# exe_mem_stage

Figure 1. Register map, names as in the netlist (exe_mem_stage).
Drawn at 3 px/micron. Other sequential cells in the stronger grey, the rest of the logic in the fainter grey.
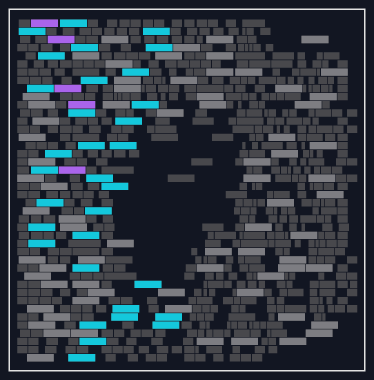
===== src/rtl/exe_mem_stage.sv =====
`timescale 1ns/1ps
// EX->MEM pipeline register with architectural flag register and branch resolution.
// Latency: 1 cycle from EX inputs to mm_*/br_* outputs; flags visible on f_* the cycle after capture.
// Backpressure: stall holds every register (br_taken drops); flush inserts a bubble and wins over stall.
module exe_mem_stage (
  input  logic        clk,
  input  logic        clrn,
  input  logic        stall,
  input  logic        flush,
  input  logic        ex_valid,
  input  logic [31:0] ex_r,
  input  logic        ex_zf,
  input  logic        ex_sf,
  input  logic        ex_cf,
  input  logic [31:0] ex_b,
  input  logic [4:0]  ex_rd,
  input  logic        ex_wreg,
  input  logic        ex_m2reg,
  input  logic        ex_wmem,
  input  logic        ex_setf,
  input  logic        ex_br,
  input  logic [2:0]  ex_cond,
  input  logic [31:0] ex_target,
  output logic        mm_valid,
  output logic [31:0] mm_r,
  output logic [31:0] mm_b,
  output logic [4:0]  mm_rd,
  output logic        mm_wreg,
  output logic        mm_m2reg,
  output logic        mm_wmem,
  output logic        f_zf,
  output logic        f_sf,
  output logic        f_cf,
  output logic        br_taken,
  output logic [31:0] br_target
);

  // Condition codes
  localparam logic [2:0] COND_AL = 3'b000;
  localparam logic [2:0] COND_EQ = 3'b001;
  localparam logic [2:0] COND_NE = 3'b010;
  localparam logic [2:0] COND_LT = 3'b011;
  localparam logic [2:0] COND_GE = 3'b100;
  localparam logic [2:0] COND_CS = 3'b101;
  localparam logic [2:0] COND_CC = 3'b110;
  localparam logic [2:0] COND_LE = 3'b111;

  // Registered state and next-state
  logic        mm_valid_q,  mm_valid_d;
  logic [31:0] mm_r_q,      mm_r_d;
  logic [31:0] mm_b_q,      mm_b_d;
  logic [4:0]  mm_rd_q,     mm_rd_d;
  logic        mm_wreg_q,   mm_wreg_d;
  logic        mm_m2reg_q,  mm_m2reg_d;
  logic        mm_wmem_q,   mm_wmem_d;
  logic        f_zf_q,      f_zf_d;
  logic        f_sf_q,      f_sf_d;
  logic        f_cf_q,      f_cf_d;
  logic        br_taken_q,  br_taken_d;
  logic [31:0] br_target_q, br_target_d;

  logic acc;
  logic bubble;
  logic cond_true;
  logic take;

  // Accept/bubble qualification; flush beats stall, an empty EX slot only bubbles when not stalled
  always_comb begin
    acc    = ex_valid & ~stall & ~flush;
    bubble = flush | (~ex_valid & ~stall);
  end

  // Branch condition against the flags currently held (before any same-cycle update).
  // Signed conditions deliberately use the sign flag alone, with no overflow term.
  always_comb begin
    cond_true = 1'b0;
    case (ex_cond)
      COND_AL: cond_true = 1'b1;
      COND_EQ: cond_true = f_zf_q;
      COND_NE: cond_true = ~f_zf_q;
      COND_LT: cond_true = f_sf_q;
      COND_GE: cond_true = ~f_sf_q;
      COND_CS: cond_true = f_cf_q;
      COND_CC: cond_true = ~f_cf_q;
      COND_LE: cond_true = f_zf_q | f_sf_q;
      default: cond_true = 1'b0;
    endcase
    take = acc & ex_br & cond_true;
  end

  // Next-state: capture, bubble or hold for the pipeline slot, flags and branch outputs
  always_comb begin
    mm_valid_d  = mm_valid_q;
    mm_r_d      = mm_r_q;
    mm_b_d      = mm_b_q;
    mm_rd_d     = mm_rd_q;
    mm_wreg_d   = mm_wreg_q;
    mm_m2reg_d  = mm_m2reg_q;
    mm_wmem_d   = mm_wmem_q;
    f_zf_d      = f_zf_q;
    f_sf_d      = f_sf_q;
    f_cf_d      = f_cf_q;
    br_taken_d  = 1'b0;
    br_target_d = br_target_q;

    if (bubble) begin
      // Data fields are don't-care in a bubble; holding them saves enables toggling
      mm_valid_d = 1'b0;
      mm_wreg_d  = 1'b0;
      mm_m2reg_d = 1'b0;
      mm_wmem_d  = 1'b0;
    end else if (acc) begin
      mm_valid_d = 1'b1;
      mm_r_d     = ex_r;
      mm_b_d     = ex_b;
      mm_rd_d    = ex_rd;
      mm_wreg_d  = ex_wreg;
      mm_m2reg_d = ex_m2reg;
      mm_wmem_d  = ex_wmem;
    end

    if (acc && ex_setf) begin
      f_zf_d = ex_zf;
      f_sf_d = ex_sf;
      f_cf_d = ex_cf;
    end

    br_taken_d = take;
    if (take) begin
      br_target_d = ex_target;
    end
  end

  // State registers, asynchronously cleared
  always_ff @(posedge clk or negedge clrn) begin
    if (!clrn) begin
      mm_valid_q  <= 1'b0;
      mm_r_q      <= 32'd0;
      mm_b_q      <= 32'd0;
      mm_rd_q     <= 5'd0;
      mm_wreg_q   <= 1'b0;
      mm_m2reg_q  <= 1'b0;
      mm_wmem_q   <= 1'b0;
      f_zf_q      <= 1'b0;
      f_sf_q      <= 1'b0;
      f_cf_q      <= 1'b0;
      br_taken_q  <= 1'b0;
      br_target_q <= 32'd0;
    end else begin
      mm_valid_q  <= mm_valid_d;
      mm_r_q      <= mm_r_d;
      mm_b_q      <= mm_b_d;
      mm_rd_q     <= mm_rd_d;
      mm_wreg_q   <= mm_wreg_d;
      mm_m2reg_q  <= mm_m2reg_d;
      mm_wmem_q   <= mm_wmem_d;
      f_zf_q      <= f_zf_d;
      f_sf_q      <= f_sf_d;
      f_cf_q      <= f_cf_d;
      br_taken_q  <= br_taken_d;
      br_target_q <= br_target_d;
    end
  end

  // Output drive
  always_comb begin
    mm_valid  = mm_valid_q;
    mm_r      = mm_r_q;
    mm_b      = mm_b_q;
    mm_rd     = mm_rd_q;
    mm_wreg   = mm_wreg_q;
    mm_m2reg  = mm_m2reg_q;
    mm_wmem   = mm_wmem_q;
    f_zf      = f_zf_q;
    f_sf      = f_sf_q;
    f_cf      = f_cf_q;
    br_taken  = br_taken_q;
    br_target = br_target_q;
  end

endmodule


===== config.mk =====
export PLATFORM = sky130hd
export DESIGN_NAME = exe_mem_stage
export DESIGN_NICKNAME = d
export VERILOG_FILES = /design/src/rtl/exe_mem_stage.sv
export SDC_FILE = /design/constraint.sdc
export NUM_CORES = 1
export LEC_CHECK = 0
export CORE_AREA = 2 2 116 118
export DETAILED_ROUTE_END_ITERATION = 16
export DIE_AREA = 0 0 118 120
export PLACE_DENSITY = 0.8
export SKIP_LAST_GASP = 1
export SLEW_MARGIN = 10
export SYNTH_ARGS = -nofsm -noshare
export SYNTH_HDL_FRONTEND = slang
export SYNTH_SLANG_ARGS = --single-unit

===== constraint.sdc =====
create_clock -name clk -period 1.9 [get_ports clk]
set_input_delay 0.38 -clock clk [delete_from_list [all_inputs] [get_ports clk]]
set_output_delay 0.38 -clock clk [all_outputs]
set_load 0.01 [all_outputs]

==> impl_metrics.csv <==
group,metric,value,unit
final_layout,combGateArea,2540,sq um
power,comb_power_share,32.0,%
detailed_routing,wl_met1,6230,microns
yosys,synth.area.top_cells,"sky130_fd_sc_hd__dfrtp_1 (50%), sky130_fd_sc_hd__mux2_2 (14%), sky130_fd_sc_hd__a221oi_2 (8.2%)",
grt,grtUsageMet2,38.4,%
run_status,run_status,"finished, final reports clean",
yosys,synth.yosys.seq_area_share,49.7,%
die,pin_count,226,
yosys,synth.mux.area_fraction,14.8,%
power,pwr_density_cell,886,nW/um^2
sta,max_freq,555,MHz
final_layout,top_area_cell_class,"buffers",
sta,hold_ws,0.509,ns
sta,tightest_slew,0.445,ns
placement,post-dp-hpwl,11600,microns
critical_path,cp.required,2.15,ns
final_layout,multi_input_comb_cells,288,
final_layout,post_route_cells_drive_above_1_share,25.2,%
About Figure 1:
cyan -> `mm_r`  # sequential cells 32
purple -> `mm_rd`  # sequential cells 5, where top left
power in sequential cells: 0.00298 W
final core utilization: 66.5%
flop share of the area: 31.6%
flip-flop and latch area: 2730 sq um


# knn_topk_vote_flat

--- src/rtl/knn_pkg.sv ---
// knn_pkg
// Shared definitions for the k-NN pipeline: default datapath widths (common
// with the distance engine), the top-k/vote FSM state encoding and a
// saturating counter helper.
package knn_pkg;

    localparam int KNN_DATA_WIDTH  = 32;
    localparam int KNN_CLASS_WIDTH = 8;
    localparam int KNN_COUNT_WIDTH = 16;

    typedef enum logic [1:0] {
        ST_COLLECT = 2'd0,
        ST_VOTE    = 2'd1,
        ST_OUTPUT  = 2'd2
    } knn_state_t;

    // Pair counter increment that sticks at all-ones instead of wrapping.
    function automatic logic [KNN_COUNT_WIDTH-1:0] sat_inc(input logic [KNN_COUNT_WIDTH-1:0] v);
        return (&v) ? v : v + KNN_COUNT_WIDTH'(1);
    endfunction

endpackage

--- src/rtl/knn_topk_vote_if.sv ---
// knn_topk_vote_if
// Bundles the two handshake streams of the top-k vote stage.
//   in_*  : (distance, class, last) pairs from the distance engine, valid/ready
//   out_* : one classification result per query, valid/ready
// Modports:
//   master : the environment side (drives pairs, consumes results)
//   slave  : the knn_topk_vote side
interface knn_topk_vote_if #(
    parameter int DATA_WIDTH  = 32,
    parameter int CLASS_WIDTH = 8,
    parameter int VOTE_WIDTH  = 4
);
    logic                   in_valid;
    logic                   in_ready;
    logic [DATA_WIDTH-1:0]  in_distance;
    logic [CLASS_WIDTH-1:0] in_class;
    logic                   in_last;

    logic                   out_valid;
    logic                   out_ready;
    logic [CLASS_WIDTH-1:0] out_class;
    logic [VOTE_WIDTH-1:0]  out_votes;
    logic [DATA_WIDTH-1:0]  out_min_distance;
    logic [15:0]            out_count;

    modport master (
        output in_valid, in_distance, in_class, in_last, out_ready,
        input  in_ready, out_valid, out_class, out_votes, out_min_distance, out_count
    );

    modport slave (
        input  in_valid, in_distance, in_class, in_last, out_ready,
        output in_ready, out_valid, out_class, out_votes, out_min_distance, out_count
    );
endinterface

--- src/rtl/knn_sorted_slot.sv ---
// knn_sorted_slot
// One cell of the sorted nearest-neighbour register file.
// Ports:
//   clk, rst                     clock, asynchronous active-low reset
//   clear                        invalidate the slot (end of query)
//   insert                       an incoming pair is being inserted somewhere
//   prev_le                      compare flag of the slot above (1 for slot 0)
//   prev_distance/class/valid    contents of the slot above (shift source)
//   new_distance/class           the incoming pair
//   le                           this slot is valid and distance <= new_distance
//   distance, label, valid       slot contents
module knn_sorted_slot
    import knn_pkg::*;
#(
    parameter int DATA_WIDTH  = KNN_DATA_WIDTH,
    parameter int CLASS_WIDTH = KNN_CLASS_WIDTH
) (
    input  logic                   clk,
    input  logic                   rst,
    input  logic                   clear,
    input  logic                   insert,
    input  logic                   prev_le,
    input  logic [DATA_WIDTH-1:0]  prev_distance,
    input  logic [CLASS_WIDTH-1:0] prev_class,
    input  logic                   prev_valid,
    input  logic [DATA_WIDTH-1:0]  new_distance,
    input  logic [CLASS_WIDTH-1:0] new_class,
    output logic                   le,
    output logic [DATA_WIDTH-1:0]  distance,
    output logic [CLASS_WIDTH-1:0] label,
    output logic                   valid
);

    // An empty slot never reports <=, so it always sorts after real data.
    assign le = valid && (distance <= new_distance);

    // Flags are monotonic down the chain (1..1 0..0). The first slot with
    // le=0 takes the new pair; every slot below it takes its upper
    // neighbour; slots with le=1 keep their contents, which keeps equal
    // distances in arrival order.
    always_ff @(posedge clk or negedge rst) begin
        if (!rst) begin
            valid    <= 1'b0;
            distance <= '0;
            label    <= '0;
        end else if (clear) begin
            valid <= 1'b0;
        end else if (insert && !le) begin
            if (prev_le) begin
                valid    <= 1'b1;
                distance <= new_distance;
                label    <= new_class;
            end else begin
                valid    <= prev_valid;
                distance <= prev_distance;
                label    <= prev_class;
            end
        end
    end

endmodule

--- src/rtl/knn_topk_vote.sv ---
// knn_topk_vote
// Keeps the K nearest (distance, class) pairs of a query in a sorted slot
// chain and, after the last pair, emits the majority class among them.
// Ports:
//   clk  clock, rising edge
//   rst  asynchronous active-low reset
//   bus  knn_topk_vote_if.slave: input pair stream and result stream
module knn_topk_vote
    import knn_pkg::*;
#(
    parameter int K           = 3,
    parameter int DATA_WIDTH  = KNN_DATA_WIDTH,
    parameter int CLASS_WIDTH = KNN_CLASS_WIDTH,
    parameter int VOTE_WIDTH  = 4
) (
    input  logic               clk,
    input  logic               rst,
    knn_topk_vote_if.slave     bus
);

    knn_state_t state;
    logic       in_ready_q;
    logic [KNN_COUNT_WIDTH-1:0] count;

    logic                   out_valid_q;
    logic [CLASS_WIDTH-1:0] out_class_q;
    logic [VOTE_WIDTH-1:0]  out_votes_q;
    logic [DATA_WIDTH-1:0]  out_min_q;
    logic [KNN_COUNT_WIDTH-1:0] out_count_q;

    logic [DATA_WIDTH-1:0]  slot_distance [K];
    logic [CLASS_WIDTH-1:0] slot_class    [K];
    logic [K-1:0]           slot_valid;
    logic [K-1:0]           slot_le;

    logic beat;
    logic insert;
    logic clear;

    // in_ready_q is only ever high in COLLECT, so it doubles as the state qualifier.
    assign beat   = bus.in_valid && in_ready_q;
    // When even the last slot is <= the new distance the pair lands at
    // position K and is dropped.
    assign insert = beat && !slot_le[K-1];
    assign clear  = (state == ST_OUTPUT) && bus.out_ready;

    for (genvar i = 0; i < K; i++) begin : g_slot
        logic                   prev_le;
        logic [DATA_WIDTH-1:0]  prev_distance;
        logic [CLASS_WIDTH-1:0] prev_class;
        logic                   prev_valid;

        if (i == 0) begin : g_head
            assign prev_le       = 1'b1;
            assign prev_distance = bus.in_distance;
            assign prev_class    = bus.in_class;
            assign prev_valid    = 1'b0;
        end else begin : g_tail
            assign prev_le       = slot_le[i-1];
            assign prev_distance = slot_distance[i-1];
            assign prev_class    = slot_class[i-1];
            assign prev_valid    = slot_valid[i-1];
        end

        knn_sorted_slot #(
            .DATA_WIDTH  (DATA_WIDTH),
            .CLASS_WIDTH (CLASS_WIDTH)
        ) u_slot (
            .clk           (clk),
            .rst           (rst),
            .clear         (clear),
            .insert        (insert),
            .prev_le       (prev_le),
            .prev_distance (prev_distance),
            .prev_class    (prev_class),
            .prev_valid    (prev_valid),
            .new_distance  (bus.in_distance),
            .new_class     (bus.in_class),
            .le            (slot_le[i]),
            .distance      (slot_distance[i]),
            .label         (slot_class[i]),
            .valid         (slot_valid[i])
        );
    end

    // Majority vote over valid slots. Scanning from slot 0 with a strict '>'
    // means a tie goes to the class whose nearest member is closest.
    logic [CLASS_WIDTH-1:0] win_class;
    logic [VOTE_WIDTH-1:0]  win_votes;

    always_comb begin
        win_class = '0;
        win_votes = '0;
        for (int i = 0; i < K; i++) begin
            logic [VOTE_WIDTH-1:0] votes;
            votes = '0;
            for (int j = 0; j < K; j++) begin
                if (slot_valid[i] && slot_valid[j] && (slot_class[j] == slot_class[i])) begin
                    votes = votes + VOTE_WIDTH'(1);
                end
            end
            if (slot_valid[i] && (votes > win_votes)) begin
                win_votes = votes;
                win_class = slot_class[i];
            end
        end
    end

    always_ff @(posedge clk or negedge rst) begin
        if (!rst) begin
            state       <= ST_COLLECT;
            in_ready_q  <= 1'b0;
            count       <= '0;
            out_valid_q <= 1'b0;
            out_class_q <= '0;
            out_votes_q <= '0;
            out_min_q   <= '0;
            out_count_q <= '0;
        end else begin
            case (state)
                ST_COLLECT: begin
                    in_ready_q <= 1'b1;
                    if (beat) begin
                        count <= sat_inc(count);
                        if (bus.in_last) begin
                            state      <= ST_VOTE;
                            in_ready_q <= 1'b0;
                        end
                    end
                end
                ST_VOTE: begin
                    out_class_q <= win_class;
                    out_votes_q <= win_votes;
                    out_min_q   <= slot_distance[0];
                    out_count_q <= count;
                    out_valid_q <= 1'b1;
                    state       <= ST_OUTPUT;
                end
                ST_OUTPUT: begin
                    if (bus.out_ready) begin
                        out_valid_q <= 1'b0;
                        count       <= '0;
                        in_ready_q  <= 1'b1;
                        state       <= ST_COLLECT;
                    end
                end
                default: begin
                    state      <= ST_COLLECT;
                    in_ready_q <= 1'b0;
                end
            endcase
        end
    end

    assign bus.in_ready         = in_ready_q;
    assign bus.out_valid        = out_valid_q;
    assign bus.out_class        = out_class_q;
    assign bus.out_votes        = out_votes_q;
    assign bus.out_min_distance = out_min_q;
    assign bus.out_count        = out_count_q;

endmodule

--- src/flat_wrapper.sv ---
// flat-port wrapper written by rule: the top's interface ports become plain ports
module knn_topk_vote_flat import knn_pkg::*;
#(
    parameter int K           = 3,
    parameter int DATA_WIDTH  = KNN_DATA_WIDTH,
    parameter int CLASS_WIDTH = KNN_CLASS_WIDTH,
    parameter int VOTE_WIDTH  = 4
)
  (clk, rst, bus_in_valid, bus_in_distance, bus_in_class, bus_in_last, bus_out_ready, bus_in_ready, bus_out_valid, bus_out_class, bus_out_votes, bus_out_min_distance, bus_out_count);
  knn_topk_vote_if #(.DATA_WIDTH(DATA_WIDTH), .CLASS_WIDTH(CLASS_WIDTH), .VOTE_WIDTH(VOTE_WIDTH)) bus_i ();
  input  logic clk;
  input  logic rst;
  input wire logic [$bits(bus_i.in_valid)-1:0] bus_in_valid;
  input wire logic [$bits(bus_i.in_distance)-1:0] bus_in_distance;
  input wire logic [$bits(bus_i.in_class)-1:0] bus_in_class;
  input wire logic [$bits(bus_i.in_last)-1:0] bus_in_last;
  input wire logic [$bits(bus_i.out_ready)-1:0] bus_out_ready;
  output wire logic [$bits(bus_i.in_ready)-1:0] bus_in_ready;
  output wire logic [$bits(bus_i.out_valid)-1:0] bus_out_valid;
  output wire logic [$bits(bus_i.out_class)-1:0] bus_out_class;
  output wire logic [$bits(bus_i.out_votes)-1:0] bus_out_votes;
  output wire logic [$bits(bus_i.out_min_distance)-1:0] bus_out_min_distance;
  output wire logic [$bits(bus_i.out_count)-1:0] bus_out_count;
  assign bus_i.in_valid = bus_in_valid;
  assign bus_i.in_distance = bus_in_distance;
  assign bus_i.in_class = bus_in_class;
  assign bus_i.in_last = bus_in_last;
  assign bus_i.out_ready = bus_out_ready;
  assign bus_in_ready = bus_i.in_ready;
  assign bus_out_valid = bus_i.out_valid;
  assign bus_out_class = bus_i.out_class;
  assign bus_out_votes = bus_i.out_votes;
  assign bus_out_min_distance = bus_i.out_min_distance;
  assign bus_out_count = bus_i.out_count;
  knn_topk_vote #(.K(K), .DATA_WIDTH(DATA_WIDTH), .CLASS_WIDTH(CLASS_WIDTH), .VOTE_WIDTH(VOTE_WIDTH)) u_core (.clk(clk), .rst(rst), .bus(bus_i));
endmodule
--- config.mk ---
export PLATFORM = sky130hd
export DESIGN_NAME = knn_topk_vote_flat
export DESIGN_NICKNAME = d
export VERILOG_FILES = /design/src/rtl/knn_pkg.sv /design/src/rtl/knn_topk_vote_if.sv /design/src/rtl/knn_sorted_slot.sv /design/src/rtl/knn_topk_vote.sv /design/src/flat_wrapper.sv
export SDC_FILE = /design/constraint.sdc
export NUM_CORES = 1
export LEC_CHECK = 0
export CAP_MARGIN = 15
export CORE_AREA = 2 2 117 165
export CTS_CLUSTER_DIAMETER = 50
export DETAILED_ROUTE_END_ITERATION = 7
export DIE_AREA = 0 0 119 167
export GPL_TIMING_DRIVEN = 0
export PLACE_DENSITY_LB_ADDON = 0.08
export SETUP_SLACK_MARGIN = 0.3
export SLEW_MARGIN = 15
export SYNTH_ARGS = -nofsm -noshare
export SYNTH_HDL_FRONTEND = slang
export SYNTH_SLANG_ARGS = --single-unit
--- constraint.sdc ---
create_clock -name clk -period 10.05 [get_ports clk]
set_clock_uncertainty 0.2 [all_clocks]
set_input_delay 2.01 -clock clk [delete_from_list [all_inputs] [get_ports clk]]
set_output_delay 2.01 -clock clk [all_outputs]
set_load 0.05 [all_outputs]
==> impl_metrics.csv <==
group,metric,value,unit
run_status,run_status,"finished, final reports clean",
final_layout,finish.instance_area,13600,sq um
critical_path,cp.buffers_inverters,5,
critical_path,timing.critical_path.slowest_stage_cell,"sky130_fd_sc_hd__clkdlybuf4s50_1",
final_layout,n_all_buffers,160,
placement,dpl_worst_slack,4.16,ns
yosys,synth.yosys.num_cells,1099,
yosys,synth.cellmix.adderShare,11.9,%
worst_hold_path,min-delay-start,"u_core.bus.out_class[2]",
final_layout,fillCellCount,1354,
critical_path,r2r_setup_slack,4.80,ns
yosys,synth.area.top_cells,"sky130_fd_sc_hd__dfrtp_1 (44%), sky130_fd_sc_hd__ha_1 (12%), sky130_fd_sc_hd__a21oi_1 (7.8%)",
yosys,synth.yosys.seq_area_share,44.2,%
grt,grtUsageMet2,52.0,%
flow_run,drv_cap,0,
clock_tree,clock-sinks,202,
grt,pin_count_of_the_biggest_net_entering_global_routing,103,
power,peak_supply_drop,0.000237,V
placement,gp_congestion,0.883,
sta,worst_slack,4.67,ns
yosys,post_synth_xor_area_fraction,3.14,%
flow_run,stage_log_warnings,33,
critical_path,critPathTopFamily,"buffers and inverters",
critical_path,cp.required,10.21,ns
detailed_routing,met2WireLength,14600,microns
yosys,postSynth.asyncResetShare,100,%
power,comb_power_share,48.7,%
grt,gr-usage-met1,34.5,%
critical_path,worst_setup_end_kind,"flop",
sta,fin_crit_share,53.6,%
grt,antenna_found_initial,0,
final_layout,inverters_excl_clock,49,
sta,tightest_slew,0.898,ns
power,pwr-share-seq,32.5,%
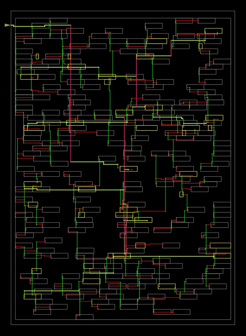
Figure 2: knn_topk_vote_flat, clock wiring as the flow saved it.
clock buffer count in the final layout: 29
clock buffers created by TritonCTS: 22
latest clock arrival within the worst-skew pair: 0.51 ns

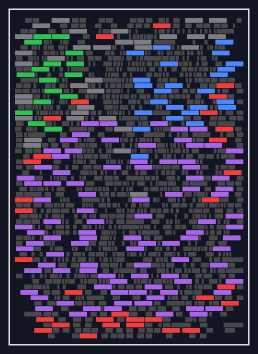
Figure 3: knn_topk_vote_flat, register map, names as in the netlist.
Drawn at 2 px/micron. Other sequential cells in the stronger grey, the rest of the logic in the fainter grey.
purple -> `u_core.g_slot.u_slot.distance`  # sequential cells 96
blue -> `u_core.g_slot.u_slot.label`  # sequential cells 24
red -> `u_core.bus.out_min_distance`  # sequential cells 32, where all over the die
green -> `u_core.count`  # sequential cells 16, where top left
final core utilization: 74.1%
power in sequential cells: 0.00150 W

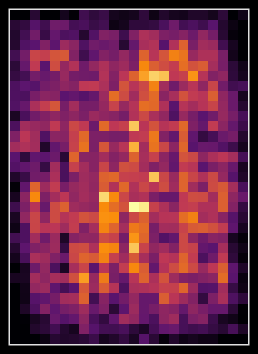
Figure 4: knn_topk_vote_flat, wiring heat map.
Drawn at 2 px/micron. 24 x 33 tiles, from black (low) to pale yellow (high), scaled to the fullest tile. Values are wire area over tile area, all layers added.
tiles over half the peak = 23%
nearly empty tiles = 3.9%
densest ninth of the die = middle
fullest tile = 0.62
routed len/inst: 18.6 microns
overall global routing resource usage: 28.6%
Routed WL: 27,700 microns
detailed-route via count: 8,833


# countdown_timer_bcd

File: src/rtl/countdown_timer_bcd.sv
// rtl/countdown_timer_bcd.sv - HH:MM:SS BCD countdown timer; optional CDT_AUTO_RELOAD_EN reloads on expiry
module countdown_timer_bcd #(
    parameter int MAX_HRS = 12
) (
    input  logic        clk,
    input  logic        rst,
    input  logic        enb,
    input  logic        run,
    input  logic        load,
    input  logic [23:0] ld_value,
    output logic [3:0]  hr_tens,
    output logic [3:0]  hr_ones,
    output logic [3:0]  min_tens,
    output logic [3:0]  min_ones,
    output logic [3:0]  sec_tens,
    output logic [3:0]  sec_ones,
    output logic        zero,
    output logic        done,
    output logic        ld_err
);

    logic [3:0] hr_tens_q,  hr_tens_d;
    logic [3:0] hr_ones_q,  hr_ones_d;
    logic [3:0] min_tens_q, min_tens_d;
    logic [3:0] min_ones_q, min_ones_d;
    logic [3:0] sec_tens_q, sec_tens_d;
    logic [3:0] sec_ones_q, sec_ones_d;
    logic       done_q,     done_d;
    logic       ld_err_q,   ld_err_d;

    logic [3:0] ld_hr_t, ld_hr_o, ld_mn_t, ld_mn_o, ld_sc_t, ld_sc_o;
    logic [7:0] ld_hours;
    logic       ld_valid;
    logic       tick;
    logic       at_last_sec;

    assign ld_hr_t = ld_value[23:20];
    assign ld_hr_o = ld_value[19:16];
    assign ld_mn_t = ld_value[15:12];
    assign ld_mn_o = ld_value[11:8];
    assign ld_sc_t = ld_value[7:4];
    assign ld_sc_o = ld_value[3:0];

    assign ld_hours = ({4'd0, ld_hr_t} * 8'd10) + {4'd0, ld_hr_o};

    assign ld_valid = (ld_hr_t <= 4'd9) && (ld_hr_o <= 4'd9)
                   && (ld_mn_t <= 4'd5) && (ld_mn_o <= 4'd9)
                   && (ld_sc_t <= 4'd5) && (ld_sc_o <= 4'd9)
                   && (ld_hours <= 8'(MAX_HRS));

    assign zero = (hr_tens_q == 4'd0) && (hr_ones_q == 4'd0)
               && (min_tens_q == 4'd0) && (min_ones_q == 4'd0)
               && (sec_tens_q == 4'd0) && (sec_ones_q == 4'd0);

    assign at_last_sec = (hr_tens_q == 4'd0) && (hr_ones_q == 4'd0)
                      && (min_tens_q == 4'd0) && (min_ones_q == 4'd0)
                      && (sec_tens_q == 4'd0) && (sec_ones_q == 4'd1);

    // A tick coincident with load is dropped, not deferred.
    assign tick = enb && run && !load && !zero;

`ifdef CDT_AUTO_RELOAD_EN
    logic [23:0] reload_q, reload_d;

    always_ff @(posedge clk or posedge rst) begin
        if (rst) begin
            reload_q <= 24'd0;
        end else begin
            reload_q <= reload_d;
        end
    end

    always_comb begin
        reload_d = reload_q;
        if (load && ld_valid) begin
            reload_d = ld_value;
        end
    end
`endif

    always_comb begin
        hr_tens_d  = hr_tens_q;
        hr_ones_d  = hr_ones_q;
        min_tens_d = min_tens_q;
        min_ones_d = min_ones_q;
        sec_tens_d = sec_tens_q;
        sec_ones_d = sec_ones_q;
        done_d     = 1'b0;
        ld_err_d   = 1'b0;

        if (load) begin
            if (ld_valid) begin
                hr_tens_d  = ld_hr_t;
                hr_ones_d  = ld_hr_o;
                min_tens_d = ld_mn_t;
                min_ones_d = ld_mn_o;
                sec_tens_d = ld_sc_t;
                sec_ones_d = ld_sc_o;
            end else begin
                ld_err_d = 1'b1;
            end
        end else if (tick) begin
            if (at_last_sec) begin
                done_d = 1'b1;
`ifdef CDT_AUTO_RELOAD_EN
                hr_tens_d  = reload_q[23:20];
                hr_ones_d  = reload_q[19:16];
                min_tens_d = reload_q[15:12];
                min_ones_d = reload_q[11:8];
                sec_tens_d = reload_q[7:4];
                sec_ones_d = reload_q[3:0];
`else
                sec_ones_d = 4'd0;
`endif
            end else if (sec_ones_q != 4'd0) begin
                sec_ones_d = sec_ones_q - 4'd1;
            end else begin
                // Borrow ripples up until a non-zero digit absorbs it.
                sec_ones_d = 4'd9;
                if (sec_tens_q != 4'd0) begin
                    sec_tens_d = sec_tens_q - 4'd1;
                end else begin
                    sec_tens_d = 4'd5;
                    if (min_ones_q != 4'd0) begin
                        min_ones_d = min_ones_q - 4'd1;
                    end else begin
                        min_ones_d = 4'd9;
                        if (min_tens_q != 4'd0) begin
                            min_tens_d = min_tens_q - 4'd1;
                        end else begin
                            min_tens_d = 4'd5;
                            if (hr_ones_q != 4'd0) begin
                                hr_ones_d = hr_ones_q - 4'd1;
                            end else begin
                                hr_ones_d = 4'd9;
                                hr_tens_d = hr_tens_q - 4'd1;
                            end
                        end
                    end
                end
            end
        end
    end

    always_ff @(posedge clk or posedge rst) begin
        if (rst) begin
            hr_tens_q  <= 4'd0;
            hr_ones_q  <= 4'd0;
            min_tens_q <= 4'd0;
            min_ones_q <= 4'd0;
            sec_tens_q <= 4'd0;
            sec_ones_q <= 4'd0;
            done_q     <= 1'b0;
            ld_err_q   <= 1'b0;
        end else begin
            hr_tens_q  <= hr_tens_d;
            hr_ones_q  <= hr_ones_d;
            min_tens_q <= min_tens_d;
            min_ones_q <= min_ones_d;
            sec_tens_q <= sec_tens_d;
            sec_ones_q <= sec_ones_d;
            done_q     <= done_d;
            ld_err_q   <= ld_err_d;
        end
    end

    assign hr_tens  = hr_tens_q;
    assign hr_ones  = hr_ones_q;
    assign min_tens = min_tens_q;
    assign min_ones = min_ones_q;
    assign sec_tens = sec_tens_q;
    assign sec_ones = sec_ones_q;
    assign done     = done_q;
    assign ld_err   = ld_err_q;

endmodule

File: config.mk
export PLATFORM = sky130hd
export DESIGN_NAME = countdown_timer_bcd
export DESIGN_NICKNAME = d
export VERILOG_FILES = /design/src/rtl/countdown_timer_bcd.sv
export SDC_FILE = /design/constraint.sdc
export NUM_CORES = 1
export LEC_CHECK = 0
export CAP_MARGIN = 20
export CELL_PAD_IN_SITES_DETAIL_PLACEMENT = 0
export CELL_PAD_IN_SITES_GLOBAL_PLACEMENT = 2
export CORE_ASPECT_RATIO = 0.6
export CORE_MARGIN = 8
export CORE_UTILIZATION = 31
export DETAILED_ROUTE_END_ITERATION = 8
export PLACE_DENSITY_LB_ADDON = 0.1
export SLEW_MARGIN = 0
export SYNTH_ARGS = -nofsm -noshare
export SYNTH_HDL_FRONTEND = slang
export SYNTH_SLANG_ARGS = --single-unit
File: constraint.sdc
create_clock -name clk -period 4.7 [get_ports clk]
set_input_delay 0.47 -clock clk [delete_from_list [all_inputs] [get_ports clk]]
set_output_delay 0.47 -clock clk [all_outputs]
set_load 0.02 [all_outputs]
==> impl_metrics.csv <==
group,metric,value,unit
clock_tree,hold_buf_count_cts,0,
power,pwr-share-seq,38.9,%
critical_path,critPathTopFamily,"AND-OR/OR-AND gates",
critical_path,timing.critical_path.cells,"clkdlybuf4s50_1, ha_1, ha_1, inv_1, fa_1, nor2b_1, nand4_1, a211oi_1, o211a_1, mux2_2, a21oi_1",
worst_hold_path,min_path_type,"primary input to async pin",
placement,dpl_worst_slack,0.894,ns
final_layout,fillCellCount,726,
sta,rsz0062_at_grt,"no",
yosys,synth.yosys.num_cells,264,
critical_path,r2r_start,"sec_ones[1]",
power,power_switching,0.000204,W
placement,post_dp_cell_area,2910,sq um
yosys,synth_cells,264,
detailed_routing,per_cell_via_count_in_the_routed_design,5.53,
yosys,post_synth_xor_area_fraction,1.55,%
critical_path,path_common_cell,"sky130_fd_sc_hd__ha_1",
yosys,synth.cells.most_frequent,"sky130_fd_sc_hd__dfrtp_1 (26), sky130_fd_sc_hd__nor2_1 (24), sky130_fd_sc_hd__inv_1 (17)",
yosys,synth.area.top_cells,"sky130_fd_sc_hd__dfrtp_1 (29%), sky130_fd_sc_hd__ha_1 (6.1%), sky130_fd_sc_hd__nor2_1 (4.0%)",
grt,grt_usage,14.7,%
detailed_routing,topRoutingLayerUsed,"met4",
grt,pin_count_of_the_biggest_net_entering_global_routing,33,
yosys,postSynth.asyncResetShare,100,%
placement,gp_congestion,0.775,
die,dieHeight,82.1,microns
power,power.internal,0.000460,W
detailed_routing,drt_iter0_drc,255,
yosys,synth.mux.area_fraction,2.27,%
sta,fin_crit_share,76.0,%
run_status,run_status,"finished, final reports clean",
final_layout,post_route_cells_drive_above_1_share,7.86,%
grt,gr-usage-met1,22.4,%
final_layout,final_nets,361,
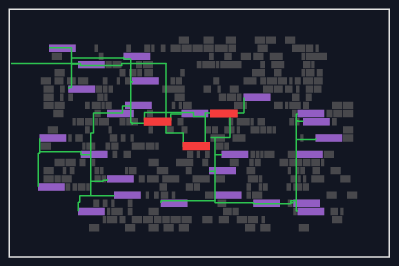
Figure 5: countdown_timer_bcd, clock distribution.
Drawn at 3 px/micron.
purple -> flip-flops  # count 26
red -> clock-net drivers  # count 3
green -> clock wires  # length 445 microns
routed clock nets = 4
Setup Skew: 0.00616 ns
part of the power in the clock network: 32.2%
latest clock arrival within the worst-skew pair: 0.26 ns

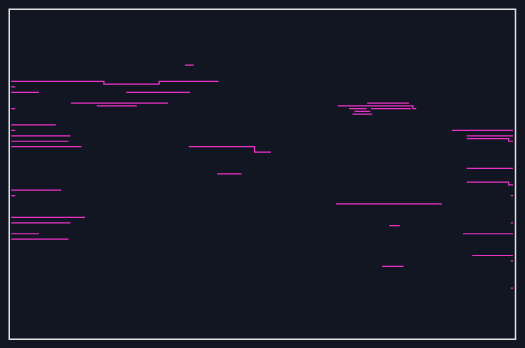
Figure 6: countdown_timer_bcd, metal 3.
Drawn at 4 px/micron.
nets with wire on the layer = 40
share of all routed wire = 5.7%
detailed-route via count: 2,262
Routed WL: 7610 microns

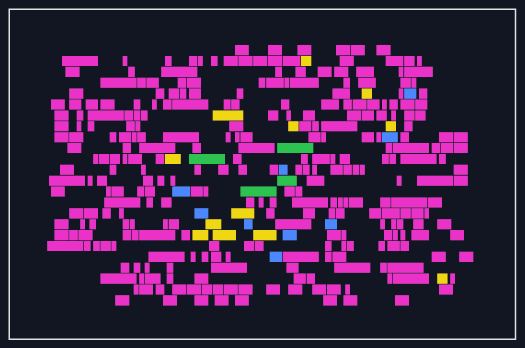
Figure 7: countdown_timer_bcd, sizing map.
Drawn at 4 px/micron.
green -> x6 and larger  # cells 4
yellow -> x3 and x4  # cells 12
blue -> x2  # cells 9
magenta -> x1 and smaller  # cells 293
relative area change from synthesis to final layout: 32.9%
Non-CTS buffers: 60
Setup WS post-layout: 1.13 ns
cell area after layout: 3000 sq um


# cache_ctrl

Figure 8. Clock wiring as the flow saved it (cache_ctrl).
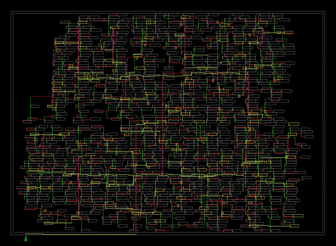
Figure 9. Wiring heat map (cache_ctrl).
Drawn at 1 px/micron. 34 x 24 tiles, from black (low) to pale yellow (high), scaled to the fullest tile. Values are wire area over tile area, all layers added.
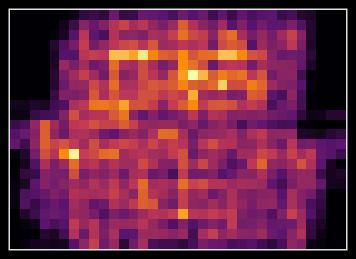
**config.mk**
```make
export PLATFORM = sky130hd
export DESIGN_NAME = cache_ctrl
export DESIGN_NICKNAME = d
export VERILOG_FILES = /design/src/rtl/cache_ctrl.sv
export SDC_FILE = /design/constraint.sdc
export NUM_CORES = 1
export LEC_CHECK = 0
export ABC_AREA = 0
export ABC_CLOCK_PERIOD_IN_PS = 3400
export CAP_MARGIN = 10
export CORE_AREA = 2 2 334 237
export DETAILED_ROUTE_END_ITERATION = 10
export DIE_AREA = 0 0 336 239
export PLACE_DENSITY_LB_ADDON = 0.3
export SYNTH_ARGS = -nofsm -noshare
export SYNTH_HDL_FRONTEND = slang
export SYNTH_SLANG_ARGS = --single-unit
```
**constraint.sdc**
```tcl
create_clock -name clk -period 3.4 [get_ports clk]
set_input_delay 0.68 -clock clk [delete_from_list [all_inputs] [get_ports clk]]
set_output_delay 0.68 -clock clk [all_outputs]
set_load 0.02 [all_outputs]
```
**src/rtl/cache_ctrl.sv**
```systemverilog
// Direct-mapped write-through no-allocate cache; hit 1 cycle, miss/write MEM_LAT+1; one request held until cpu_ready.
// Optional CACHE_STATS_EN adds saturating hit_count/miss_count ports.
module cache_ctrl #(
  parameter int INDEX_W = 4,
  parameter int MEM_LAT = 1
) (
  input  logic        clk,
  input  logic        rst_n,
  input  logic        cpu_req,
  input  logic        cpu_we,
  input  logic [31:0] cpu_addr,
  input  logic [31:0] cpu_wdata,
  output logic [31:0] cpu_rdata,
  output logic        cpu_ready,
  output logic [31:0] mem_addr,
  output logic        mem_rEnable,
  output logic        mem_wEnable,
  output logic [31:0] mem_din,
  input  logic [31:0] mem_dout
`ifdef CACHE_STATS_EN
  ,
  output logic [15:0] hit_count,
  output logic [15:0] miss_count
`endif
);

  localparam int LINES = 1 << INDEX_W;
  localparam int TAG_W = 30 - INDEX_W;

  typedef enum logic [1:0] {IDLE, FILL, WRITE, RESP} state_t;

  state_t state, next_state;

  logic [LINES-1:0] valid;
  logic [TAG_W-1:0] tag_arr  [LINES];
  logic [31:0]      data_arr [LINES];

  logic [3:0]         cnt;
  logic               wr_hit;
  logic [INDEX_W-1:0] req_idx, lat_idx;
  logic [TAG_W-1:0]   req_tag, lat_tag;
  logic               req_hit, accept, last;
  logic [1:0]         unused_addr_bits;

  assign req_idx          = cpu_addr[2 +: INDEX_W];
  assign req_tag          = cpu_addr[31 -: TAG_W];
  // mem_addr doubles as the latched request address for the line update
  assign lat_idx          = mem_addr[2 +: INDEX_W];
  assign lat_tag          = mem_addr[31 -: TAG_W];
  assign req_hit          = valid[req_idx] && (tag_arr[req_idx] == req_tag);
  assign accept           = (state == IDLE) && cpu_req;
  assign last             = (cnt == 4'(MEM_LAT - 1));
  assign unused_addr_bits = cpu_addr[1:0];

  always_ff @(posedge clk or negedge rst_n) begin
    if (!rst_n) state <= IDLE;
    else        state <= next_state;
  end

  always_comb begin
    next_state  = state;
    mem_rEnable = 1'b0;
    mem_wEnable = 1'b0;
    cpu_ready   = 1'b0;
    case (state)
      IDLE: begin
        if (cpu_req) begin
          if (cpu_we)       next_state = WRITE;
          else if (req_hit) next_state = RESP;
          else              next_state = FILL;
        end
      end
      FILL: begin
        mem_rEnable = 1'b1;
        if (last) next_state = RESP;
      end
      WRITE: begin
        mem_wEnable = 1'b1;
        if (last) next_state = RESP;
      end
      RESP: begin
        cpu_ready  = 1'b1;
        next_state = IDLE;
      end
      default: next_state = IDLE;
    endcase
  end

  always_ff @(posedge clk or negedge rst_n) begin
    if (!rst_n) begin
      cnt       <= '0;
      wr_hit    <= 1'b0;
      mem_addr  <= '0;
      mem_din   <= '0;
      cpu_rdata <= '0;
      valid     <= '0;
    end else if (accept) begin
      cnt <= '0;
      if (cpu_we || !req_hit) mem_addr <= {cpu_addr[31:2], 2'b00};
      if (cpu_we) begin
        mem_din <= cpu_wdata;
        wr_hit  <= req_hit;
      end else if (req_hit) begin
        cpu_rdata <= data_arr[req_idx];
      end
    end else if (state == FILL || state == WRITE) begin
      cnt <= cnt + 4'd1;
      if (state == FILL && last) begin
        valid[lat_idx] <= 1'b1;
        cpu_rdata      <= mem_dout;
      end
    end
  end

  // Tag/data storage carries no reset; valid bits gate its use.
  always_ff @(posedge clk) begin
    if (state == FILL && last) begin
      tag_arr[lat_idx]  <= lat_tag;
      data_arr[lat_idx] <= mem_dout;
    end else if (state == WRITE && cnt == 4'd0 && wr_hit) begin
      data_arr[lat_idx] <= mem_din;
    end
  end

`ifdef CACHE_STATS_EN
  always_ff @(posedge clk or negedge rst_n) begin
    if (!rst_n) begin
      hit_count  <= '0;
      miss_count <= '0;
    end else if (accept && !cpu_we) begin
      if (req_hit) begin
        if (hit_count != 16'hFFFF) hit_count <= hit_count + 16'd1;
      end else begin
        if (miss_count != 16'hFFFF) miss_count <= miss_count + 16'd1;
      end
    end
  end
`endif

endmodule

```
==> impl_metrics.csv <==
group,metric,value,unit
final_layout,top_register,"data_arr",
critical_path,r2r_start,"tag_arr[11][20]",
final_layout,number_of_antenna_diodes,0,
die,dieHeight,239,microns
run_status,violations,"setup timing",
detailed_routing,topRoutingLayerUsed,"met4",
critical_path,r2r_setup_slack,-0.07,ns
yosys,synthTopLogicFamily,"multiplexers",
yosys,synth.area.top_cells,"sky130_fd_sc_hd__edfxtp_1 (68%), sky130_fd_sc_hd__mux4_2 (14%), sky130_fd_sc_hd__dfrtp_1 (7.1%)",
sta,tightest_slew,0.853,ns
yosys,synth.lib_cells_used.distinct,58,
grt,groute.layer.met3.usage,4.57,%
critical_path,critical_path.endpoint,"mem_addr[14]",
yosys,synth.cellmix.adderShare,0.213,%
power,power_attributed_to_combinational_cells,0.00584,W
detailed_routing,wl_met1,39900,microns
sta,slew_viol_final,0,
sta,finalSetupViolations,61,
power,p_seq,0.0170,W
sta,worst_slack,-0.131,ns
sta,hold_viol,0,
clock_tree,cts_post_setup_buffers_inserted,1,
sta,rsz0062_at_grt,"yes",
detailed_routing,antenna_left,0,
die,fp.dieW,336,microns
run_status,run_status,"complete, but fails checks",
grt,grtUsageMet2,38.5,%
final_layout,largest_register_ff_count,512,
critical_path,path_depth,15,
die,fp-utilization,53.1,%
yosys,compound_area_share,1.48,%
detailed_routing,met2WireLength,47000,microns
power,total_leakage_power,16.8,nW
clock_tree,htree_num_levels,3,
grt,grt_pass1_vias,21500,
yosys,synth.largest_area_cell,"sky130_fd_sc_hd__edfxtp_1",
critical_path,worstRegToRegCells,12,
final_layout,seq_share,62.2,%
critical_path,timing.critical_path.cells,"buf_8, buf_12, buf_6, mux4_2, mux2i_2, nor2_1, a211oi_1, o2111ai_1, buf_4, nor4b_4, buf_4, buf_6, a21o_4, clkbuf_16, mux2_1",
About Figure 8:
flop count: 1,045
power consumed by the clock network: 0.0112 W
Setup Skew: 0.0291 ns
clock buffers created by TritonCTS: 96

About Figure 9:
mean over tiles = 0.20
fullest tile = 0.59
nearly empty tiles = 12%
emptiest ninth of the die = top left
densest ninth of the die = top middle
Routed WL: 97,200 microns
routed len/inst: 28.2 microns
detailed-route via count: 21,000
overall global routing resource usage: 24.5%


# voice_envelope_mixer

Figure 10. Sizing map (voice_envelope_mixer).
Drawn at 1.5 px/micron.
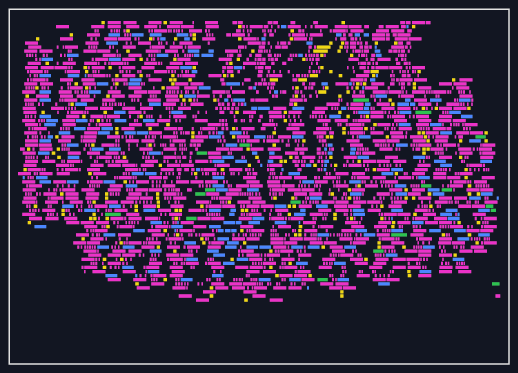
Figure 11. Wiring heat map (voice_envelope_mixer).
Drawn at 1 px/micron. 33 x 24 tiles, from black (low) to pale yellow (high), scaled to the fullest tile. Values are wire area over tile area, all layers added.
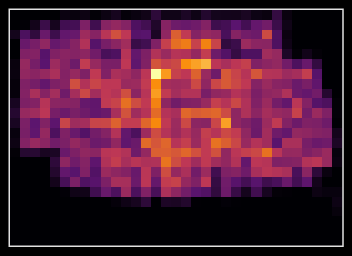
===== src/rtl/voice_envelope_mixer.sv =====
// 64-slot time-multiplexed envelope generator and mixer. One voice slot is processed
// per valid cycle, and one saturated mixed sample is emitted per frame (slot 0 to slot 63).
module voice_envelope_mixer #(
    parameter int unsigned ATTACK_STEP  = 8,
    parameter int unsigned RELEASE_STEP = 2,
    parameter int unsigned OUT_SHIFT    = 3
) (
    input  logic       i_clk,
    input  logic       i_res_n,
    input  logic       i_slot_valid,
    input  logic [5:0] i_slot_addr,
    input  logic       i_slot_wave,
    input  logic       i_note_en,
    input  logic [6:0] i_velocity,
    input  logic       i_tick,
    output logic [5:0] o_sound,
    output logic       o_sample_valid
);

    typedef enum logic [1:0] {
        ST_IDLE    = 2'd0,
        ST_ATTACK  = 2'd1,
        ST_SUSTAIN = 2'd2,
        ST_RELEASE = 2'd3
    } env_state_e;

    localparam logic [7:0]  ATT_INC   = 8'(ATTACK_STEP);
    localparam logic [7:0]  REL_DEC   = 8'(RELEASE_STEP);
    localparam logic [12:0] SOUND_MAX = 13'd63;

    env_state_e  state_mem_q [64];
    logic [6:0]  level_mem_q [64];

    logic        tick_pending_q, frame_tick_q, frame_started_q;
    logic        s1_valid_q, s1_wave_q, s1_note_on_q, s1_first_q, s1_emit_q;
    logic [5:0]  s1_addr_q;
    logic [6:0]  s1_vel_q, s1_level_q;
    env_state_e  s1_state_q;
    logic [12:0] acc_q, acc_d, acc_shift;
    logic        s2_emit_q, sample_valid_q;
    logic [5:0]  sound_q, sound_d;

    env_state_e  state_d, rd_state;
    logic [6:0]  level_d, rd_level, contrib;
    logic [7:0]  att_sum;
    logic        fwd, slot_first, note_on;

    assign slot_first = i_slot_valid && (i_slot_addr == 6'd0);
    assign note_on    = i_note_en && (i_velocity != 7'd0);

    // Back-to-back visits of one slot must see the write-back still in flight.
    assign fwd      = s1_valid_q && i_slot_valid && (i_slot_addr == s1_addr_q);
    assign rd_state = fwd ? state_d : state_mem_q[i_slot_addr];
    assign rd_level = fwd ? level_d : level_mem_q[i_slot_addr];

    // NOTE: every always_comb output gets a default first so no path can infer a latch.
    always_comb begin
        state_d = s1_state_q;
        level_d = s1_level_q;
        att_sum = {1'b0, s1_level_q} + ATT_INC;
        unique case (s1_state_q)
            ST_IDLE: begin
                if (s1_note_on_q) state_d = ST_ATTACK;
            end
            ST_ATTACK: begin
                if (!s1_note_on_q) begin
                    state_d = ST_RELEASE;
                end else if (frame_tick_q) begin
                    if (att_sum >= {1'b0, s1_vel_q}) begin
                        level_d = s1_vel_q;
                        state_d = ST_SUSTAIN;
                    end else begin
                        level_d = att_sum[6:0];
                    end
                end
            end
            ST_SUSTAIN: begin
                if (!s1_note_on_q) state_d = ST_RELEASE;
                else               level_d = s1_vel_q;
            end
            ST_RELEASE: begin
                if (s1_note_on_q) begin
                    state_d = ST_ATTACK;
                end else if (frame_tick_q) begin
                    if ({1'b0, s1_level_q} <= REL_DEC) begin
                        level_d = 7'd0;
                        state_d = ST_IDLE;
                    end else begin
                        level_d = s1_level_q - REL_DEC[6:0];
                    end
                end
            end
        endcase
        contrib   = s1_wave_q ? level_d : 7'd0;
        acc_d     = (s1_first_q ? 13'd0 : acc_q) + {6'd0, contrib};
        acc_shift = acc_q >> OUT_SHIFT;
        sound_d   = (acc_shift > SOUND_MAX) ? 6'd63 : acc_shift[5:0];
    end

    // NOTE: the slot storage sits in the async-reset domain because every voice must
    // come out of reset IDLE at level 0, so it maps to flops rather than a RAM macro.
    always_ff @(posedge i_clk or negedge i_res_n) begin
        if (!i_res_n) begin
            for (int i = 0; i < 64; i++) begin
                state_mem_q[i] <= ST_IDLE;
                level_mem_q[i] <= 7'd0;
            end
            tick_pending_q  <= 1'b0;
            frame_tick_q    <= 1'b0;
            frame_started_q <= 1'b0;
            s1_valid_q      <= 1'b0;
            s1_wave_q       <= 1'b0;
            s1_note_on_q    <= 1'b0;
            s1_first_q      <= 1'b0;
            s1_emit_q       <= 1'b0;
            s1_addr_q       <= 6'd0;
            s1_vel_q        <= 7'd0;
            s1_level_q      <= 7'd0;
            s1_state_q      <= ST_IDLE;
            acc_q           <= 13'd0;
            s2_emit_q       <= 1'b0;
            sample_valid_q  <= 1'b0;
            sound_q         <= 6'd0;
        end else begin
            if (slot_first) begin
                frame_tick_q    <= tick_pending_q | i_tick;
                tick_pending_q  <= 1'b0;
                frame_started_q <= 1'b1;
            end else if (i_tick) begin
                tick_pending_q  <= 1'b1;
            end

            s1_valid_q <= i_slot_valid;
            if (i_slot_valid) begin
                s1_addr_q    <= i_slot_addr;
                s1_wave_q    <= i_slot_wave;
                s1_note_on_q <= note_on;
                s1_vel_q     <= i_velocity;
                s1_state_q   <= rd_state;
                s1_level_q   <= rd_level;
                s1_first_q   <= slot_first;
                s1_emit_q    <= (i_slot_addr == 6'd63) && frame_started_q;
                if (i_slot_addr == 6'd63) frame_started_q <= 1'b0;
            end

            if (s1_valid_q) begin
                state_mem_q[s1_addr_q] <= state_d;
                level_mem_q[s1_addr_q] <= level_d;
                acc_q                  <= acc_d;
            end

            s2_emit_q      <= s1_valid_q && s1_emit_q;
            sample_valid_q <= s2_emit_q;
            if (s2_emit_q) sound_q <= sound_d;
        end
    end

    assign o_sound        = sound_q;
    assign o_sample_valid = sample_valid_q;

endmodule


===== config.mk =====
export PLATFORM = sky130hd
export DESIGN_NAME = voice_envelope_mixer
export DESIGN_NICKNAME = d
export VERILOG_FILES = /design/src/rtl/voice_envelope_mixer.sv
export SDC_FILE = /design/constraint.sdc
export NUM_CORES = 1
export LEC_CHECK = 0
export CAP_MARGIN = 20
export CORE_ASPECT_RATIO = 0.7
export CORE_MARGIN = 5
export CORE_UTILIZATION = 39
export CTS_BUF_LIST = sky130_fd_sc_hd__clkbuf_4
export CTS_CLUSTER_SIZE = 16
export DETAILED_ROUTE_END_ITERATION = 7
export GPL_ROUTABILITY_DRIVEN = 1
export SLEW_MARGIN = 20
export SYNTH_ARGS = -nofsm -noshare
export SYNTH_HDL_FRONTEND = slang
export SYNTH_SLANG_ARGS = --single-unit
export TNS_END_PERCENT = 10

===== constraint.sdc =====
create_clock -name i_clk -period 4.8 [get_ports i_clk]
set_input_delay 0.72 -clock i_clk [delete_from_list [all_inputs] [get_ports i_clk]]
set_output_delay 0.72 -clock i_clk [all_outputs]
set_load 0.005 [all_outputs]

==> impl_metrics.csv <==
group,metric,value,unit
run_status,run_status,"finished, final reports clean",
final_layout,final-nonclk-buf-share,2.32,%
sta,finalSetupViolations,0,
placement,io_buffer_count,25,
final_layout,seq_share,50.0,%
yosys,synth.largest_area_cell,"sky130_fd_sc_hd__dfrtp_1",
detailed_routing,drt_iter0_drc,1793,
final_layout,combGateArea,11800,sq um
grt,pin_count_of_the_biggest_net_entering_global_routing,122,
detailed_routing,drt-wirelength-per-cell,20.7,microns
grt,antenna_found_initial,4,
clock_tree,clock-sinks,627,
sta,slew_viol_final,0,
yosys,synth_flops,627,
clock_tree,cts-resized-gates,1,
clock_tree,root_buffer,"sky130_fd_sc_hd__clkbuf_4",
worst_hold_path,holdPathEnd,"s1_valid_q",
final_layout,nFlopsAndLatches,627,
die,tap_cells,966,
worst_hold_path,min_path_type,"primary input to flop",
yosys,post_synth_and_or_nand_nor_area_fraction,11.4,%
grt,grtUsageMet2,28.4,%
placement,dpl_worst_slack,0.0462,ns
power,fraction_of_power_spent_switching_nets,32.2,%
yosys,post-synth-top-area-fraction,55.4,%
yosys,post_synth_xor_area_fraction,0.463,%
placement,gp_congestion,0.889,
clock_tree,cts-buffers-inserted,149,
critical_path,critPathTopFamily,"AND-OR/OR-AND gates",
power,maxPowerGroup,"registers",
final_layout,clkbuf_count,206,
final_layout,number_of_antenna_diodes,5,
yosys,synth.cells.most_frequent,"sky130_fd_sc_hd__nand2_1 (645), sky130_fd_sc_hd__dfrtp_1 (627), sky130_fd_sc_hd__o21ai_0 (573)",
final_layout,lay_top_count,"sky130_fd_sc_hd__nand2_1",
yosys,compound_area_share,13.1,%
## Picture notes: Figure 10
yellow -> x3 and x4  # cells 247
blue -> x2  # cells 234
magenta -> x1 and smaller  # cells 2,228
green -> x6 and larger  # cells 18
Setup WS post-layout: 0.232 ns
Non-CTS buffers: 71

## Picture notes: Figure 11
nearly empty tiles = 29%
mean over tiles = 0.16
emptiest ninth of the die = bottom left
tiles over half the peak = 13%
Routed WL: 76,400 microns
detailed-route via count: 20,200


# ifu_fetch_flat

Figure 12. Register map, names as in the netlist (ifu_fetch_flat).
Drawn at 2 px/micron. Other sequential cells in the stronger grey, the rest of the logic in the fainter grey.
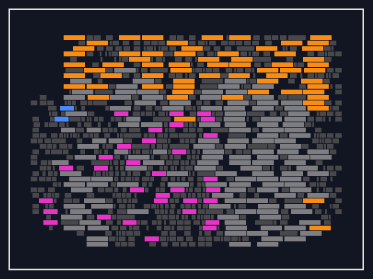
Figure 13. Metal 3 (ifu_fetch_flat).
Drawn at 3 px/micron.
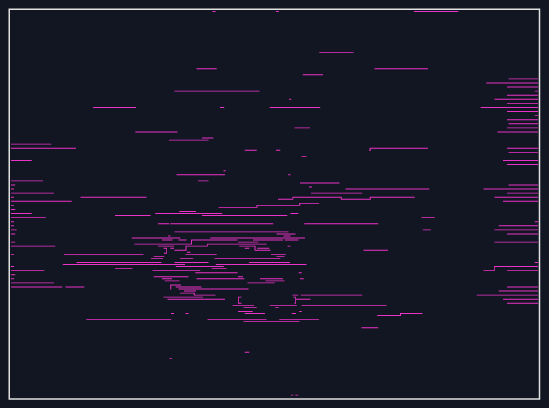
$ cat config.mk
export PLATFORM = sky130hd
export DESIGN_NAME = ifu_fetch_flat
export DESIGN_NICKNAME = d
export VERILOG_FILES = /design/src/rtl/ifu_fetch_if.sv /design/src/rtl/ifu_fetch.sv /design/src/flat_wrapper.sv
export SDC_FILE = /design/constraint.sdc
export NUM_CORES = 1
export LEC_CHECK = 0
export CAP_MARGIN = 40
export CORE_ASPECT_RATIO = 0.7
export CORE_MARGIN = 10
export CORE_UTILIZATION = 57
export CTS_CLUSTER_DIAMETER = 200
export DETAILED_ROUTE_END_ITERATION = 10
export PLACE_DENSITY = 0.85
export SYNTH_ARGS = -nofsm -noshare
export SYNTH_HDL_FRONTEND = slang
export SYNTH_SLANG_ARGS = --single-unit
$ cat constraint.sdc
create_clock -name clk -period 6.7 [get_ports clk]
set_clock_uncertainty 0.2 [all_clocks]
set_input_delay 1.005 -clock clk [delete_from_list [all_inputs] [get_ports clk]]
set_output_delay 1.005 -clock clk [all_outputs]
set_load 0.03 [all_outputs]
$ cat src/rtl/ifu_fetch_if.sv
// rtl/ifu_fetch_if.sv - icache request/response and if2dec handshake bundle for ifu_fetch
interface ifu_fetch_if;
  logic        icache_req_vld_o;
  logic        icache_req_rdy_i;
  logic [31:0] icache_req_addr_o;
  logic        icache_rsp_vld_i;
  logic        icache_rsp_rdy_o;
  logic [31:0] icache_rsp_instr_i;
  logic        if2dec_vld_o;
  logic        if2dec_rdy_i;
  logic [31:0] if2dec_instr_o;
  logic [31:0] if2dec_pc_o;
  logic        if2dec_pc_j_o;
  logic        if2dec_prdt_taken_o;

  modport master (
    output icache_req_vld_o, icache_req_addr_o, icache_rsp_rdy_o,
    output if2dec_vld_o, if2dec_instr_o, if2dec_pc_o, if2dec_pc_j_o, if2dec_prdt_taken_o,
    input  icache_req_rdy_i, icache_rsp_vld_i, icache_rsp_instr_i, if2dec_rdy_i
  );

  modport slave (
    input  icache_req_vld_o, icache_req_addr_o, icache_rsp_rdy_o,
    input  if2dec_vld_o, if2dec_instr_o, if2dec_pc_o, if2dec_pc_j_o, if2dec_prdt_taken_o,
    output icache_req_rdy_i, icache_rsp_vld_i, icache_rsp_instr_i, if2dec_rdy_i
  );
endinterface

$ cat src/rtl/ifu_fetch.sv
// rtl/ifu_fetch.sv - fetch PC, in-order icache requests, response FIFO toward decode
// Static BTFN prediction is built only when IFU_BTFN_PRDT_EN is defined.
module ifu_fetch #(
  parameter logic [31:0] RESET_PC  = 32'h8000_0000,
  parameter int          BUF_DEPTH = 2
) (
  input  logic        clk,
  input  logic        rst,
  input  logic        jump_flag_i,
  input  logic [31:0] jump_pc_i,
  ifu_fetch_if.master bus
);
  localparam int PW = $clog2(BUF_DEPTH);
  localparam int CW = PW + 1;
  localparam logic [CW:0] DEPTH = (CW+1)'(BUF_DEPTH);

  logic [31:0]   pc_q, pc_d;
  logic [31:0]   ifa_mem_q [BUF_DEPTH];
  logic [31:0]   ifa_mem_d [BUF_DEPTH];
  logic [PW-1:0] ifa_wr_q, ifa_wr_d, ifa_rd_q, ifa_rd_d;
  logic [31:0]   rb_instr_q [BUF_DEPTH];
  logic [31:0]   rb_instr_d [BUF_DEPTH];
  logic [31:0]   rb_pc_q [BUF_DEPTH];
  logic [31:0]   rb_pc_d [BUF_DEPTH];
  logic          rb_j_q [BUF_DEPTH];
  logic          rb_j_d [BUF_DEPTH];
  logic          rb_p_q [BUF_DEPTH];
  logic          rb_p_d [BUF_DEPTH];
  logic [PW-1:0] rb_wr_q, rb_wr_d, rb_rd_q, rb_rd_d;
  logic [CW-1:0] rb_occ_q, rb_occ_d;
  logic [CW-1:0] out_cnt_q, out_cnt_d;
  logic [CW-1:0] kill_cnt_q, kill_cnt_d;
`ifdef IFU_BTFN_PRDT_EN
  logic [CW-1:0] wp_cnt_q, wp_cnt_d;
  logic [31:0]   b_imm, j_imm, prdt_target;
  logic          prdt_taken;
`endif

  logic [CW:0]   used;
  logic [31:0]   rsp_pc, rsp_instr;
  logic          req_vld, req_fire, rsp_fire, rb_vld, pop;
  logic          push, push_j, push_p;

  // Credit counts both in-flight requests and buffered words so responses never overflow.
  assign used      = {1'b0, out_cnt_q} + {1'b0, rb_occ_q};
  assign req_vld   = rst & (used < DEPTH);
  assign req_fire  = req_vld & bus.icache_req_rdy_i;
  assign rsp_fire  = rst & bus.icache_rsp_vld_i;
  assign rb_vld    = rst & (rb_occ_q != '0);
  assign pop       = rb_vld & bus.if2dec_rdy_i;
  assign rsp_pc    = ifa_mem_q[ifa_rd_q];
  assign rsp_instr = bus.icache_rsp_instr_i;

`ifdef IFU_BTFN_PRDT_EN
  assign b_imm = {{19{rsp_instr[31]}}, rsp_instr[31], rsp_instr[7], rsp_instr[30:25],
                  rsp_instr[11:8], 1'b0};
  assign j_imm = {{11{rsp_instr[31]}}, rsp_instr[31], rsp_instr[19:12], rsp_instr[20],
                  rsp_instr[30:21], 1'b0};
  assign prdt_taken  = (rsp_instr[6:0] == 7'b1101111) ||
                       ((rsp_instr[6:0] == 7'b1100011) && rsp_instr[31]);
  assign prdt_target = rsp_pc + ((rsp_instr[6:0] == 7'b1101111) ? j_imm : b_imm);
`endif

  always_comb begin
    pc_d       = pc_q;
    ifa_mem_d  = ifa_mem_q;
    ifa_wr_d   = ifa_wr_q;
    ifa_rd_d   = ifa_rd_q;
    rb_instr_d = rb_instr_q;
    rb_pc_d    = rb_pc_q;
    rb_j_d     = rb_j_q;
    rb_p_d     = rb_p_q;
    rb_wr_d    = rb_wr_q;
    rb_rd_d    = rb_rd_q;
    rb_occ_d   = rb_occ_q;
    kill_cnt_d = kill_cnt_q;
`ifdef IFU_BTFN_PRDT_EN
    wp_cnt_d   = wp_cnt_q;
`endif
    push   = 1'b0;
    push_j = 1'b0;
    push_p = 1'b0;

    if (req_fire) begin
      ifa_mem_d[ifa_wr_q] = pc_q;
      ifa_wr_d            = ifa_wr_q + 1'b1;
      pc_d                = pc_q + 32'd4;
    end
    if (rsp_fire) begin
      ifa_rd_d = ifa_rd_q + 1'b1;
    end
    out_cnt_d = out_cnt_q + CW'(req_fire) - CW'(rsp_fire);

    if (rsp_fire) begin
      if (kill_cnt_q != '0) begin
        kill_cnt_d = kill_cnt_q - CW'(1'b1);
`ifdef IFU_BTFN_PRDT_EN
      end else if (wp_cnt_q != '0) begin
        push     = 1'b1;
        push_j   = 1'b1;
        wp_cnt_d = wp_cnt_q - CW'(1'b1);
`endif
      end else begin
        push = 1'b1;
`ifdef IFU_BTFN_PRDT_EN
        // Every request issued after this one, including one firing now, is wrong-path.
        if (prdt_taken) begin
          push_p   = 1'b1;
          pc_d     = prdt_target;
          wp_cnt_d = out_cnt_q - CW'(1'b1) + CW'(req_fire);
        end
`endif
      end
    end

    if (push && !jump_flag_i) begin
      rb_instr_d[rb_wr_q] = rsp_instr;
      rb_pc_d[rb_wr_q]    = rsp_pc;
      rb_j_d[rb_wr_q]     = push_j;
      rb_p_d[rb_wr_q]     = push_p;
      rb_wr_d             = rb_wr_q + 1'b1;
    end
    if (pop) begin
      rb_rd_d = rb_rd_q + 1'b1;
    end
    rb_occ_d = rb_occ_q + CW'(push && !jump_flag_i) - CW'(pop);

    // Redirect overrides prediction, flushes buffered words and kills everything still in flight.
    if (jump_flag_i) begin
      pc_d       = jump_pc_i;
      rb_rd_d    = rb_wr_q;
      rb_wr_d    = rb_wr_q;
      rb_occ_d   = '0;
      kill_cnt_d = out_cnt_d;
`ifdef IFU_BTFN_PRDT_EN
      wp_cnt_d   = '0;
`endif
    end
  end

  always_ff @(posedge clk) begin
    if (!rst) begin
      pc_q       <= RESET_PC;
      ifa_wr_q   <= '0;
      ifa_rd_q   <= '0;
      rb_wr_q    <= '0;
      rb_rd_q    <= '0;
      rb_occ_q   <= '0;
      out_cnt_q  <= '0;
      kill_cnt_q <= '0;
`ifdef IFU_BTFN_PRDT_EN
      wp_cnt_q   <= '0;
`endif
    end else begin
      pc_q       <= pc_d;
      ifa_wr_q   <= ifa_wr_d;
      ifa_rd_q   <= ifa_rd_d;
      rb_wr_q    <= rb_wr_d;
      rb_rd_q    <= rb_rd_d;
      rb_occ_q   <= rb_occ_d;
      out_cnt_q  <= out_cnt_d;
      kill_cnt_q <= kill_cnt_d;
`ifdef IFU_BTFN_PRDT_EN
      wp_cnt_q   <= wp_cnt_d;
`endif
    end
  end

  always_ff @(posedge clk) begin
    ifa_mem_q  <= ifa_mem_d;
    rb_instr_q <= rb_instr_d;
    rb_pc_q    <= rb_pc_d;
    rb_j_q     <= rb_j_d;
    rb_p_q     <= rb_p_d;
  end

  assign bus.icache_req_vld_o    = req_vld;
  assign bus.icache_req_addr_o   = pc_q;
  assign bus.icache_rsp_rdy_o    = rst;
  assign bus.if2dec_vld_o        = rb_vld;
  assign bus.if2dec_instr_o      = rb_vld ? rb_instr_q[rb_rd_q] : 32'h0;
  assign bus.if2dec_pc_o         = rb_vld ? rb_pc_q[rb_rd_q] : 32'h0;
  assign bus.if2dec_pc_j_o       = rb_vld & rb_j_q[rb_rd_q];
  assign bus.if2dec_prdt_taken_o = rb_vld & rb_p_q[rb_rd_q];
endmodule

$ cat src/flat_wrapper.sv
// flat-port wrapper written by rule: the top's interface ports become plain ports
module ifu_fetch_flat 
#(
  parameter logic [31:0] RESET_PC  = 32'h8000_0000,
  parameter int          BUF_DEPTH = 2
)
  (clk, rst, jump_flag_i, jump_pc_i, bus_icache_req_vld_o, bus_icache_req_addr_o, bus_icache_rsp_rdy_o, bus_if2dec_vld_o, bus_if2dec_instr_o, bus_if2dec_pc_o, bus_if2dec_pc_j_o, bus_if2dec_prdt_taken_o, bus_icache_req_rdy_i, bus_icache_rsp_vld_i, bus_icache_rsp_instr_i, bus_if2dec_rdy_i);
  ifu_fetch_if bus_i ();
  input  logic clk;
  input  logic rst;
  input  logic jump_flag_i;
  input  logic [31:0] jump_pc_i;
  output wire logic [$bits(bus_i.icache_req_vld_o)-1:0] bus_icache_req_vld_o;
  output wire logic [$bits(bus_i.icache_req_addr_o)-1:0] bus_icache_req_addr_o;
  output wire logic [$bits(bus_i.icache_rsp_rdy_o)-1:0] bus_icache_rsp_rdy_o;
  output wire logic [$bits(bus_i.if2dec_vld_o)-1:0] bus_if2dec_vld_o;
  output wire logic [$bits(bus_i.if2dec_instr_o)-1:0] bus_if2dec_instr_o;
  output wire logic [$bits(bus_i.if2dec_pc_o)-1:0] bus_if2dec_pc_o;
  output wire logic [$bits(bus_i.if2dec_pc_j_o)-1:0] bus_if2dec_pc_j_o;
  output wire logic [$bits(bus_i.if2dec_prdt_taken_o)-1:0] bus_if2dec_prdt_taken_o;
  input wire logic [$bits(bus_i.icache_req_rdy_i)-1:0] bus_icache_req_rdy_i;
  input wire logic [$bits(bus_i.icache_rsp_vld_i)-1:0] bus_icache_rsp_vld_i;
  input wire logic [$bits(bus_i.icache_rsp_instr_i)-1:0] bus_icache_rsp_instr_i;
  input wire logic [$bits(bus_i.if2dec_rdy_i)-1:0] bus_if2dec_rdy_i;
  assign bus_icache_req_vld_o = bus_i.icache_req_vld_o;
  assign bus_icache_req_addr_o = bus_i.icache_req_addr_o;
  assign bus_icache_rsp_rdy_o = bus_i.icache_rsp_rdy_o;
  assign bus_if2dec_vld_o = bus_i.if2dec_vld_o;
  assign bus_if2dec_instr_o = bus_i.if2dec_instr_o;
  assign bus_if2dec_pc_o = bus_i.if2dec_pc_o;
  assign bus_if2dec_pc_j_o = bus_i.if2dec_pc_j_o;
  assign bus_if2dec_prdt_taken_o = bus_i.if2dec_prdt_taken_o;
  assign bus_i.icache_req_rdy_i = bus_icache_req_rdy_i;
  assign bus_i.icache_rsp_vld_i = bus_icache_rsp_vld_i;
  assign bus_i.icache_rsp_instr_i = bus_icache_rsp_instr_i;
  assign bus_i.if2dec_rdy_i = bus_if2dec_rdy_i;
  ifu_fetch #(.RESET_PC(RESET_PC), .BUF_DEPTH(BUF_DEPTH)) u_core (.clk(clk), .rst(rst), .jump_flag_i(jump_flag_i), .jump_pc_i(jump_pc_i), .bus(bus_i));
endmodule
==> impl_metrics.csv <==
group,metric,value,unit
clock_tree,cts-resized-gates,0,
run_status,run_status,"finished, final reports clean",
power,fraction_of_power_spent_switching_nets,22.5,%
sta,setup_total_negative_slack,0,ns
critical_path,crit_arrival,3.35,ns
clock_tree,htree_num_levels,1,
detailed_routing,per_cell_via_count_in_the_routed_design,5.83,
sta,finalSetupViolations,0,
power,power_switching,0.000738,W
die,tap_cells,225,
yosys,synth_cells,679,
die,fp-utilization,58.9,%
power,total_leakage_power,4.15,nW
clock_tree,hold_buf_count_cts,0,
grt,grtUsageMet2,33.6,%
final_layout,area.growth.synth_to_final,27.9,%
grt,pin_count_of_the_biggest_net_entering_global_routing,65,
flow_run,drv_cap,0,
die,fp.dieW,176,microns
final_layout,fillCellCount,983,
sta,worst_slack,2.15,ns
placement,post_dp_cell_area,11700,sq um
final_layout,reg_top3,"u_core.ifa_mem_q x64, u_core.rb_instr_q x64, u_core.rb_pc_q x64",
placement,dpl_worst_slack,2.18,ns
About Figure 12:
blue -> `u_core.rb_occ_q`  # sequential cells 2
magenta -> `u_core.bus.icache_req_addr_o`  # sequential cells 32
orange -> `u_core.rb_instr_q`  # sequential cells 64, where a horizontal strip, top
not coloured = 140
flop share of the area: 54.0%
final core utilization: 75.3%

About Figure 13:
wire length on this layer = 1,890 microns
share of all routed wire = 8.1%
longest straight run = 40.5 microns
nets with wire on the layer = 131
Routed WL: 23,300 microns
detailed-route via count: 6,336
met3 usage in global routing: 3.37%


# vadd_seq_pipe

Figure 14. Metal 3 (vadd_seq_pipe).
Drawn at 1 px/micron.
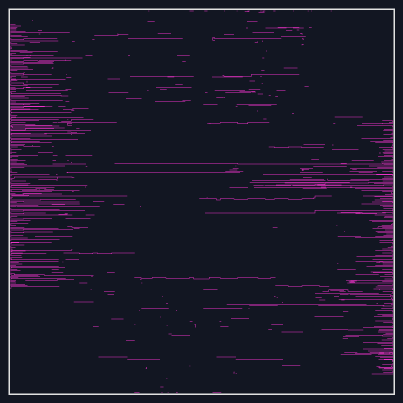
Figure 15. Clock wiring as the flow saved it (vadd_seq_pipe).
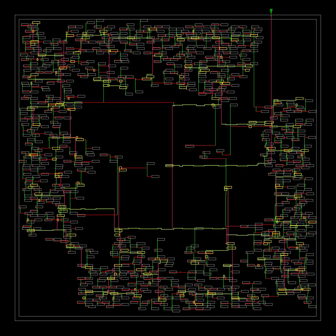
Figure 16. Register map, names as in the netlist (vadd_seq_pipe).
Drawn at 1 px/micron. Other sequential cells in the stronger grey, the rest of the logic in the fainter grey.
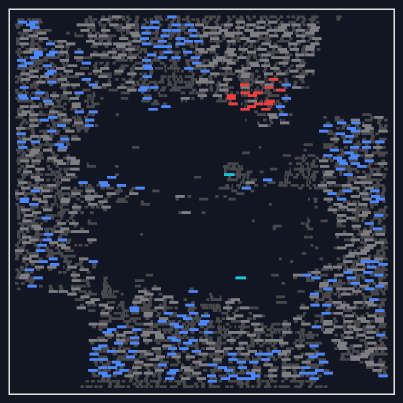
[config.mk]
export PLATFORM = sky130hd
export DESIGN_NAME = vadd_seq_pipe
export DESIGN_NICKNAME = d
export VERILOG_FILES = /design/src/rtl/vadd_seq_pipe.sv
export SDC_FILE = /design/constraint.sdc
export NUM_CORES = 1
export LEC_CHECK = 0
export ABC_AREA = 0
export CORE_MARGIN = 5
export CORE_UTILIZATION = 25
export CTS_CLUSTER_SIZE = 24
export DETAILED_ROUTE_END_ITERATION = 7
export SYNTH_ARGS = -nofsm -noshare
export SYNTH_HDL_FRONTEND = slang
export SYNTH_SLANG_ARGS = --single-unit
[constraint.sdc]
create_clock -name clk -period 6.5 [get_ports clk]
set_clock_uncertainty 0.1 [all_clocks]
set_input_delay 0.65 -clock clk [delete_from_list [all_inputs] [get_ports clk]]
set_output_delay 0.65 -clock clk [all_outputs]
set_load 0.005 [all_outputs]
[src/rtl/vadd_seq_pipe.sv]
// Multi-cycle signed vector adder/subtractor: LANES lanes of W bits, LPC lanes per clock.
// Optional build macro VADD_SAT_EN clamps overflowing lanes instead of wrapping them.
module vadd_seq_pipe #(
  parameter int LANES = 16,
  parameter int W     = 16,
  parameter int LPC   = 4
) (
  input  logic               clk,
  input  logic               rst_n,
  input  logic               start,
  input  logic               op_sub,
  input  logic [LANES*W-1:0] in_a,
  input  logic [LANES*W-1:0] in_b,
  output logic               busy,
  output logic               done,
  output logic [LANES*W-1:0] sum_v,
  output logic [LANES-1:0]   ovf_lane,
  output logic               ovf_any
);

  localparam int BEATS = LANES / LPC;
  localparam int BW    = (BEATS > 1) ? $clog2(BEATS) : 1;
  localparam int AW    = (LANES * W > 1) ? $clog2(LANES * W) : 1;
  localparam int OW    = (LANES > 1) ? $clog2(LANES) : 1;
  localparam logic [BW-1:0] LAST_BEAT = BW'(BEATS - 1);

  generate
    if ((LANES % LPC) != 0) begin : g_lpc_check
      $error("vadd_seq_pipe: LANES must be a multiple of LPC");
    end
  endgenerate

  typedef enum logic [0:0] {
    IDLE = 1'b0,
    RUN  = 1'b1
  } state_t;

  state_t             state_r;
  logic [BW-1:0]      beat_r;
  logic [LANES*W-1:0] a_r;
  logic [LANES*W-1:0] b_r;
  logic               sub_r;

  logic [AW-1:0]      base_s;
  logic [OW-1:0]      obase_s;
  logic [LPC*W-1:0]   slice_a_s;
  logic [LPC*W-1:0]   slice_b_s;
  logic [LPC*W-1:0]   slice_sum_s;
  logic [LPC-1:0]     slice_ovf_s;
  logic [W:0]         lane_res_s;

  // One lane: {overflow, result}; lanes never share a carry.
  function automatic logic [W:0] lane_op(input logic [W-1:0] a,
                                         input logic [W-1:0] b,
                                         input logic         sub);
    logic [W-1:0] bp;
    logic [W-1:0] s;
    logic         ovf;
    bp  = sub ? ~b : b;
    s   = a + bp + {{(W-1){1'b0}}, sub};
    ovf = (a[W-1] == bp[W-1]) && (s[W-1] != a[W-1]);
`ifdef VADD_SAT_EN
    if (ovf) begin
      s = a[W-1] ? {1'b1, {(W-1){1'b0}}} : {1'b0, {(W-1){1'b1}}};
    end else begin
      s = s;
    end
`endif
    return {ovf, s};
  endfunction

  // Select the current beat's lanes from the latched operands and compute them.
  always_comb begin
    base_s      = AW'(int'(beat_r) * LPC * W);
    obase_s     = OW'(int'(beat_r) * LPC);
    slice_a_s   = a_r[base_s +: LPC*W];
    slice_b_s   = b_r[base_s +: LPC*W];
    slice_sum_s = '0;
    slice_ovf_s = '0;
    lane_res_s  = '0;
    for (int j = 0; j < LPC; j++) begin
      lane_res_s = lane_op(slice_a_s[j*W +: W], slice_b_s[j*W +: W], sub_r);
      slice_sum_s[j*W +: W] = lane_res_s[W-1:0];
      slice_ovf_s[j]        = lane_res_s[W];
    end
  end

  // Control FSM, operand latches and registered result outputs.
  always_ff @(posedge clk or negedge rst_n) begin
    if (!rst_n) begin
      state_r  <= IDLE;
      beat_r   <= '0;
      a_r      <= '0;
      b_r      <= '0;
      sub_r    <= 1'b0;
      busy     <= 1'b0;
      done     <= 1'b0;
      sum_v    <= '0;
      ovf_lane <= '0;
      ovf_any  <= 1'b0;
    end else begin
      case (state_r)
        IDLE: begin
          done <= 1'b0;
          if (start) begin
            a_r      <= in_a;
            b_r      <= in_b;
            sub_r    <= op_sub;
            sum_v    <= '0;
            ovf_lane <= '0;
            ovf_any  <= 1'b0;
            beat_r   <= '0;
            busy     <= 1'b1;
            state_r  <= RUN;
          end else begin
            state_r  <= IDLE;
          end
        end
        RUN: begin
          sum_v[base_s +: LPC*W]  <= slice_sum_s;
          ovf_lane[obase_s +: LPC] <= slice_ovf_s;
          if (beat_r == LAST_BEAT) begin
            // Earlier beats' flags are already in ovf_lane; fold in the final slice.
            ovf_any <= (|ovf_lane) | (|slice_ovf_s);
            done    <= 1'b1;
            busy    <= 1'b0;
            beat_r  <= '0;
            state_r <= IDLE;
          end else begin
            done    <= 1'b0;
            beat_r  <= beat_r + BW'(1);
            state_r <= RUN;
          end
        end
        default: begin
          state_r <= IDLE;
          beat_r  <= '0;
          busy    <= 1'b0;
          done    <= 1'b0;
        end
      endcase
    end
  end

endmodule
==> impl_metrics.csv <==
group,metric,value,unit
run_status,run_status,"finished, final reports clean",
critical_path,critical_path.endpoint,"sum_v[238]",
critical_path,timing.critical_path.slowest_stage_cell,"sky130_fd_sc_hd__dfrtp_4",
yosys,postSynth.asyncResetShare,100,%
critical_path,critPathLaunch,"beat_r[0]",
final_layout,reg_top3,"a_r x256, b_r x256, sum_v x256",
clock_tree,htree_num_levels,3,
yosys,synthTopLogicFamily,"multiplexers",
critical_path,cp.required,6.93,ns
clock_tree,hold_buf_count_cts,1,
final_layout,comb-cell-share,30.0,%
final_layout,post_layout_nonfiller_instances,5128,
yosys,synth.largest_area_cell,"sky130_fd_sc_hd__dfrtp_1",
yosys,synth_cells,2374,
final_layout,final_nets,3732,
sta,rsz0062_at_grt,"no",
die,die_area,147000,sq um
die,dieHeight,383,microns
yosys,synth.yosys.seq_area_share,56.8,%
critical_path,setup.worst_path.class,"flop to flop",
About Figure 14:
wire length on this layer = 12,100 microns
main direction = horizontal
longest straight run = 173 microns
detailed-route via count: 23,800
met3 usage in global routing: 6.82%
Routed WL: 133,000 microns

About Figure 15:
flop count: 791
clock buffers created by TritonCTS: 93
Num Clock Sinks: 791
latest clock arrival within the worst-skew pair: 0.72 ns

About Figure 16:
red -> `ovf_lane`  # sequential cells 16
blue -> `a_r`  # sequential cells 256, where all over the die
cyan -> `beat_r`  # sequential cells 2
not coloured = 517
flop share of the area: 41.0%
flip-flop and latch area: 19,800 sq um


# uart_rx

Figure 17. Clock wiring as the flow saved it (uart_rx).
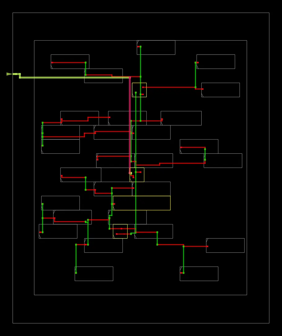
Figure 18. Metal 3 (uart_rx).
Drawn at 8 px/micron.
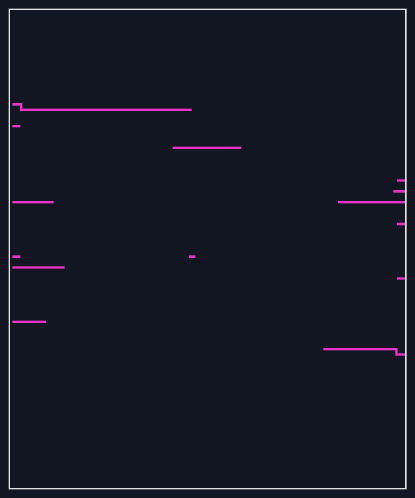
`config.mk`:
```
export PLATFORM = sky130hd
export DESIGN_NAME = uart_rx
export DESIGN_NICKNAME = d
export VERILOG_FILES = /design/src/rtl/uart_rx.sv
export SDC_FILE = /design/constraint.sdc
export NUM_CORES = 1
export LEC_CHECK = 0
export CAP_MARGIN = 20
export CORE_ASPECT_RATIO = 1.25
export CORE_MARGIN = 4
export CORE_UTILIZATION = 54
export CTS_BUF_LIST = sky130_fd_sc_hd__clkbuf_4 sky130_fd_sc_hd__clkbuf_8
export CTS_CLUSTER_DIAMETER = 60
export DETAILED_ROUTE_END_ITERATION = 12
export PLACE_DENSITY = 0.8
export RECOVER_POWER = 25
export SETUP_SLACK_MARGIN = 0.5
export SYNTH_ARGS = -nofsm -noshare
export SYNTH_HDL_FRONTEND = slang
export SYNTH_SLANG_ARGS = --single-unit
```
`constraint.sdc`:
```
create_clock -name clk -period 2.15 [get_ports clk]
set_input_delay 0.43 -clock clk [delete_from_list [all_inputs] [get_ports clk]]
set_output_delay 0.43 -clock clk [all_outputs]
set_load 0.005 [all_outputs]
```
`src/rtl/uart_rx.sv`:
```
// UART receiver: synchronised rx line, strobe-driven mid-bit sampling, LSB-first
// deserialiser and a one-entry valid/ready holding register. Define UART_RX_PARITY_EN for even parity.
module uart_rx #(
    parameter int DATA_BITS   = 8,
    parameter int SYNC_STAGES = 2
) (
    input  logic       clk,
    input  logic       rst_n,
    input  logic       i_rx,
    input  logic       i_rx_strb,
    output logic       o_rx_strb_en,
    output logic [7:0] o_rx_data,
    output logic       o_rx_valid,
    input  logic       i_rx_ready,
    output logic       o_frame_err,
    output logic       o_overrun,
    output logic       o_parity_err
);

    typedef enum logic [2:0] {
        S_IDLE   = 3'd0,
        S_START  = 3'd1,
        S_DATA   = 3'd2,
`ifdef UART_RX_PARITY_EN
        S_PARITY = 3'd3,
`endif
        S_STOP   = 3'd4,
        S_BREAK  = 3'd5
    } state_e;

    localparam logic [2:0] LAST_BIT = 3'(DATA_BITS - 1);

    logic [SYNC_STAGES-1:0] sync_q, sync_d;
    state_e                 state_q, state_d;
    logic [2:0]             bit_cnt_q, bit_cnt_d;
    logic [DATA_BITS-1:0]   shift_q, shift_d;
    logic                   strb_en_q, strb_en_d;
    logic [7:0]             data_q, data_d;
    logic                   valid_q, valid_d;
    logic                   frame_err_q, frame_err_d;
    logic                   overrun_q, overrun_d;
    logic                   rx_s;
    logic                   load;

`ifdef UART_RX_PARITY_EN
    logic par_q, par_d;
    logic parity_err_q, parity_err_d;
    logic parity_bad;

    // Even parity: data bits plus parity bit must hold an even number of ones.
    assign parity_bad = ^{shift_q, par_q};
`endif

    assign rx_s = sync_q[SYNC_STAGES-1];

    always_comb begin
        sync_d      = {sync_q[SYNC_STAGES-2:0], i_rx};
        state_d     = state_q;
        bit_cnt_d   = bit_cnt_q;
        shift_d     = shift_q;
        data_d      = data_q;
        valid_d     = valid_q;
        frame_err_d = 1'b0;
        overrun_d   = 1'b0;
        load        = 1'b0;
`ifdef UART_RX_PARITY_EN
        par_d        = par_q;
        parity_err_d = 1'b0;
`endif

        if (valid_q && i_rx_ready) begin
            valid_d = 1'b0;
        end

        case (state_q)
            S_IDLE: begin
                if (!rx_s) begin
                    state_d = S_START;
                end
            end
            S_START: begin
                if (i_rx_strb) begin
                    if (rx_s) begin
                        state_d = S_IDLE;
                    end else begin
                        state_d   = S_DATA;
                        bit_cnt_d = 3'd0;
                    end
                end
            end
            S_DATA: begin
                if (i_rx_strb) begin
                    shift_d   = {rx_s, shift_q[DATA_BITS-1:1]};
                    bit_cnt_d = bit_cnt_q + 3'd1;
                    if (bit_cnt_q == LAST_BIT) begin
`ifdef UART_RX_PARITY_EN
                        state_d = S_PARITY;
`else
                        state_d = S_STOP;
`endif
                    end
                end
            end
`ifdef UART_RX_PARITY_EN
            S_PARITY: begin
                if (i_rx_strb) begin
                    par_d   = rx_s;
                    state_d = S_STOP;
                end
            end
`endif
            S_STOP: begin
                if (i_rx_strb) begin
`ifdef UART_RX_PARITY_EN
                    parity_err_d = parity_bad;
`endif
                    if (rx_s) begin
                        load    = 1'b1;
                        state_d = S_IDLE;
                    end else begin
                        frame_err_d = 1'b1;
                        state_d     = S_BREAK;
                    end
                end
            end
            S_BREAK: begin
                // A held-low line stays here so a break never looks like a new start bit.
                if (rx_s) begin
                    state_d = S_IDLE;
                end
            end
            default: state_d = S_IDLE;
        endcase

        if (load) begin
            if (!valid_q || i_rx_ready) begin
                data_d  = 8'(shift_q);
                valid_d = 1'b1;
            end else begin
                overrun_d = 1'b1;
            end
        end

        strb_en_d = (state_d == S_START) || (state_d == S_DATA) ||
`ifdef UART_RX_PARITY_EN
                    (state_d == S_PARITY) ||
`endif
                    (state_d == S_STOP);
    end

    always_ff @(posedge clk) begin
        if (!rst_n) begin
            sync_q      <= '1;
            state_q     <= S_IDLE;
            bit_cnt_q   <= 3'd0;
            shift_q     <= '0;
            strb_en_q   <= 1'b0;
            data_q      <= 8'd0;
            valid_q     <= 1'b0;
            frame_err_q <= 1'b0;
            overrun_q   <= 1'b0;
`ifdef UART_RX_PARITY_EN
            par_q        <= 1'b0;
            parity_err_q <= 1'b0;
`endif
        end else begin
            sync_q      <= sync_d;
            state_q     <= state_d;
            bit_cnt_q   <= bit_cnt_d;
            shift_q     <= shift_d;
            strb_en_q   <= strb_en_d;
            data_q      <= data_d;
            valid_q     <= valid_d;
            frame_err_q <= frame_err_d;
            overrun_q   <= overrun_d;
`ifdef UART_RX_PARITY_EN
            par_q        <= par_d;
            parity_err_q <= parity_err_d;
`endif
        end
    end

    assign o_rx_strb_en = strb_en_q;
    assign o_rx_data    = data_q;
    assign o_rx_valid   = valid_q;
    assign o_frame_err  = frame_err_q;
    assign o_overrun    = overrun_q;
`ifdef UART_RX_PARITY_EN
    assign o_parity_err = parity_err_q;
`else
    assign o_parity_err = 1'b0;
`endif

endmodule

```
==> impl_metrics.csv <==
group,metric,value,unit
sta,hold_ws,0.431,ns
grt,pin_count_of_the_biggest_net_entering_global_routing,17,
critical_path,setup.worst_path.class,"flop to primary output",
critical_path,critical_path.reg2reg.endpoint,"o_rx_data[5]",
detailed_routing,drc_errors,0,
yosys,post-synth-top-area-fraction,48.5,%
power,pwr_density_cell,632,nW/um^2
power,pwr-share-seq,58.2,%
critical_path,worstPathMaxFanout,2,
power,power.internal,0.000727,W
yosys,post_synth_and_or_nand_nor_area_fraction,22.3,%
detailed_routing,met2WireLength,1090,microns
final_layout,fillCellCount,155,
detailed_routing,drt_iter0_drc,7,
power,p_clk_share,37.9,%
worst_hold_path,min_path_type,"flop to flop",
run_status,run_status,"finished, final reports clean",
yosys,synth.net_count,126,
power,power_switching,0.000176,W
placement,post_dp_cell_area,1330,sq um
final_layout,inverters_excl_clock,3,
critical_path,worstRegToRegCells,4,
critical_path,critPathMaxStageDelay,0.49,ns
critical_path,r2r_setup_slack,0.67,ns
die,tap_cells,20,
final_layout,final_util,71.3,%
final_layout,final-nonclk-buf-share,15.7,%
yosys,compound_area_share,8.33,%
power,comb_power_share,3.9,%
sta,tightest_slew,0.550,ns
yosys,top_cell,"sky130_fd_sc_hd__dfxtp_1",
critical_path,cp-start-kind,"flop",
About Figure 17:
Num Clock Sinks: 28
Setup Skew: 0.0171 ns
clock buffers created by TritonCTS: 3
latest clock arrival within the worst-skew pair: 0.33 ns

About Figure 18:
wire length on this layer = 69.4 microns
share of all routed wire = 3.3%
main direction = horizontal
detailed-route via count: 878
Routed WL: 2100 microns
met3 usage in global routing: 3.49%


# addr8s_serial_recover

Figure 19. Sizing map (addr8s_serial_recover).
Drawn at 8 px/micron.
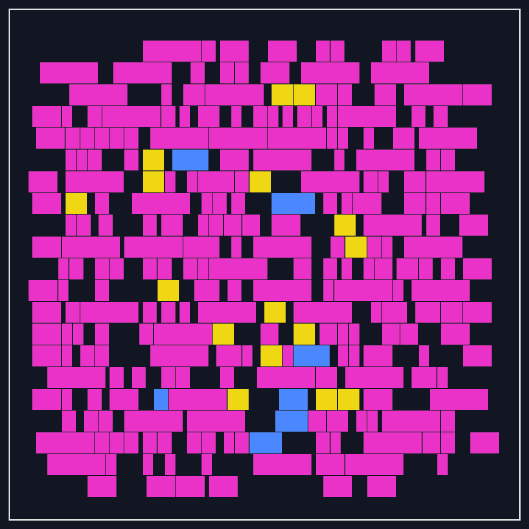
Figure 20. Register map, names as in the netlist (addr8s_serial_recover).
Drawn at 6 px/micron. Other sequential cells in the stronger grey, the rest of the logic in the fainter grey.
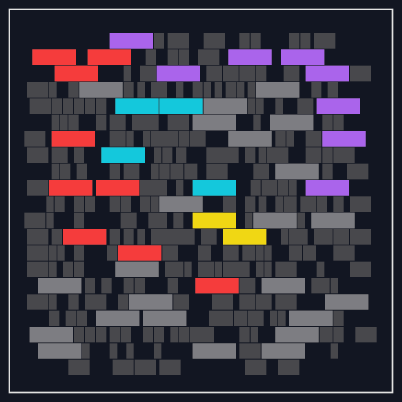
Figure 21. Metal 3 (addr8s_serial_recover).
Drawn at 8 px/micron.
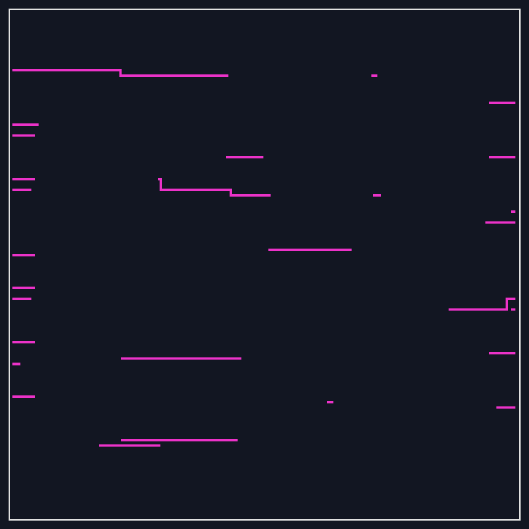
File: src/rtl/addr8s_serial_pkg.sv
// Shared constants and state encoding for the bit-serial operand-recovery block.
package addr8s_serial_pkg;

  localparam int WIDTH_DEF = 8;
  localparam int CNT_W_DEF = $clog2(WIDTH_DEF + 1);

  typedef enum logic [1:0] {
    IDLE  = 2'd0,
    SHIFT = 2'd1,
    DONE  = 2'd2
  } state_e;

endpackage

File: src/rtl/addr8s_serial_recover_fs_cell.sv
// One-bit full subtractor with its borrow flop; the borrow clears synchronously
// on clr_i and only advances while en_i is high.
module serial_fs_cell (
  input  logic clk,
  input  logic rst,
  input  logic clr_i,
  input  logic en_i,
  input  logic o_i,
  input  logic a_i,
  output logic diff_o,
  output logic borrow_q
);

  logic borrow_d;

  assign diff_o   = o_i ^ a_i ^ borrow_q;
  assign borrow_d = (~o_i & a_i) | (~(o_i ^ a_i) & borrow_q);

  always_ff @(posedge clk) begin
    if (rst || clr_i) begin
      borrow_q <= 1'b0;
    end else if (en_i) begin
      borrow_q <= borrow_d;
    end
  end

endmodule

File: src/rtl/addr8s_serial_recover.sv
// Recovers B = O - A bit-serially, LSB first, behind valid/ready handshakes.
// Define ADDR8S_SERIAL_FAULT_DETECT_EN to add a lockstep replica cell and err_o.
module addr8s_serial_recover
  import addr8s_serial_pkg::*;
#(
  parameter int WIDTH = WIDTH_DEF
) (
  input  logic             clk,
  input  logic             rst,
  input  logic             in_valid,
  output logic             in_ready,
  input  logic [WIDTH:0]   sum_i,
  input  logic [WIDTH-1:0] a_i,
  output logic             out_valid,
  input  logic             out_ready,
  output logic [WIDTH-1:0] b_o,
  output logic             ovf_o
`ifdef ADDR8S_SERIAL_FAULT_DETECT_EN
  ,
  output logic             err_o
`endif
);

  localparam int CW = $clog2(WIDTH + 1);
  localparam logic [CW-1:0] LAST = CW'(WIDTH);

  state_e           state_q;
  logic [CW-1:0]    cnt_q;
  logic [WIDTH:0]   o_sr_q, a_sr_q, res_q, res_d;
  logic             o_sgn_q, a_sgn_q;
  logic             in_ready_q, out_valid_q, ovf_q;
  logic [WIDTH-1:0] b_q;
  logic             accept, step, diff, borrow;

  assign accept = (state_q == IDLE) && in_valid;
  assign step   = (state_q == SHIFT);
  assign res_d  = {diff, res_q[WIDTH:1]};

  serial_fs_cell u_fs (
    .clk      (clk),
    .rst      (rst),
    .clr_i    (accept),
    .en_i     (step),
    .o_i      (o_sr_q[0]),
    .a_i      (a_sr_q[0]),
    .diff_o   (diff),
    .borrow_q (borrow)
  );

  always_ff @(posedge clk) begin
    if (rst) begin
      state_q     <= IDLE;
      cnt_q       <= '0;
      o_sr_q      <= '0;
      a_sr_q      <= '0;
      res_q       <= '0;
      o_sgn_q     <= 1'b0;
      a_sgn_q     <= 1'b0;
      in_ready_q  <= 1'b1;
      out_valid_q <= 1'b0;
      b_q         <= '0;
      ovf_q       <= 1'b0;
    end else begin
      case (state_q)
        IDLE: if (in_valid) begin
          o_sr_q     <= sum_i;
          a_sr_q     <= {a_i[WIDTH-1], a_i};
          o_sgn_q    <= sum_i[WIDTH];
          a_sgn_q    <= a_i[WIDTH-1];
          cnt_q      <= '0;
          in_ready_q <= 1'b0;
          state_q    <= SHIFT;
        end
        SHIFT: begin
          o_sr_q <= o_sr_q >> 1;
          a_sr_q <= a_sr_q >> 1;
          res_q  <= res_d;
          cnt_q  <= cnt_q + 1'b1;
          if (cnt_q == LAST) begin
            // Flag both a wrapped (WIDTH+1)-bit difference and one that fits
            // in WIDTH+1 bits but not in WIDTH.
            state_q     <= DONE;
            out_valid_q <= 1'b1;
            b_q         <= res_d[WIDTH-1:0];
            ovf_q       <= ((o_sgn_q != a_sgn_q) && (res_d[WIDTH] != o_sgn_q)) ||
                           (res_d[WIDTH] != res_d[WIDTH-1]);
          end
        end
        DONE: if (out_ready) begin
          state_q     <= IDLE;
          out_valid_q <= 1'b0;
          in_ready_q  <= 1'b1;
        end
        default: state_q <= IDLE;
      endcase
    end
  end

  assign in_ready  = in_ready_q;
  assign out_valid = out_valid_q;
  assign b_o       = b_q;
  assign ovf_o     = ovf_q;

`ifdef ADDR8S_SERIAL_FAULT_DETECT_EN
  logic diff_rep, borrow_rep, err_q;

  serial_fs_cell u_fs_rep (
    .clk      (clk),
    .rst      (rst),
    .clr_i    (accept),
    .en_i     (step),
    .o_i      (o_sr_q[0]),
    .a_i      (a_sr_q[0]),
    .diff_o   (diff_rep),
    .borrow_q (borrow_rep)
  );

  always_ff @(posedge clk) begin
    if (rst) begin
      err_q <= 1'b0;
    end else if ((state_q == DONE) && out_ready) begin
      err_q <= 1'b0;
    end else if (step && (diff != diff_rep)) begin
      err_q <= 1'b1;
    end
  end

  assign err_o = err_q & out_valid_q;
`endif

endmodule
File: config.mk
export PLATFORM = sky130hd
export DESIGN_NAME = addr8s_serial_recover
export DESIGN_NICKNAME = d
export VERILOG_FILES = /design/src/rtl/addr8s_serial_pkg.sv /design/src/rtl/addr8s_serial_recover_fs_cell.sv /design/src/rtl/addr8s_serial_recover.sv
export SDC_FILE = /design/constraint.sdc
export NUM_CORES = 1
export LEC_CHECK = 0
export CAP_MARGIN = 25
export CORE_MARGIN = 2
export CORE_UTILIZATION = 55
export CTS_BUF_LIST = sky130_fd_sc_hd__clkbuf_4
export CTS_CLUSTER_DIAMETER = 150
export DETAILED_ROUTE_END_ITERATION = 6
export HOLD_SLACK_MARGIN = 0.03
export PLACE_DENSITY = 0.79
export SYNTH_ARGS = -nofsm -noshare
export SYNTH_HDL_FRONTEND = slang
export SYNTH_SLANG_ARGS = --single-unit
File: constraint.sdc
create_clock -name clk -period 1.8 [get_ports clk]
set_clock_uncertainty 0.05 [all_clocks]
set_input_delay 0.27 -clock clk [delete_from_list [all_inputs] [get_ports clk]]
set_output_delay 0.27 -clock clk [all_outputs]
set_load 0.02 [all_outputs]
==> impl_metrics.csv <==
group,metric,value,unit
grt,pin_count_of_the_biggest_net_entering_global_routing,23,
die,fp.dieW,63.6,microns
detailed_routing,wl_met1,1740,microns
yosys,post_synth.cell_area_avg,8.43,sq um
sta,timing.slew.headroom,61.8,%
yosys,synth.area.top_cells,"sky130_fd_sc_hd__dfxtp_1 (47%), sky130_fd_sc_hd__a21oi_1 (13%), sky130_fd_sc_hd__nand2_1 (6.7%)",
critical_path,setup.worst_path.class,"flop to primary output",
power,power_consumed_by_the_clock_network,0.000466,W
grt,grt-busiest-layer,"met2",
yosys,enable_flop_cells,0,
detailed_routing,antenna_left,0,
final_layout,post_route_cells_drive_above_1_share,8.75,%
final_layout,final-nonclk-buf-share,16.4,%
worst_hold_path,min_path_type,"primary input to flop",
critical_path,r2r_start,"state_q[1]",
yosys,synth.largest_area_cell,"sky130_fd_sc_hd__dfxtp_1",
grt,global_route_wire_length_before_repair,6730,microns
clock_tree,clock-sinks,46,
grt,globalRouteOverflowTotal,0,
grt,grtUsageMet2,36.1,%
yosys,synth.yosys.seq_area_share,47.1,%
yosys,synth.cellmix.adderShare,2.30,%
sta,fin_crit_share,92.1,%
sta,tightest_slew,0.573,ns
sta,slew_viol_final,0,
detailed_routing,topRoutingLayerUsed,"met4",
critical_path,cp.buffers_inverters,1,
placement,post-dp-hpwl,2660,microns
yosys,synth.cells.most_frequent,"sky130_fd_sc_hd__a21oi_1 (49), sky130_fd_sc_hd__dfxtp_1 (46), sky130_fd_sc_hd__nand2_1 (35)",
clock_tree,latest_clock_arrival_within_the_worst_skew_pair,0.34,ns
critical_path,timing.critical_path.slowest_stage_cell,"sky130_fd_sc_hd__clkdlybuf4s50_1",
yosys,netlist_area,1960,sq um
run_status,run_status,"finished, final reports clean",
power,p_clk_share,25.7,%
final_layout,nFlopsAndLatches,46,
critical_path,worstPathMaxFanout,2,
worst_hold_path,hold-path-cell-count,3,
## Picture notes: Figure 19
magenta -> x1 and smaller  # cells 240
yellow -> x3 and x4  # cells 16
blue -> x2  # cells 7
relative area change from synthesis to final layout: 20.0%
cell area after layout: 2350 sq um
Setup WS post-layout: 0.143 ns
Non-CTS buffers: 41

## Picture notes: Figure 20
purple -> `b_o`  # sequential cells 8
cyan -> `cnt_q`  # sequential cells 4
yellow -> `state_q`  # sequential cells 2
red -> `o_sr_q`  # sequential cells 9
not coloured = 23
power in sequential cells: 0.00110 W
flop share of the area: 39.2%
final core utilization: 69.8%

## Picture notes: Figure 21
wire length on this layer = 143 microns
longest straight run = 14.7 microns
met3 usage in global routing: 4.46%
Routed WL: 3810 microns
detailed-route via count: 1,692


# seg_scan_ctrl

<file path="src/rtl/seg_pkg.sv">
// Shared constants, state encodings and helpers for the 7-segment scan controller.
package seg_pkg;

  // All segments off (active-low bus)
  localparam logic [6:0] SEG_BLANK = 7'h7F;

  // Scan state encodings
  localparam logic [1:0] SEG_STATE_IDLE  = 2'd0;
  localparam logic [1:0] SEG_STATE_GUARD = 2'd1;
  localparam logic [1:0] SEG_STATE_ON    = 2'd2;

  typedef enum logic [1:0] {
    ST_IDLE  = SEG_STATE_IDLE,
    ST_GUARD = SEG_STATE_GUARD,
    ST_ON    = SEG_STATE_ON
  } seg_state_e;

  // True for decimal digit codes 0..9
  function automatic logic bcd_valid(input logic [3:0] nibble);
    return (nibble <= 4'd9);
  endfunction

endpackage

</file>
<file path="src/rtl/decoder.sv">
// BCD to active-low 7-segment decoder; [6]=a ... [0]=g, codes 10..15 blank.
module decoder
  import seg_pkg::*;
(
  input  logic [3:0] bcd,
  output logic [6:0] seg_c
);

  // Pure lookup, no state
  always_comb begin
    seg_c = SEG_BLANK;
    case (bcd)
      4'd0:    seg_c = 7'h01;
      4'd1:    seg_c = 7'h4F;
      4'd2:    seg_c = 7'h12;
      4'd3:    seg_c = 7'h06;
      4'd4:    seg_c = 7'h4C;
      4'd5:    seg_c = 7'h24;
      4'd6:    seg_c = 7'h20;
      4'd7:    seg_c = 7'h0F;
      4'd8:    seg_c = 7'h00;
      4'd9:    seg_c = 7'h04;
      default: seg_c = SEG_BLANK;
    endcase
  end

endmodule

</file>
<file path="src/rtl/seg_scan_ctrl.sv">
// Time-multiplexed scan controller for a common-anode multi-digit 7-segment display.
// Optional build macro: SEG_LZ_BLANK_EN enables leading-zero blanking.
module seg_scan_ctrl
  import seg_pkg::*;
#(
  parameter int unsigned NUM_DIGITS   = 4,
  parameter int unsigned REFRESH_DIV  = 50000,
  parameter int unsigned GUARD_CYCLES = 16
) (
  input  logic                    clk,
  input  logic                    rst,
  input  logic                    enable,
  input  logic [4*NUM_DIGITS-1:0] bcd_in,
  input  logic                    load_valid,
  output logic                    load_ready,
  output logic [6:0]              seg,
  output logic [NUM_DIGITS-1:0]   an,
  output logic                    frame_done
);

  localparam int unsigned DW     = 4 * NUM_DIGITS;
  localparam int unsigned IDX_W  = $clog2(NUM_DIGITS);
  localparam int unsigned SLOT_W = $clog2(REFRESH_DIV);

  seg_state_e          state, state_nxt;
  logic [SLOT_W-1:0]   slot_cnt, slot_nxt;
  logic [IDX_W-1:0]    digit_idx, idx_nxt;
  logic [DW-1:0]       disp_reg, disp_nxt;
  logic [DW-1:0]       pend_reg, pend_nxt;
  logic                pend_full, pend_full_nxt;
  logic [6:0]          seg_nxt;
  logic [NUM_DIGITS-1:0] an_nxt;
  logic                frame_done_nxt;

  logic                accept;
  logic                slot_last;
  logic                frame_end;
  logic [3:0]          cur_nibble;
  logic [6:0]          dec_seg;
  logic [6:0]          cur_pat;

  assign accept     = load_valid & load_ready;
  assign slot_last  = (slot_cnt == SLOT_W'(REFRESH_DIV - 1));
  assign frame_end  = slot_last && (digit_idx == IDX_W'(NUM_DIGITS - 1));
  assign cur_nibble = disp_reg[{digit_idx, 2'b00} +: 4];

  decoder u_decoder (
    .bcd   (cur_nibble),
    .seg_c (dec_seg)
  );

`ifdef SEG_LZ_BLANK_EN
  logic [NUM_DIGITS-1:0] blank_mask;

  // Digits above the most significant nonzero digit; digit 0 never blanked
  function automatic logic [NUM_DIGITS-1:0] lz_mask(input logic [DW-1:0] v);
    logic [NUM_DIGITS-1:0] m;
    logic                  zero_above;
    m          = '0;
    zero_above = 1'b1;
    for (int i = int'(NUM_DIGITS) - 1; i >= 1; i--) begin
      zero_above = zero_above && (v[4*i +: 4] == 4'd0);
      m[i]       = zero_above;
    end
    return m;
  endfunction

  // Mask follows disp_reg so it is always consistent with the shown value
  always_ff @(posedge clk) begin
    if (rst) blank_mask <= lz_mask('0);
    else     blank_mask <= lz_mask(disp_nxt);
  end

  assign cur_pat = (!bcd_valid(cur_nibble) || blank_mask[digit_idx]) ? SEG_BLANK : dec_seg;
`else
  assign cur_pat = bcd_valid(cur_nibble) ? dec_seg : SEG_BLANK;
`endif

  // Next-state, counters, load buffering and output next-values
  always_comb begin
    state_nxt      = state;
    slot_nxt       = slot_cnt;
    idx_nxt        = digit_idx;
    disp_nxt       = disp_reg;
    pend_nxt       = pend_reg;
    pend_full_nxt  = pend_full;
    seg_nxt        = SEG_BLANK;
    an_nxt         = '1;
    frame_done_nxt = 1'b0;

    case (state)
      ST_IDLE: begin
        slot_nxt = '0;
        idx_nxt  = '0;
        if (accept) disp_nxt = bcd_in;
        if (enable) state_nxt = ST_GUARD;
      end
      default: begin
        if (!enable) begin
          // Drop to idle immediately; pending data survives for the next run
          state_nxt = ST_IDLE;
          slot_nxt  = '0;
          idx_nxt   = '0;
          if (accept) begin
            pend_nxt      = bcd_in;
            pend_full_nxt = 1'b1;
          end
        end else begin
          seg_nxt = cur_pat;
          if (state == ST_ON) begin
            for (int i = 0; i < int'(NUM_DIGITS); i++) begin
              if (digit_idx == IDX_W'(i)) an_nxt[i] = 1'b0;
            end
          end

          if (slot_last) begin
            slot_nxt = '0;
            idx_nxt  = (digit_idx == IDX_W'(NUM_DIGITS - 1)) ? '0 : digit_idx + IDX_W'(1);
          end else begin
            slot_nxt = slot_cnt + SLOT_W'(1);
          end
          state_nxt = (slot_nxt < SLOT_W'(GUARD_CYCLES)) ? ST_GUARD : ST_ON;

          if (frame_end) begin
            frame_done_nxt = 1'b1;
            if (pend_full) begin
              disp_nxt      = pend_reg;
              pend_full_nxt = 1'b0;
            end
          end

          if (accept) begin
            pend_nxt      = bcd_in;
            pend_full_nxt = 1'b1;
          end
        end
      end
    endcase
  end

  // State, datapath and output registers
  always_ff @(posedge clk) begin
    if (rst) begin
      state      <= ST_IDLE;
      slot_cnt   <= '0;
      digit_idx  <= '0;
      disp_reg   <= '0;
      pend_reg   <= '0;
      pend_full  <= 1'b0;
      load_ready <= 1'b1;
      seg        <= SEG_BLANK;
      an         <= '1;
      frame_done <= 1'b0;
    end else begin
      state      <= state_nxt;
      slot_cnt   <= slot_nxt;
      digit_idx  <= idx_nxt;
      disp_reg   <= disp_nxt;
      pend_reg   <= pend_nxt;
      pend_full  <= pend_full_nxt;
      load_ready <= ~pend_full_nxt;
      seg        <= seg_nxt;
      an         <= an_nxt;
      frame_done <= frame_done_nxt;
    end
  end

endmodule

</file>
<file path="config.mk">
export PLATFORM = sky130hd
export DESIGN_NAME = seg_scan_ctrl
export DESIGN_NICKNAME = d
export VERILOG_FILES = /design/src/rtl/seg_pkg.sv /design/src/rtl/decoder.sv /design/src/rtl/seg_scan_ctrl.sv
export SDC_FILE = /design/constraint.sdc
export NUM_CORES = 1
export LEC_CHECK = 0
export CORE_ASPECT_RATIO = 1.2
export CORE_MARGIN = 2
export CORE_UTILIZATION = 55
export CTS_BUF_LIST = sky130_fd_sc_hd__clkbuf_2
export CTS_CLUSTER_SIZE = 20
export DETAILED_ROUTE_END_ITERATION = 10
export PLACE_DENSITY = 0.85
export SLEW_MARGIN = 40
export SYNTH_ARGS = -nofsm -noshare
export SYNTH_HDL_FRONTEND = slang
export SYNTH_SLANG_ARGS = --single-unit
</file>
<file path="constraint.sdc">
create_clock -name clk -period 2.7 [get_ports clk]
set_clock_uncertainty 0.05 [all_clocks]
set_input_delay 0.405 -clock clk [delete_from_list [all_inputs] [get_ports clk]]
set_output_delay 0.405 -clock clk [all_outputs]
set_load 0.05 [all_outputs]
</file>
==> impl_metrics.csv <==
group,metric,value,unit
run_status,run_status,"finished, final reports clean",
sta,finalSetupViolations,0,
yosys,post_synth.cell_area_avg,8.97,sq um
final_layout,comb-cell-share,46.5,%
power,fraction_of_power_spent_switching_nets,26.6,%
final_layout,seq_area,1320,sq um
sta,rsz0062_at_grt,"no",
final_layout,combGateArea,1650,sq um
critical_path,worstPathMaxFanout,16,
final_layout,post_route_cells_drive_above_1_share,11.6,%
sta,slew_viol_final,0,
yosys,synth.lib_cells_used.distinct,47,
yosys,compound_area_share,13.8,%
final_layout,final-nonclk-buf-share,10.5,%
placement,post-dp-hpwl,4560,microns
critical_path,crit_arrival,2.59,ns
detailed_routing,detailroute.wirelength.met3,283,microns
power,total_chip_power,0.00177,W
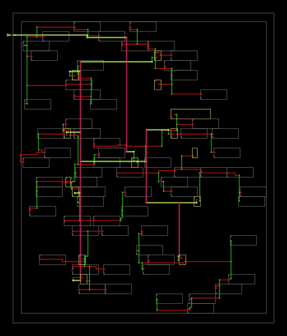
Figure 22: seg_scan_ctrl, clock wiring as the flow saved it.
clock buffer count in the final layout: 9
latest clock arrival within the worst-skew pair: 0.51 ns

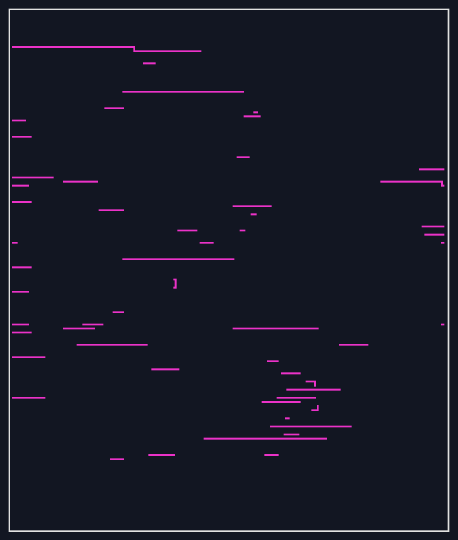
Figure 23: seg_scan_ctrl, metal 3.
Drawn at 6 px/micron.
wire length on this layer = 283 microns
main direction = horizontal
nets with wire on the layer = 39
met3 usage in global routing: 6.28%
Routed WL: 6370 microns
detailed-route via count: 2,582


# ins_fetch

## config.mk

```make
export PLATFORM = sky130hd
export DESIGN_NAME = ins_fetch
export DESIGN_NICKNAME = d
export VERILOG_FILES = /design/src/rtl/ins_fetch.sv
export SDC_FILE = /design/constraint.sdc
export NUM_CORES = 1
export LEC_CHECK = 0
export ABC_CLOCK_PERIOD_IN_PS = 1600
export CAP_MARGIN = 0
export CORE_UTILIZATION = 30
export DETAILED_ROUTE_END_ITERATION = 7
export SETUP_SLACK_MARGIN = 0.2
export SLEW_MARGIN = 15
export SYNTH_ARGS = -nofsm -noshare
export SYNTH_HDL_FRONTEND = slang
export SYNTH_SLANG_ARGS = --single-unit
export TNS_END_PERCENT = 10
```

## constraint.sdc

```tcl
create_clock -name clk -period 1.6 [get_ports clk]
set_input_delay 0.24 -clock clk [delete_from_list [all_inputs] [get_ports clk]]
set_output_delay 0.24 -clock clk [all_outputs]
set_load 0.02 [all_outputs]
```

## src/rtl/ins_fetch.sv

```systemverilog
// ins_fetch: owns the PC and fetches 1/2-byte instructions from memory.
// Optional single-step gating: define INS_FETCH_STEP_EN.
module ins_fetch #(
    parameter int              PC_W   = 8,
    parameter logic [PC_W-1:0] RST_PC = '0
) (
    input  logic            clk,
    input  logic            rst,
    output logic [PC_W-1:0] mem_addr,
    output logic            mem_req,
    input  logic            mem_ack,
    input  logic [7:0]      mem_rdata,
    output logic [3:0]      ir,
    output logic [3:0]      operand,
    output logic [7:0]      imm,
    output logic            en,
    input  logic            exec_done,
    input  logic            jump_take,
    input  logic            halt_i,
`ifdef INS_FETCH_STEP_EN
    input  logic            step,
`endif
    output logic [PC_W-1:0] pc,
    output logic            halted,
    output logic            illegal
);

    typedef enum logic [2:0] {
        S_IDLE,
        S_FETCH,
        S_FETCH2,
        S_DECODE,
        S_EXEC,
`ifdef INS_FETCH_STEP_EN
        S_WAIT,
`endif
        S_HALT
    } state_t;

    state_t state;
    state_t state_n;

    logic ld_op;
    logic ld_imm;
    logic pc_inc;
    logic pc_jmp;
    logic ill_n;
    logic op_two;
    logic op_ill;

    assign op_two = (mem_rdata[7:4] == 4'hA) ||
                    (mem_rdata[7:4] == 4'hB) ||
                    (mem_rdata[7:4] == 4'hE);
    assign op_ill = (mem_rdata[7:6] == 2'b00);

    assign mem_req  = (state == S_FETCH) || (state == S_FETCH2);
    assign mem_addr = pc;
    assign en       = (state == S_DECODE);
    assign halted   = (state == S_HALT);

    // State register
    always_ff @(posedge clk or posedge rst) begin
        if (rst) begin
            state <= S_IDLE;
        end else begin
            state <= state_n;
        end
    end

    // Next state and datapath load strobes
    always_comb begin
        state_n = state;
        ld_op   = 1'b0;
        ld_imm  = 1'b0;
        pc_inc  = 1'b0;
        pc_jmp  = 1'b0;
        ill_n   = 1'b0;
        unique case (state)
            S_IDLE: begin
                state_n = S_FETCH;
            end
            S_FETCH: begin
                if (mem_ack) begin
                    ld_op  = 1'b1;
                    pc_inc = 1'b1;
                    if (op_ill) begin
                        ill_n = 1'b1;
                    end else if (op_two) begin
                        state_n = S_FETCH2;
                    end else begin
                        state_n = S_DECODE;
                    end
                end
            end
            S_FETCH2: begin
                if (mem_ack) begin
                    ld_imm  = 1'b1;
                    pc_inc  = 1'b1;
                    state_n = S_DECODE;
                end
            end
            S_DECODE: begin
                state_n = S_EXEC;
            end
            S_EXEC: begin
                if (exec_done) begin
                    if (halt_i) begin
                        state_n = S_HALT;
                    end else begin
                        pc_jmp = jump_take;
`ifdef INS_FETCH_STEP_EN
                        state_n = S_WAIT;
`else
                        state_n = S_FETCH;
`endif
                    end
                end
            end
`ifdef INS_FETCH_STEP_EN
            S_WAIT: begin
                if (step) begin
                    state_n = S_FETCH;
                end
            end
`endif
            S_HALT: begin
                state_n = S_HALT;
            end
            default: begin
                state_n = S_IDLE;
            end
        endcase
    end

    // PC: jump target has priority over sequential increment
    always_ff @(posedge clk or posedge rst) begin
        if (rst) begin
            pc <= RST_PC;
        end else if (pc_jmp) begin
            pc <= PC_W'(imm);
        end else if (pc_inc) begin
            pc <= pc + PC_W'(1);
        end
    end

    // Instruction latches hold until the next fetch overwrites them
    always_ff @(posedge clk or posedge rst) begin
        if (rst) begin
            ir      <= 4'h0;
            operand <= 4'h0;
            imm     <= 8'h00;
        end else begin
            if (ld_op) begin
                ir      <= mem_rdata[7:4];
                operand <= mem_rdata[3:0];
            end
            if (ld_imm) begin
                imm <= mem_rdata;
            end
        end
    end

    // One-cycle pulse for a skipped illegal opcode
    always_ff @(posedge clk or posedge rst) begin
        if (rst) begin
            illegal <= 1'b0;
        end else begin
            illegal <= ill_n;
        end
    end

endmodule

```

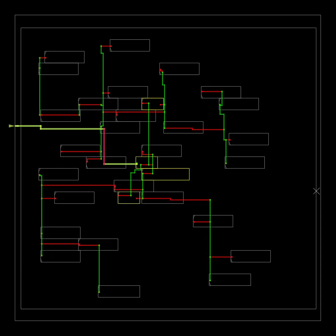
Figure 24: ins_fetch, clock wiring as the flow saved it.
latest clock arrival within the worst-skew pair: 0.27 ns
flop count: 28

==> impl_metrics.csv <==
group,metric,value,unit
sta,tightest_slew,0.364,ns
grt,pin_count_of_the_biggest_net_entering_global_routing,29,
yosys,compound_area_share,5.70,%
die,dieHeight,71.0,microns
placement,post_dp_cell_area,2000,sq um
run_status,run_status,"complete, but fails checks",
final_layout,top_area_cell_class,"sequential cells",
clock_tree,htree_num_levels,1,
sta,worst_clock_skew,0.00271,ns
critical_path,critical_path.endpoint,"halted",
final_layout,fillCellCount,420,
yosys,synth.area.top_cells,"sky130_fd_sc_hd__dfrtp_1 (49%), sky130_fd_sc_hd__mux2_2 (10%), sky130_fd_sc_hd__buf_4 (5.8%)",
detailed_routing,drc_errors,1,
detailed_routing,met2WireLength,1610,microns
critical_path,setup.worst_path.class,"flop to primary output",
sta,rsz0062_at_grt,"yes",
die,die_area,5040,sq um
die,fp-utilization,31.9,%
detailed_routing,detailroute.wirelength.met3,204,microns
detailed_routing,antenna_left,0,
yosys,enable_flop_cells,0,
power,peak_supply_drop,0.000681,V
critical_path,cp.buffers_inverters,2,
run_status,violations,"DRC",
clock_tree,clock-sinks,28,
yosys,post_synth_xor_area_fraction,7.45,%
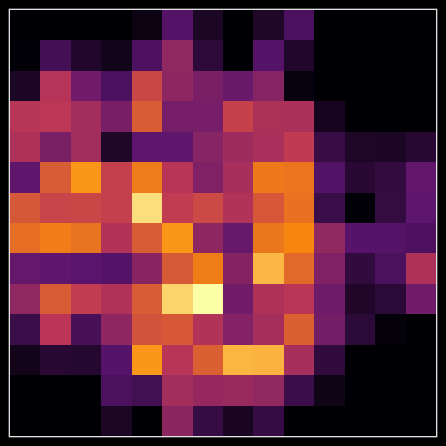
Figure 25: ins_fetch, wiring heat map.
Drawn at 6 px/micron. 14 x 14 tiles, from black (low) to pale yellow (high), scaled to the fullest tile. Values are wire area over tile area, all layers added.
fullest tile = 0.35
nearly empty tiles = 22%
tiles over half the peak = 21%
emptiest ninth of the die = top right
mean over tiles = 0.11
densest ninth of the die = middle
routed len/inst: 14.7 microns
detailed-route via count: 1,093
Routed WL: 3350 microns


# subcarrier_demap

Figure 26. Sizing map (subcarrier_demap).
Drawn at 4 px/micron.
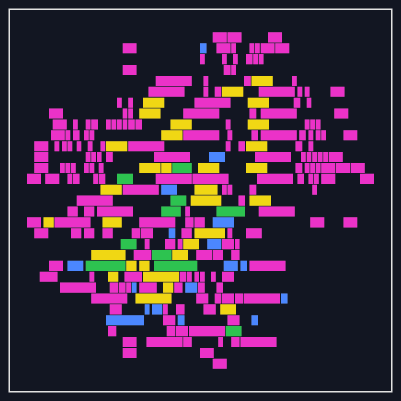
Figure 27. Wiring heat map (subcarrier_demap).
Drawn at 4 px/micron. 19 x 19 tiles, from black (low) to pale yellow (high), scaled to the fullest tile. Values are wire area over tile area, all layers added.
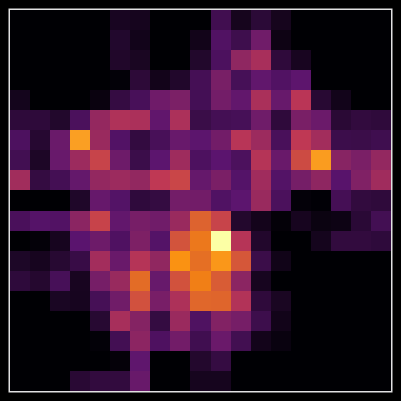
Figure 28. Clock wiring as the flow saved it (subcarrier_demap).
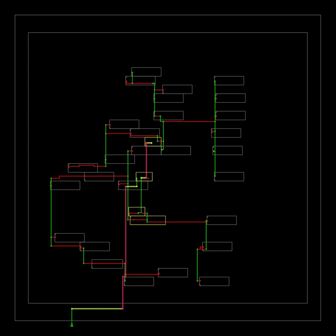
<file path="src/rtl/subcarrier_demap.sv">
// subcarrier_demap: drops DC/guard/pilot bins and emits each data subcarrier as saturated Re/Im soft bytes
module subcarrier_demap #(
  parameter int SHIFT = 6,
  parameter int NFFT = 256
) (
  input  logic        CLK_I,
  input  logic        RST_I,
  input  logic [31:0] DAT_I,
  input  logic        CYC_I,
  input  logic        STB_I,
  input  logic        WE_I,
  output logic        ACK_O,
  output logic [7:0]  DAT_O,
  output logic        CYC_O,
  output logic        STB_O,
  output logic        WE_O,
  input  logic        ACK_I
);
  localparam int CW = $clog2(NFFT);
  typedef enum logic [1:0] {S_IN, S_RE, S_IM} state_t;
  state_t state_q, state_d;
  logic [CW-1:0] bin_cnt_q, bin_cnt_d;
  logic [7:0] im_q, im_d, dat_q, dat_d;
  logic stb_q, stb_d, cyc_q, cyc_d;
  logic acc;
  logic unused;
  function automatic logic is_data(input logic [CW-1:0] k);
    return k != 0 && (k <= 100 || k >= 156) &&
           !(k inside {13, 38, 63, 88, 168, 193, 218, 243});
  endfunction
  function automatic logic [7:0] sat(input logic [15:0] x);
    logic signed [15:0] y;
    y = $signed(x) >>> SHIFT;
    return y > 16'sd127 ? 8'h7f : y < -16'sd128 ? 8'h80 : y[7:0];
  endfunction
  assign unused = WE_I;
  assign acc = state_q == S_IN && CYC_I && STB_I && !RST_I;
  assign ACK_O = acc;
  assign DAT_O = dat_q;
  assign CYC_O = cyc_q;
  assign STB_O = stb_q;
  assign WE_O = stb_q;
  // Bin counting, byte conversion and the Re/Im output sequencing
  always_comb begin
    state_d = state_q;
    bin_cnt_d = CYC_I ? bin_cnt_q : '0;
    im_d = im_q;
    dat_d = dat_q;
    stb_d = stb_q;
    cyc_d = (state_q == S_IN && !CYC_I) ? 1'b0 : cyc_q;
    if (acc) begin
      bin_cnt_d = bin_cnt_q + 1'b1;
      if (is_data(bin_cnt_q)) begin
        dat_d = sat(DAT_I[15:0]);
        im_d = sat(DAT_I[31:16]);
        stb_d = 1'b1;
        cyc_d = 1'b1;
        state_d = S_RE;
      end
    end else if (state_q == S_RE && ACK_I) begin
      dat_d = im_q;
      state_d = S_IM;
    end else if (state_q == S_IM && ACK_I) begin
      stb_d = 1'b0;
      state_d = S_IN;
    end
  end
  // State and output registers; reset drops any pair in flight
  always_ff @(posedge CLK_I or posedge RST_I) begin
    if (RST_I) begin
      state_q <= S_IN;
      bin_cnt_q <= '0;
      im_q <= '0;
      dat_q <= '0;
      stb_q <= 1'b0;
      cyc_q <= 1'b0;
    end else begin
      state_q <= state_d;
      bin_cnt_q <= bin_cnt_d;
      im_q <= im_d;
      dat_q <= dat_d;
      stb_q <= stb_d;
      cyc_q <= cyc_d;
    end
  end
endmodule

</file>
<file path="config.mk">
export PLATFORM = sky130hd
export DESIGN_NAME = subcarrier_demap
export DESIGN_NICKNAME = d
export VERILOG_FILES = /design/src/rtl/subcarrier_demap.sv
export SDC_FILE = /design/constraint.sdc
export NUM_CORES = 1
export LEC_CHECK = 0
export CAP_MARGIN = 20
export CORE_MARGIN = 4
export CORE_UTILIZATION = 25
export DETAILED_ROUTE_END_ITERATION = 12
export GPL_TIMING_DRIVEN = 0
export PLACE_DENSITY = 0.54
export SYNTH_ARGS = -nofsm -noshare
export SYNTH_HDL_FRONTEND = slang
export SYNTH_SLANG_ARGS = --single-unit
</file>
<file path="constraint.sdc">
create_clock -name CLK_I -period 2 [get_ports CLK_I]
set_input_delay 0.4 -clock CLK_I [delete_from_list [all_inputs] [get_ports CLK_I]]
set_output_delay 0.4 -clock CLK_I [all_outputs]
set_load 0.02 [all_outputs]
</file>
==> impl_metrics.csv <==
group,metric,value,unit
run_status,run_status,"complete, but fails checks",
run_status,violations,"setup timing",
power,p_seq,0.000880,W
placement,post-dp-hpwl,3290,microns
final_layout,lay_top_count,"sky130_fd_sc_hd__nor2_1",
final_layout,final-nonclk-buf-share,20.5,%
clock_tree,root_buffer,"sky130_fd_sc_hd__clkbuf_8",
sta,finalSetupViolations,16,
critical_path,cp.buffers_inverters,2,
placement,place.detailed.instances,350,
worst_hold_path,min_path_type,"primary input to async pin",
clock_tree,clk_pin_slew_worst_paths,0.10,ns
sta,worst_slack,-0.181,ns
yosys,synth_cells,214,
final_layout,fillCellCount,745,
die,die_area,9070,sq um
clock_tree,cts_post_setup_buffers_inserted,4,
About Figure 26:
magenta -> x1 and smaller  # cells 204
yellow -> x3 and x4  # cells 31
green -> x6 and larger  # cells 10
blue -> x2  # cells 17
Non-CTS buffers: 58
cell area after layout: 2630 sq um
relative area change from synthesis to final layout: 38.4%
Setup WS post-layout: -0.181 ns

About Figure 27:
densest ninth of the die = middle
fullest tile = 0.44
nearly empty tiles = 35%
Routed WL: 4440 microns
routed len/inst: 12.3 microns
detailed-route via count: 1,611
overall global routing resource usage: 10.0%

About Figure 28:
power consumed by the clock network: 0.000455 W
Num Clock Sinks: 28
clock buffers created by TritonCTS: 3
latest clock arrival within the worst-skew pair: 0.28 ns



==> screenshots <==
Register map, names as in the netlist.
panel A
Drawn at 4 px/micron. Other sequential cells in the stronger grey, the rest of the logic in the fainter grey.
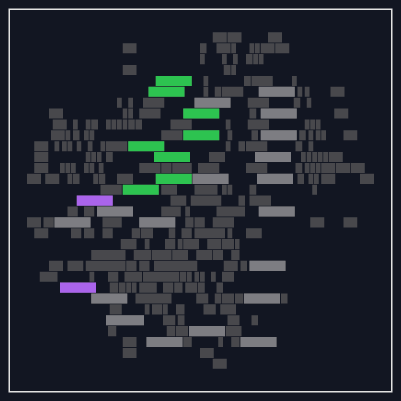
panel B
Drawn at 1 px/micron. Other sequential cells in the stronger grey, the rest of the logic in the fainter grey.
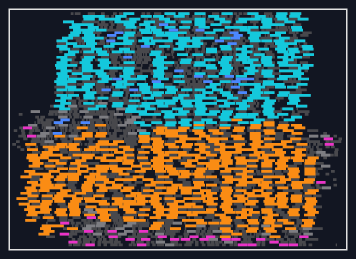
panel C
Drawn at 1 px/micron. Other sequential cells in the stronger grey, the rest of the logic in the fainter grey.
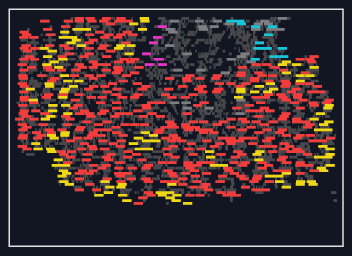
panel D
Drawn at 6 px/micron. Other sequential cells in the stronger grey, the rest of the logic in the fainter grey.
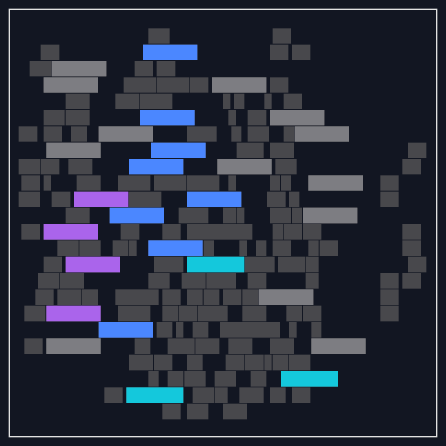
panel E
Drawn at 4 px/micron. Other sequential cells in the stronger grey, the rest of the logic in the fainter grey.
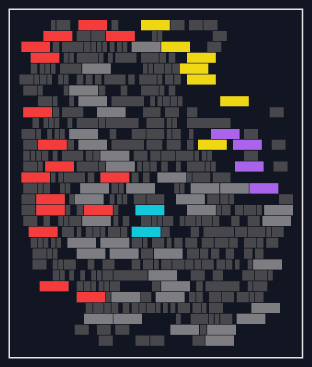
panel F
Drawn at 6 px/micron. Other sequential cells in the stronger grey, the rest of the logic in the fainter grey.
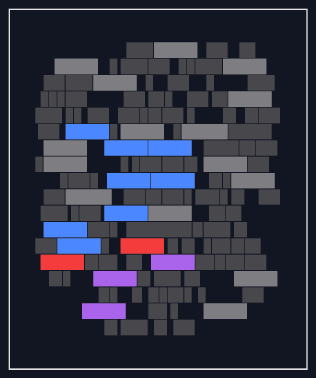
panel B -> cache_ctrl
panel A -> subcarrier_demap
panel E -> seg_scan_ctrl
panel D -> ins_fetch
panel C -> voice_envelope_mixer
panel F -> uart_rx


==> notes/layouts.md <==
Pictures saved along the way, in no particular order.

Clock wiring as the flow saved it.
(a)
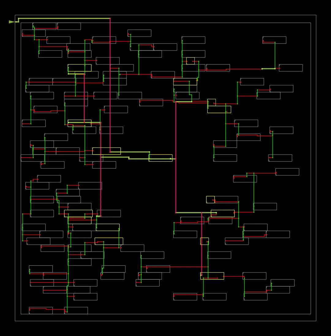
(b)
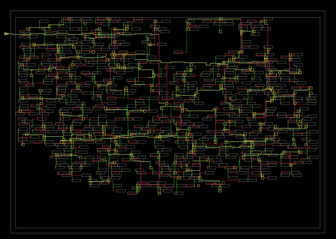
(c)
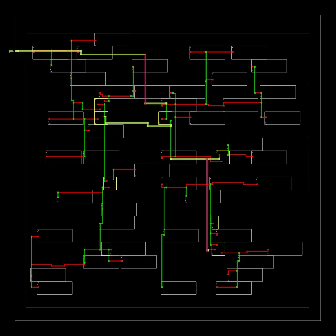
(d)
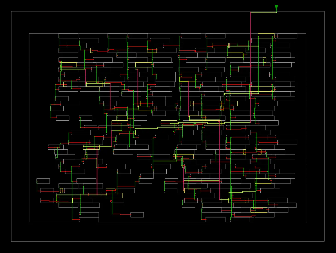
(e)
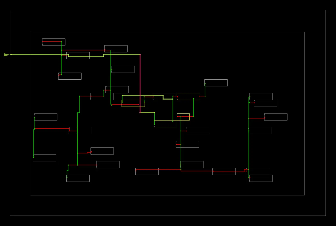
The one with the most clock buffers is (b).
The one with the most sequential cells is (b).
(a) comes from exe_mem_stage.
(d) comes from ifu_fetch_flat.
(b) comes from voice_envelope_mixer.
(c) comes from addr8s_serial_recover.
(e) comes from countdown_timer_bcd.

Power is estimated from default activity; no workload was simulated.
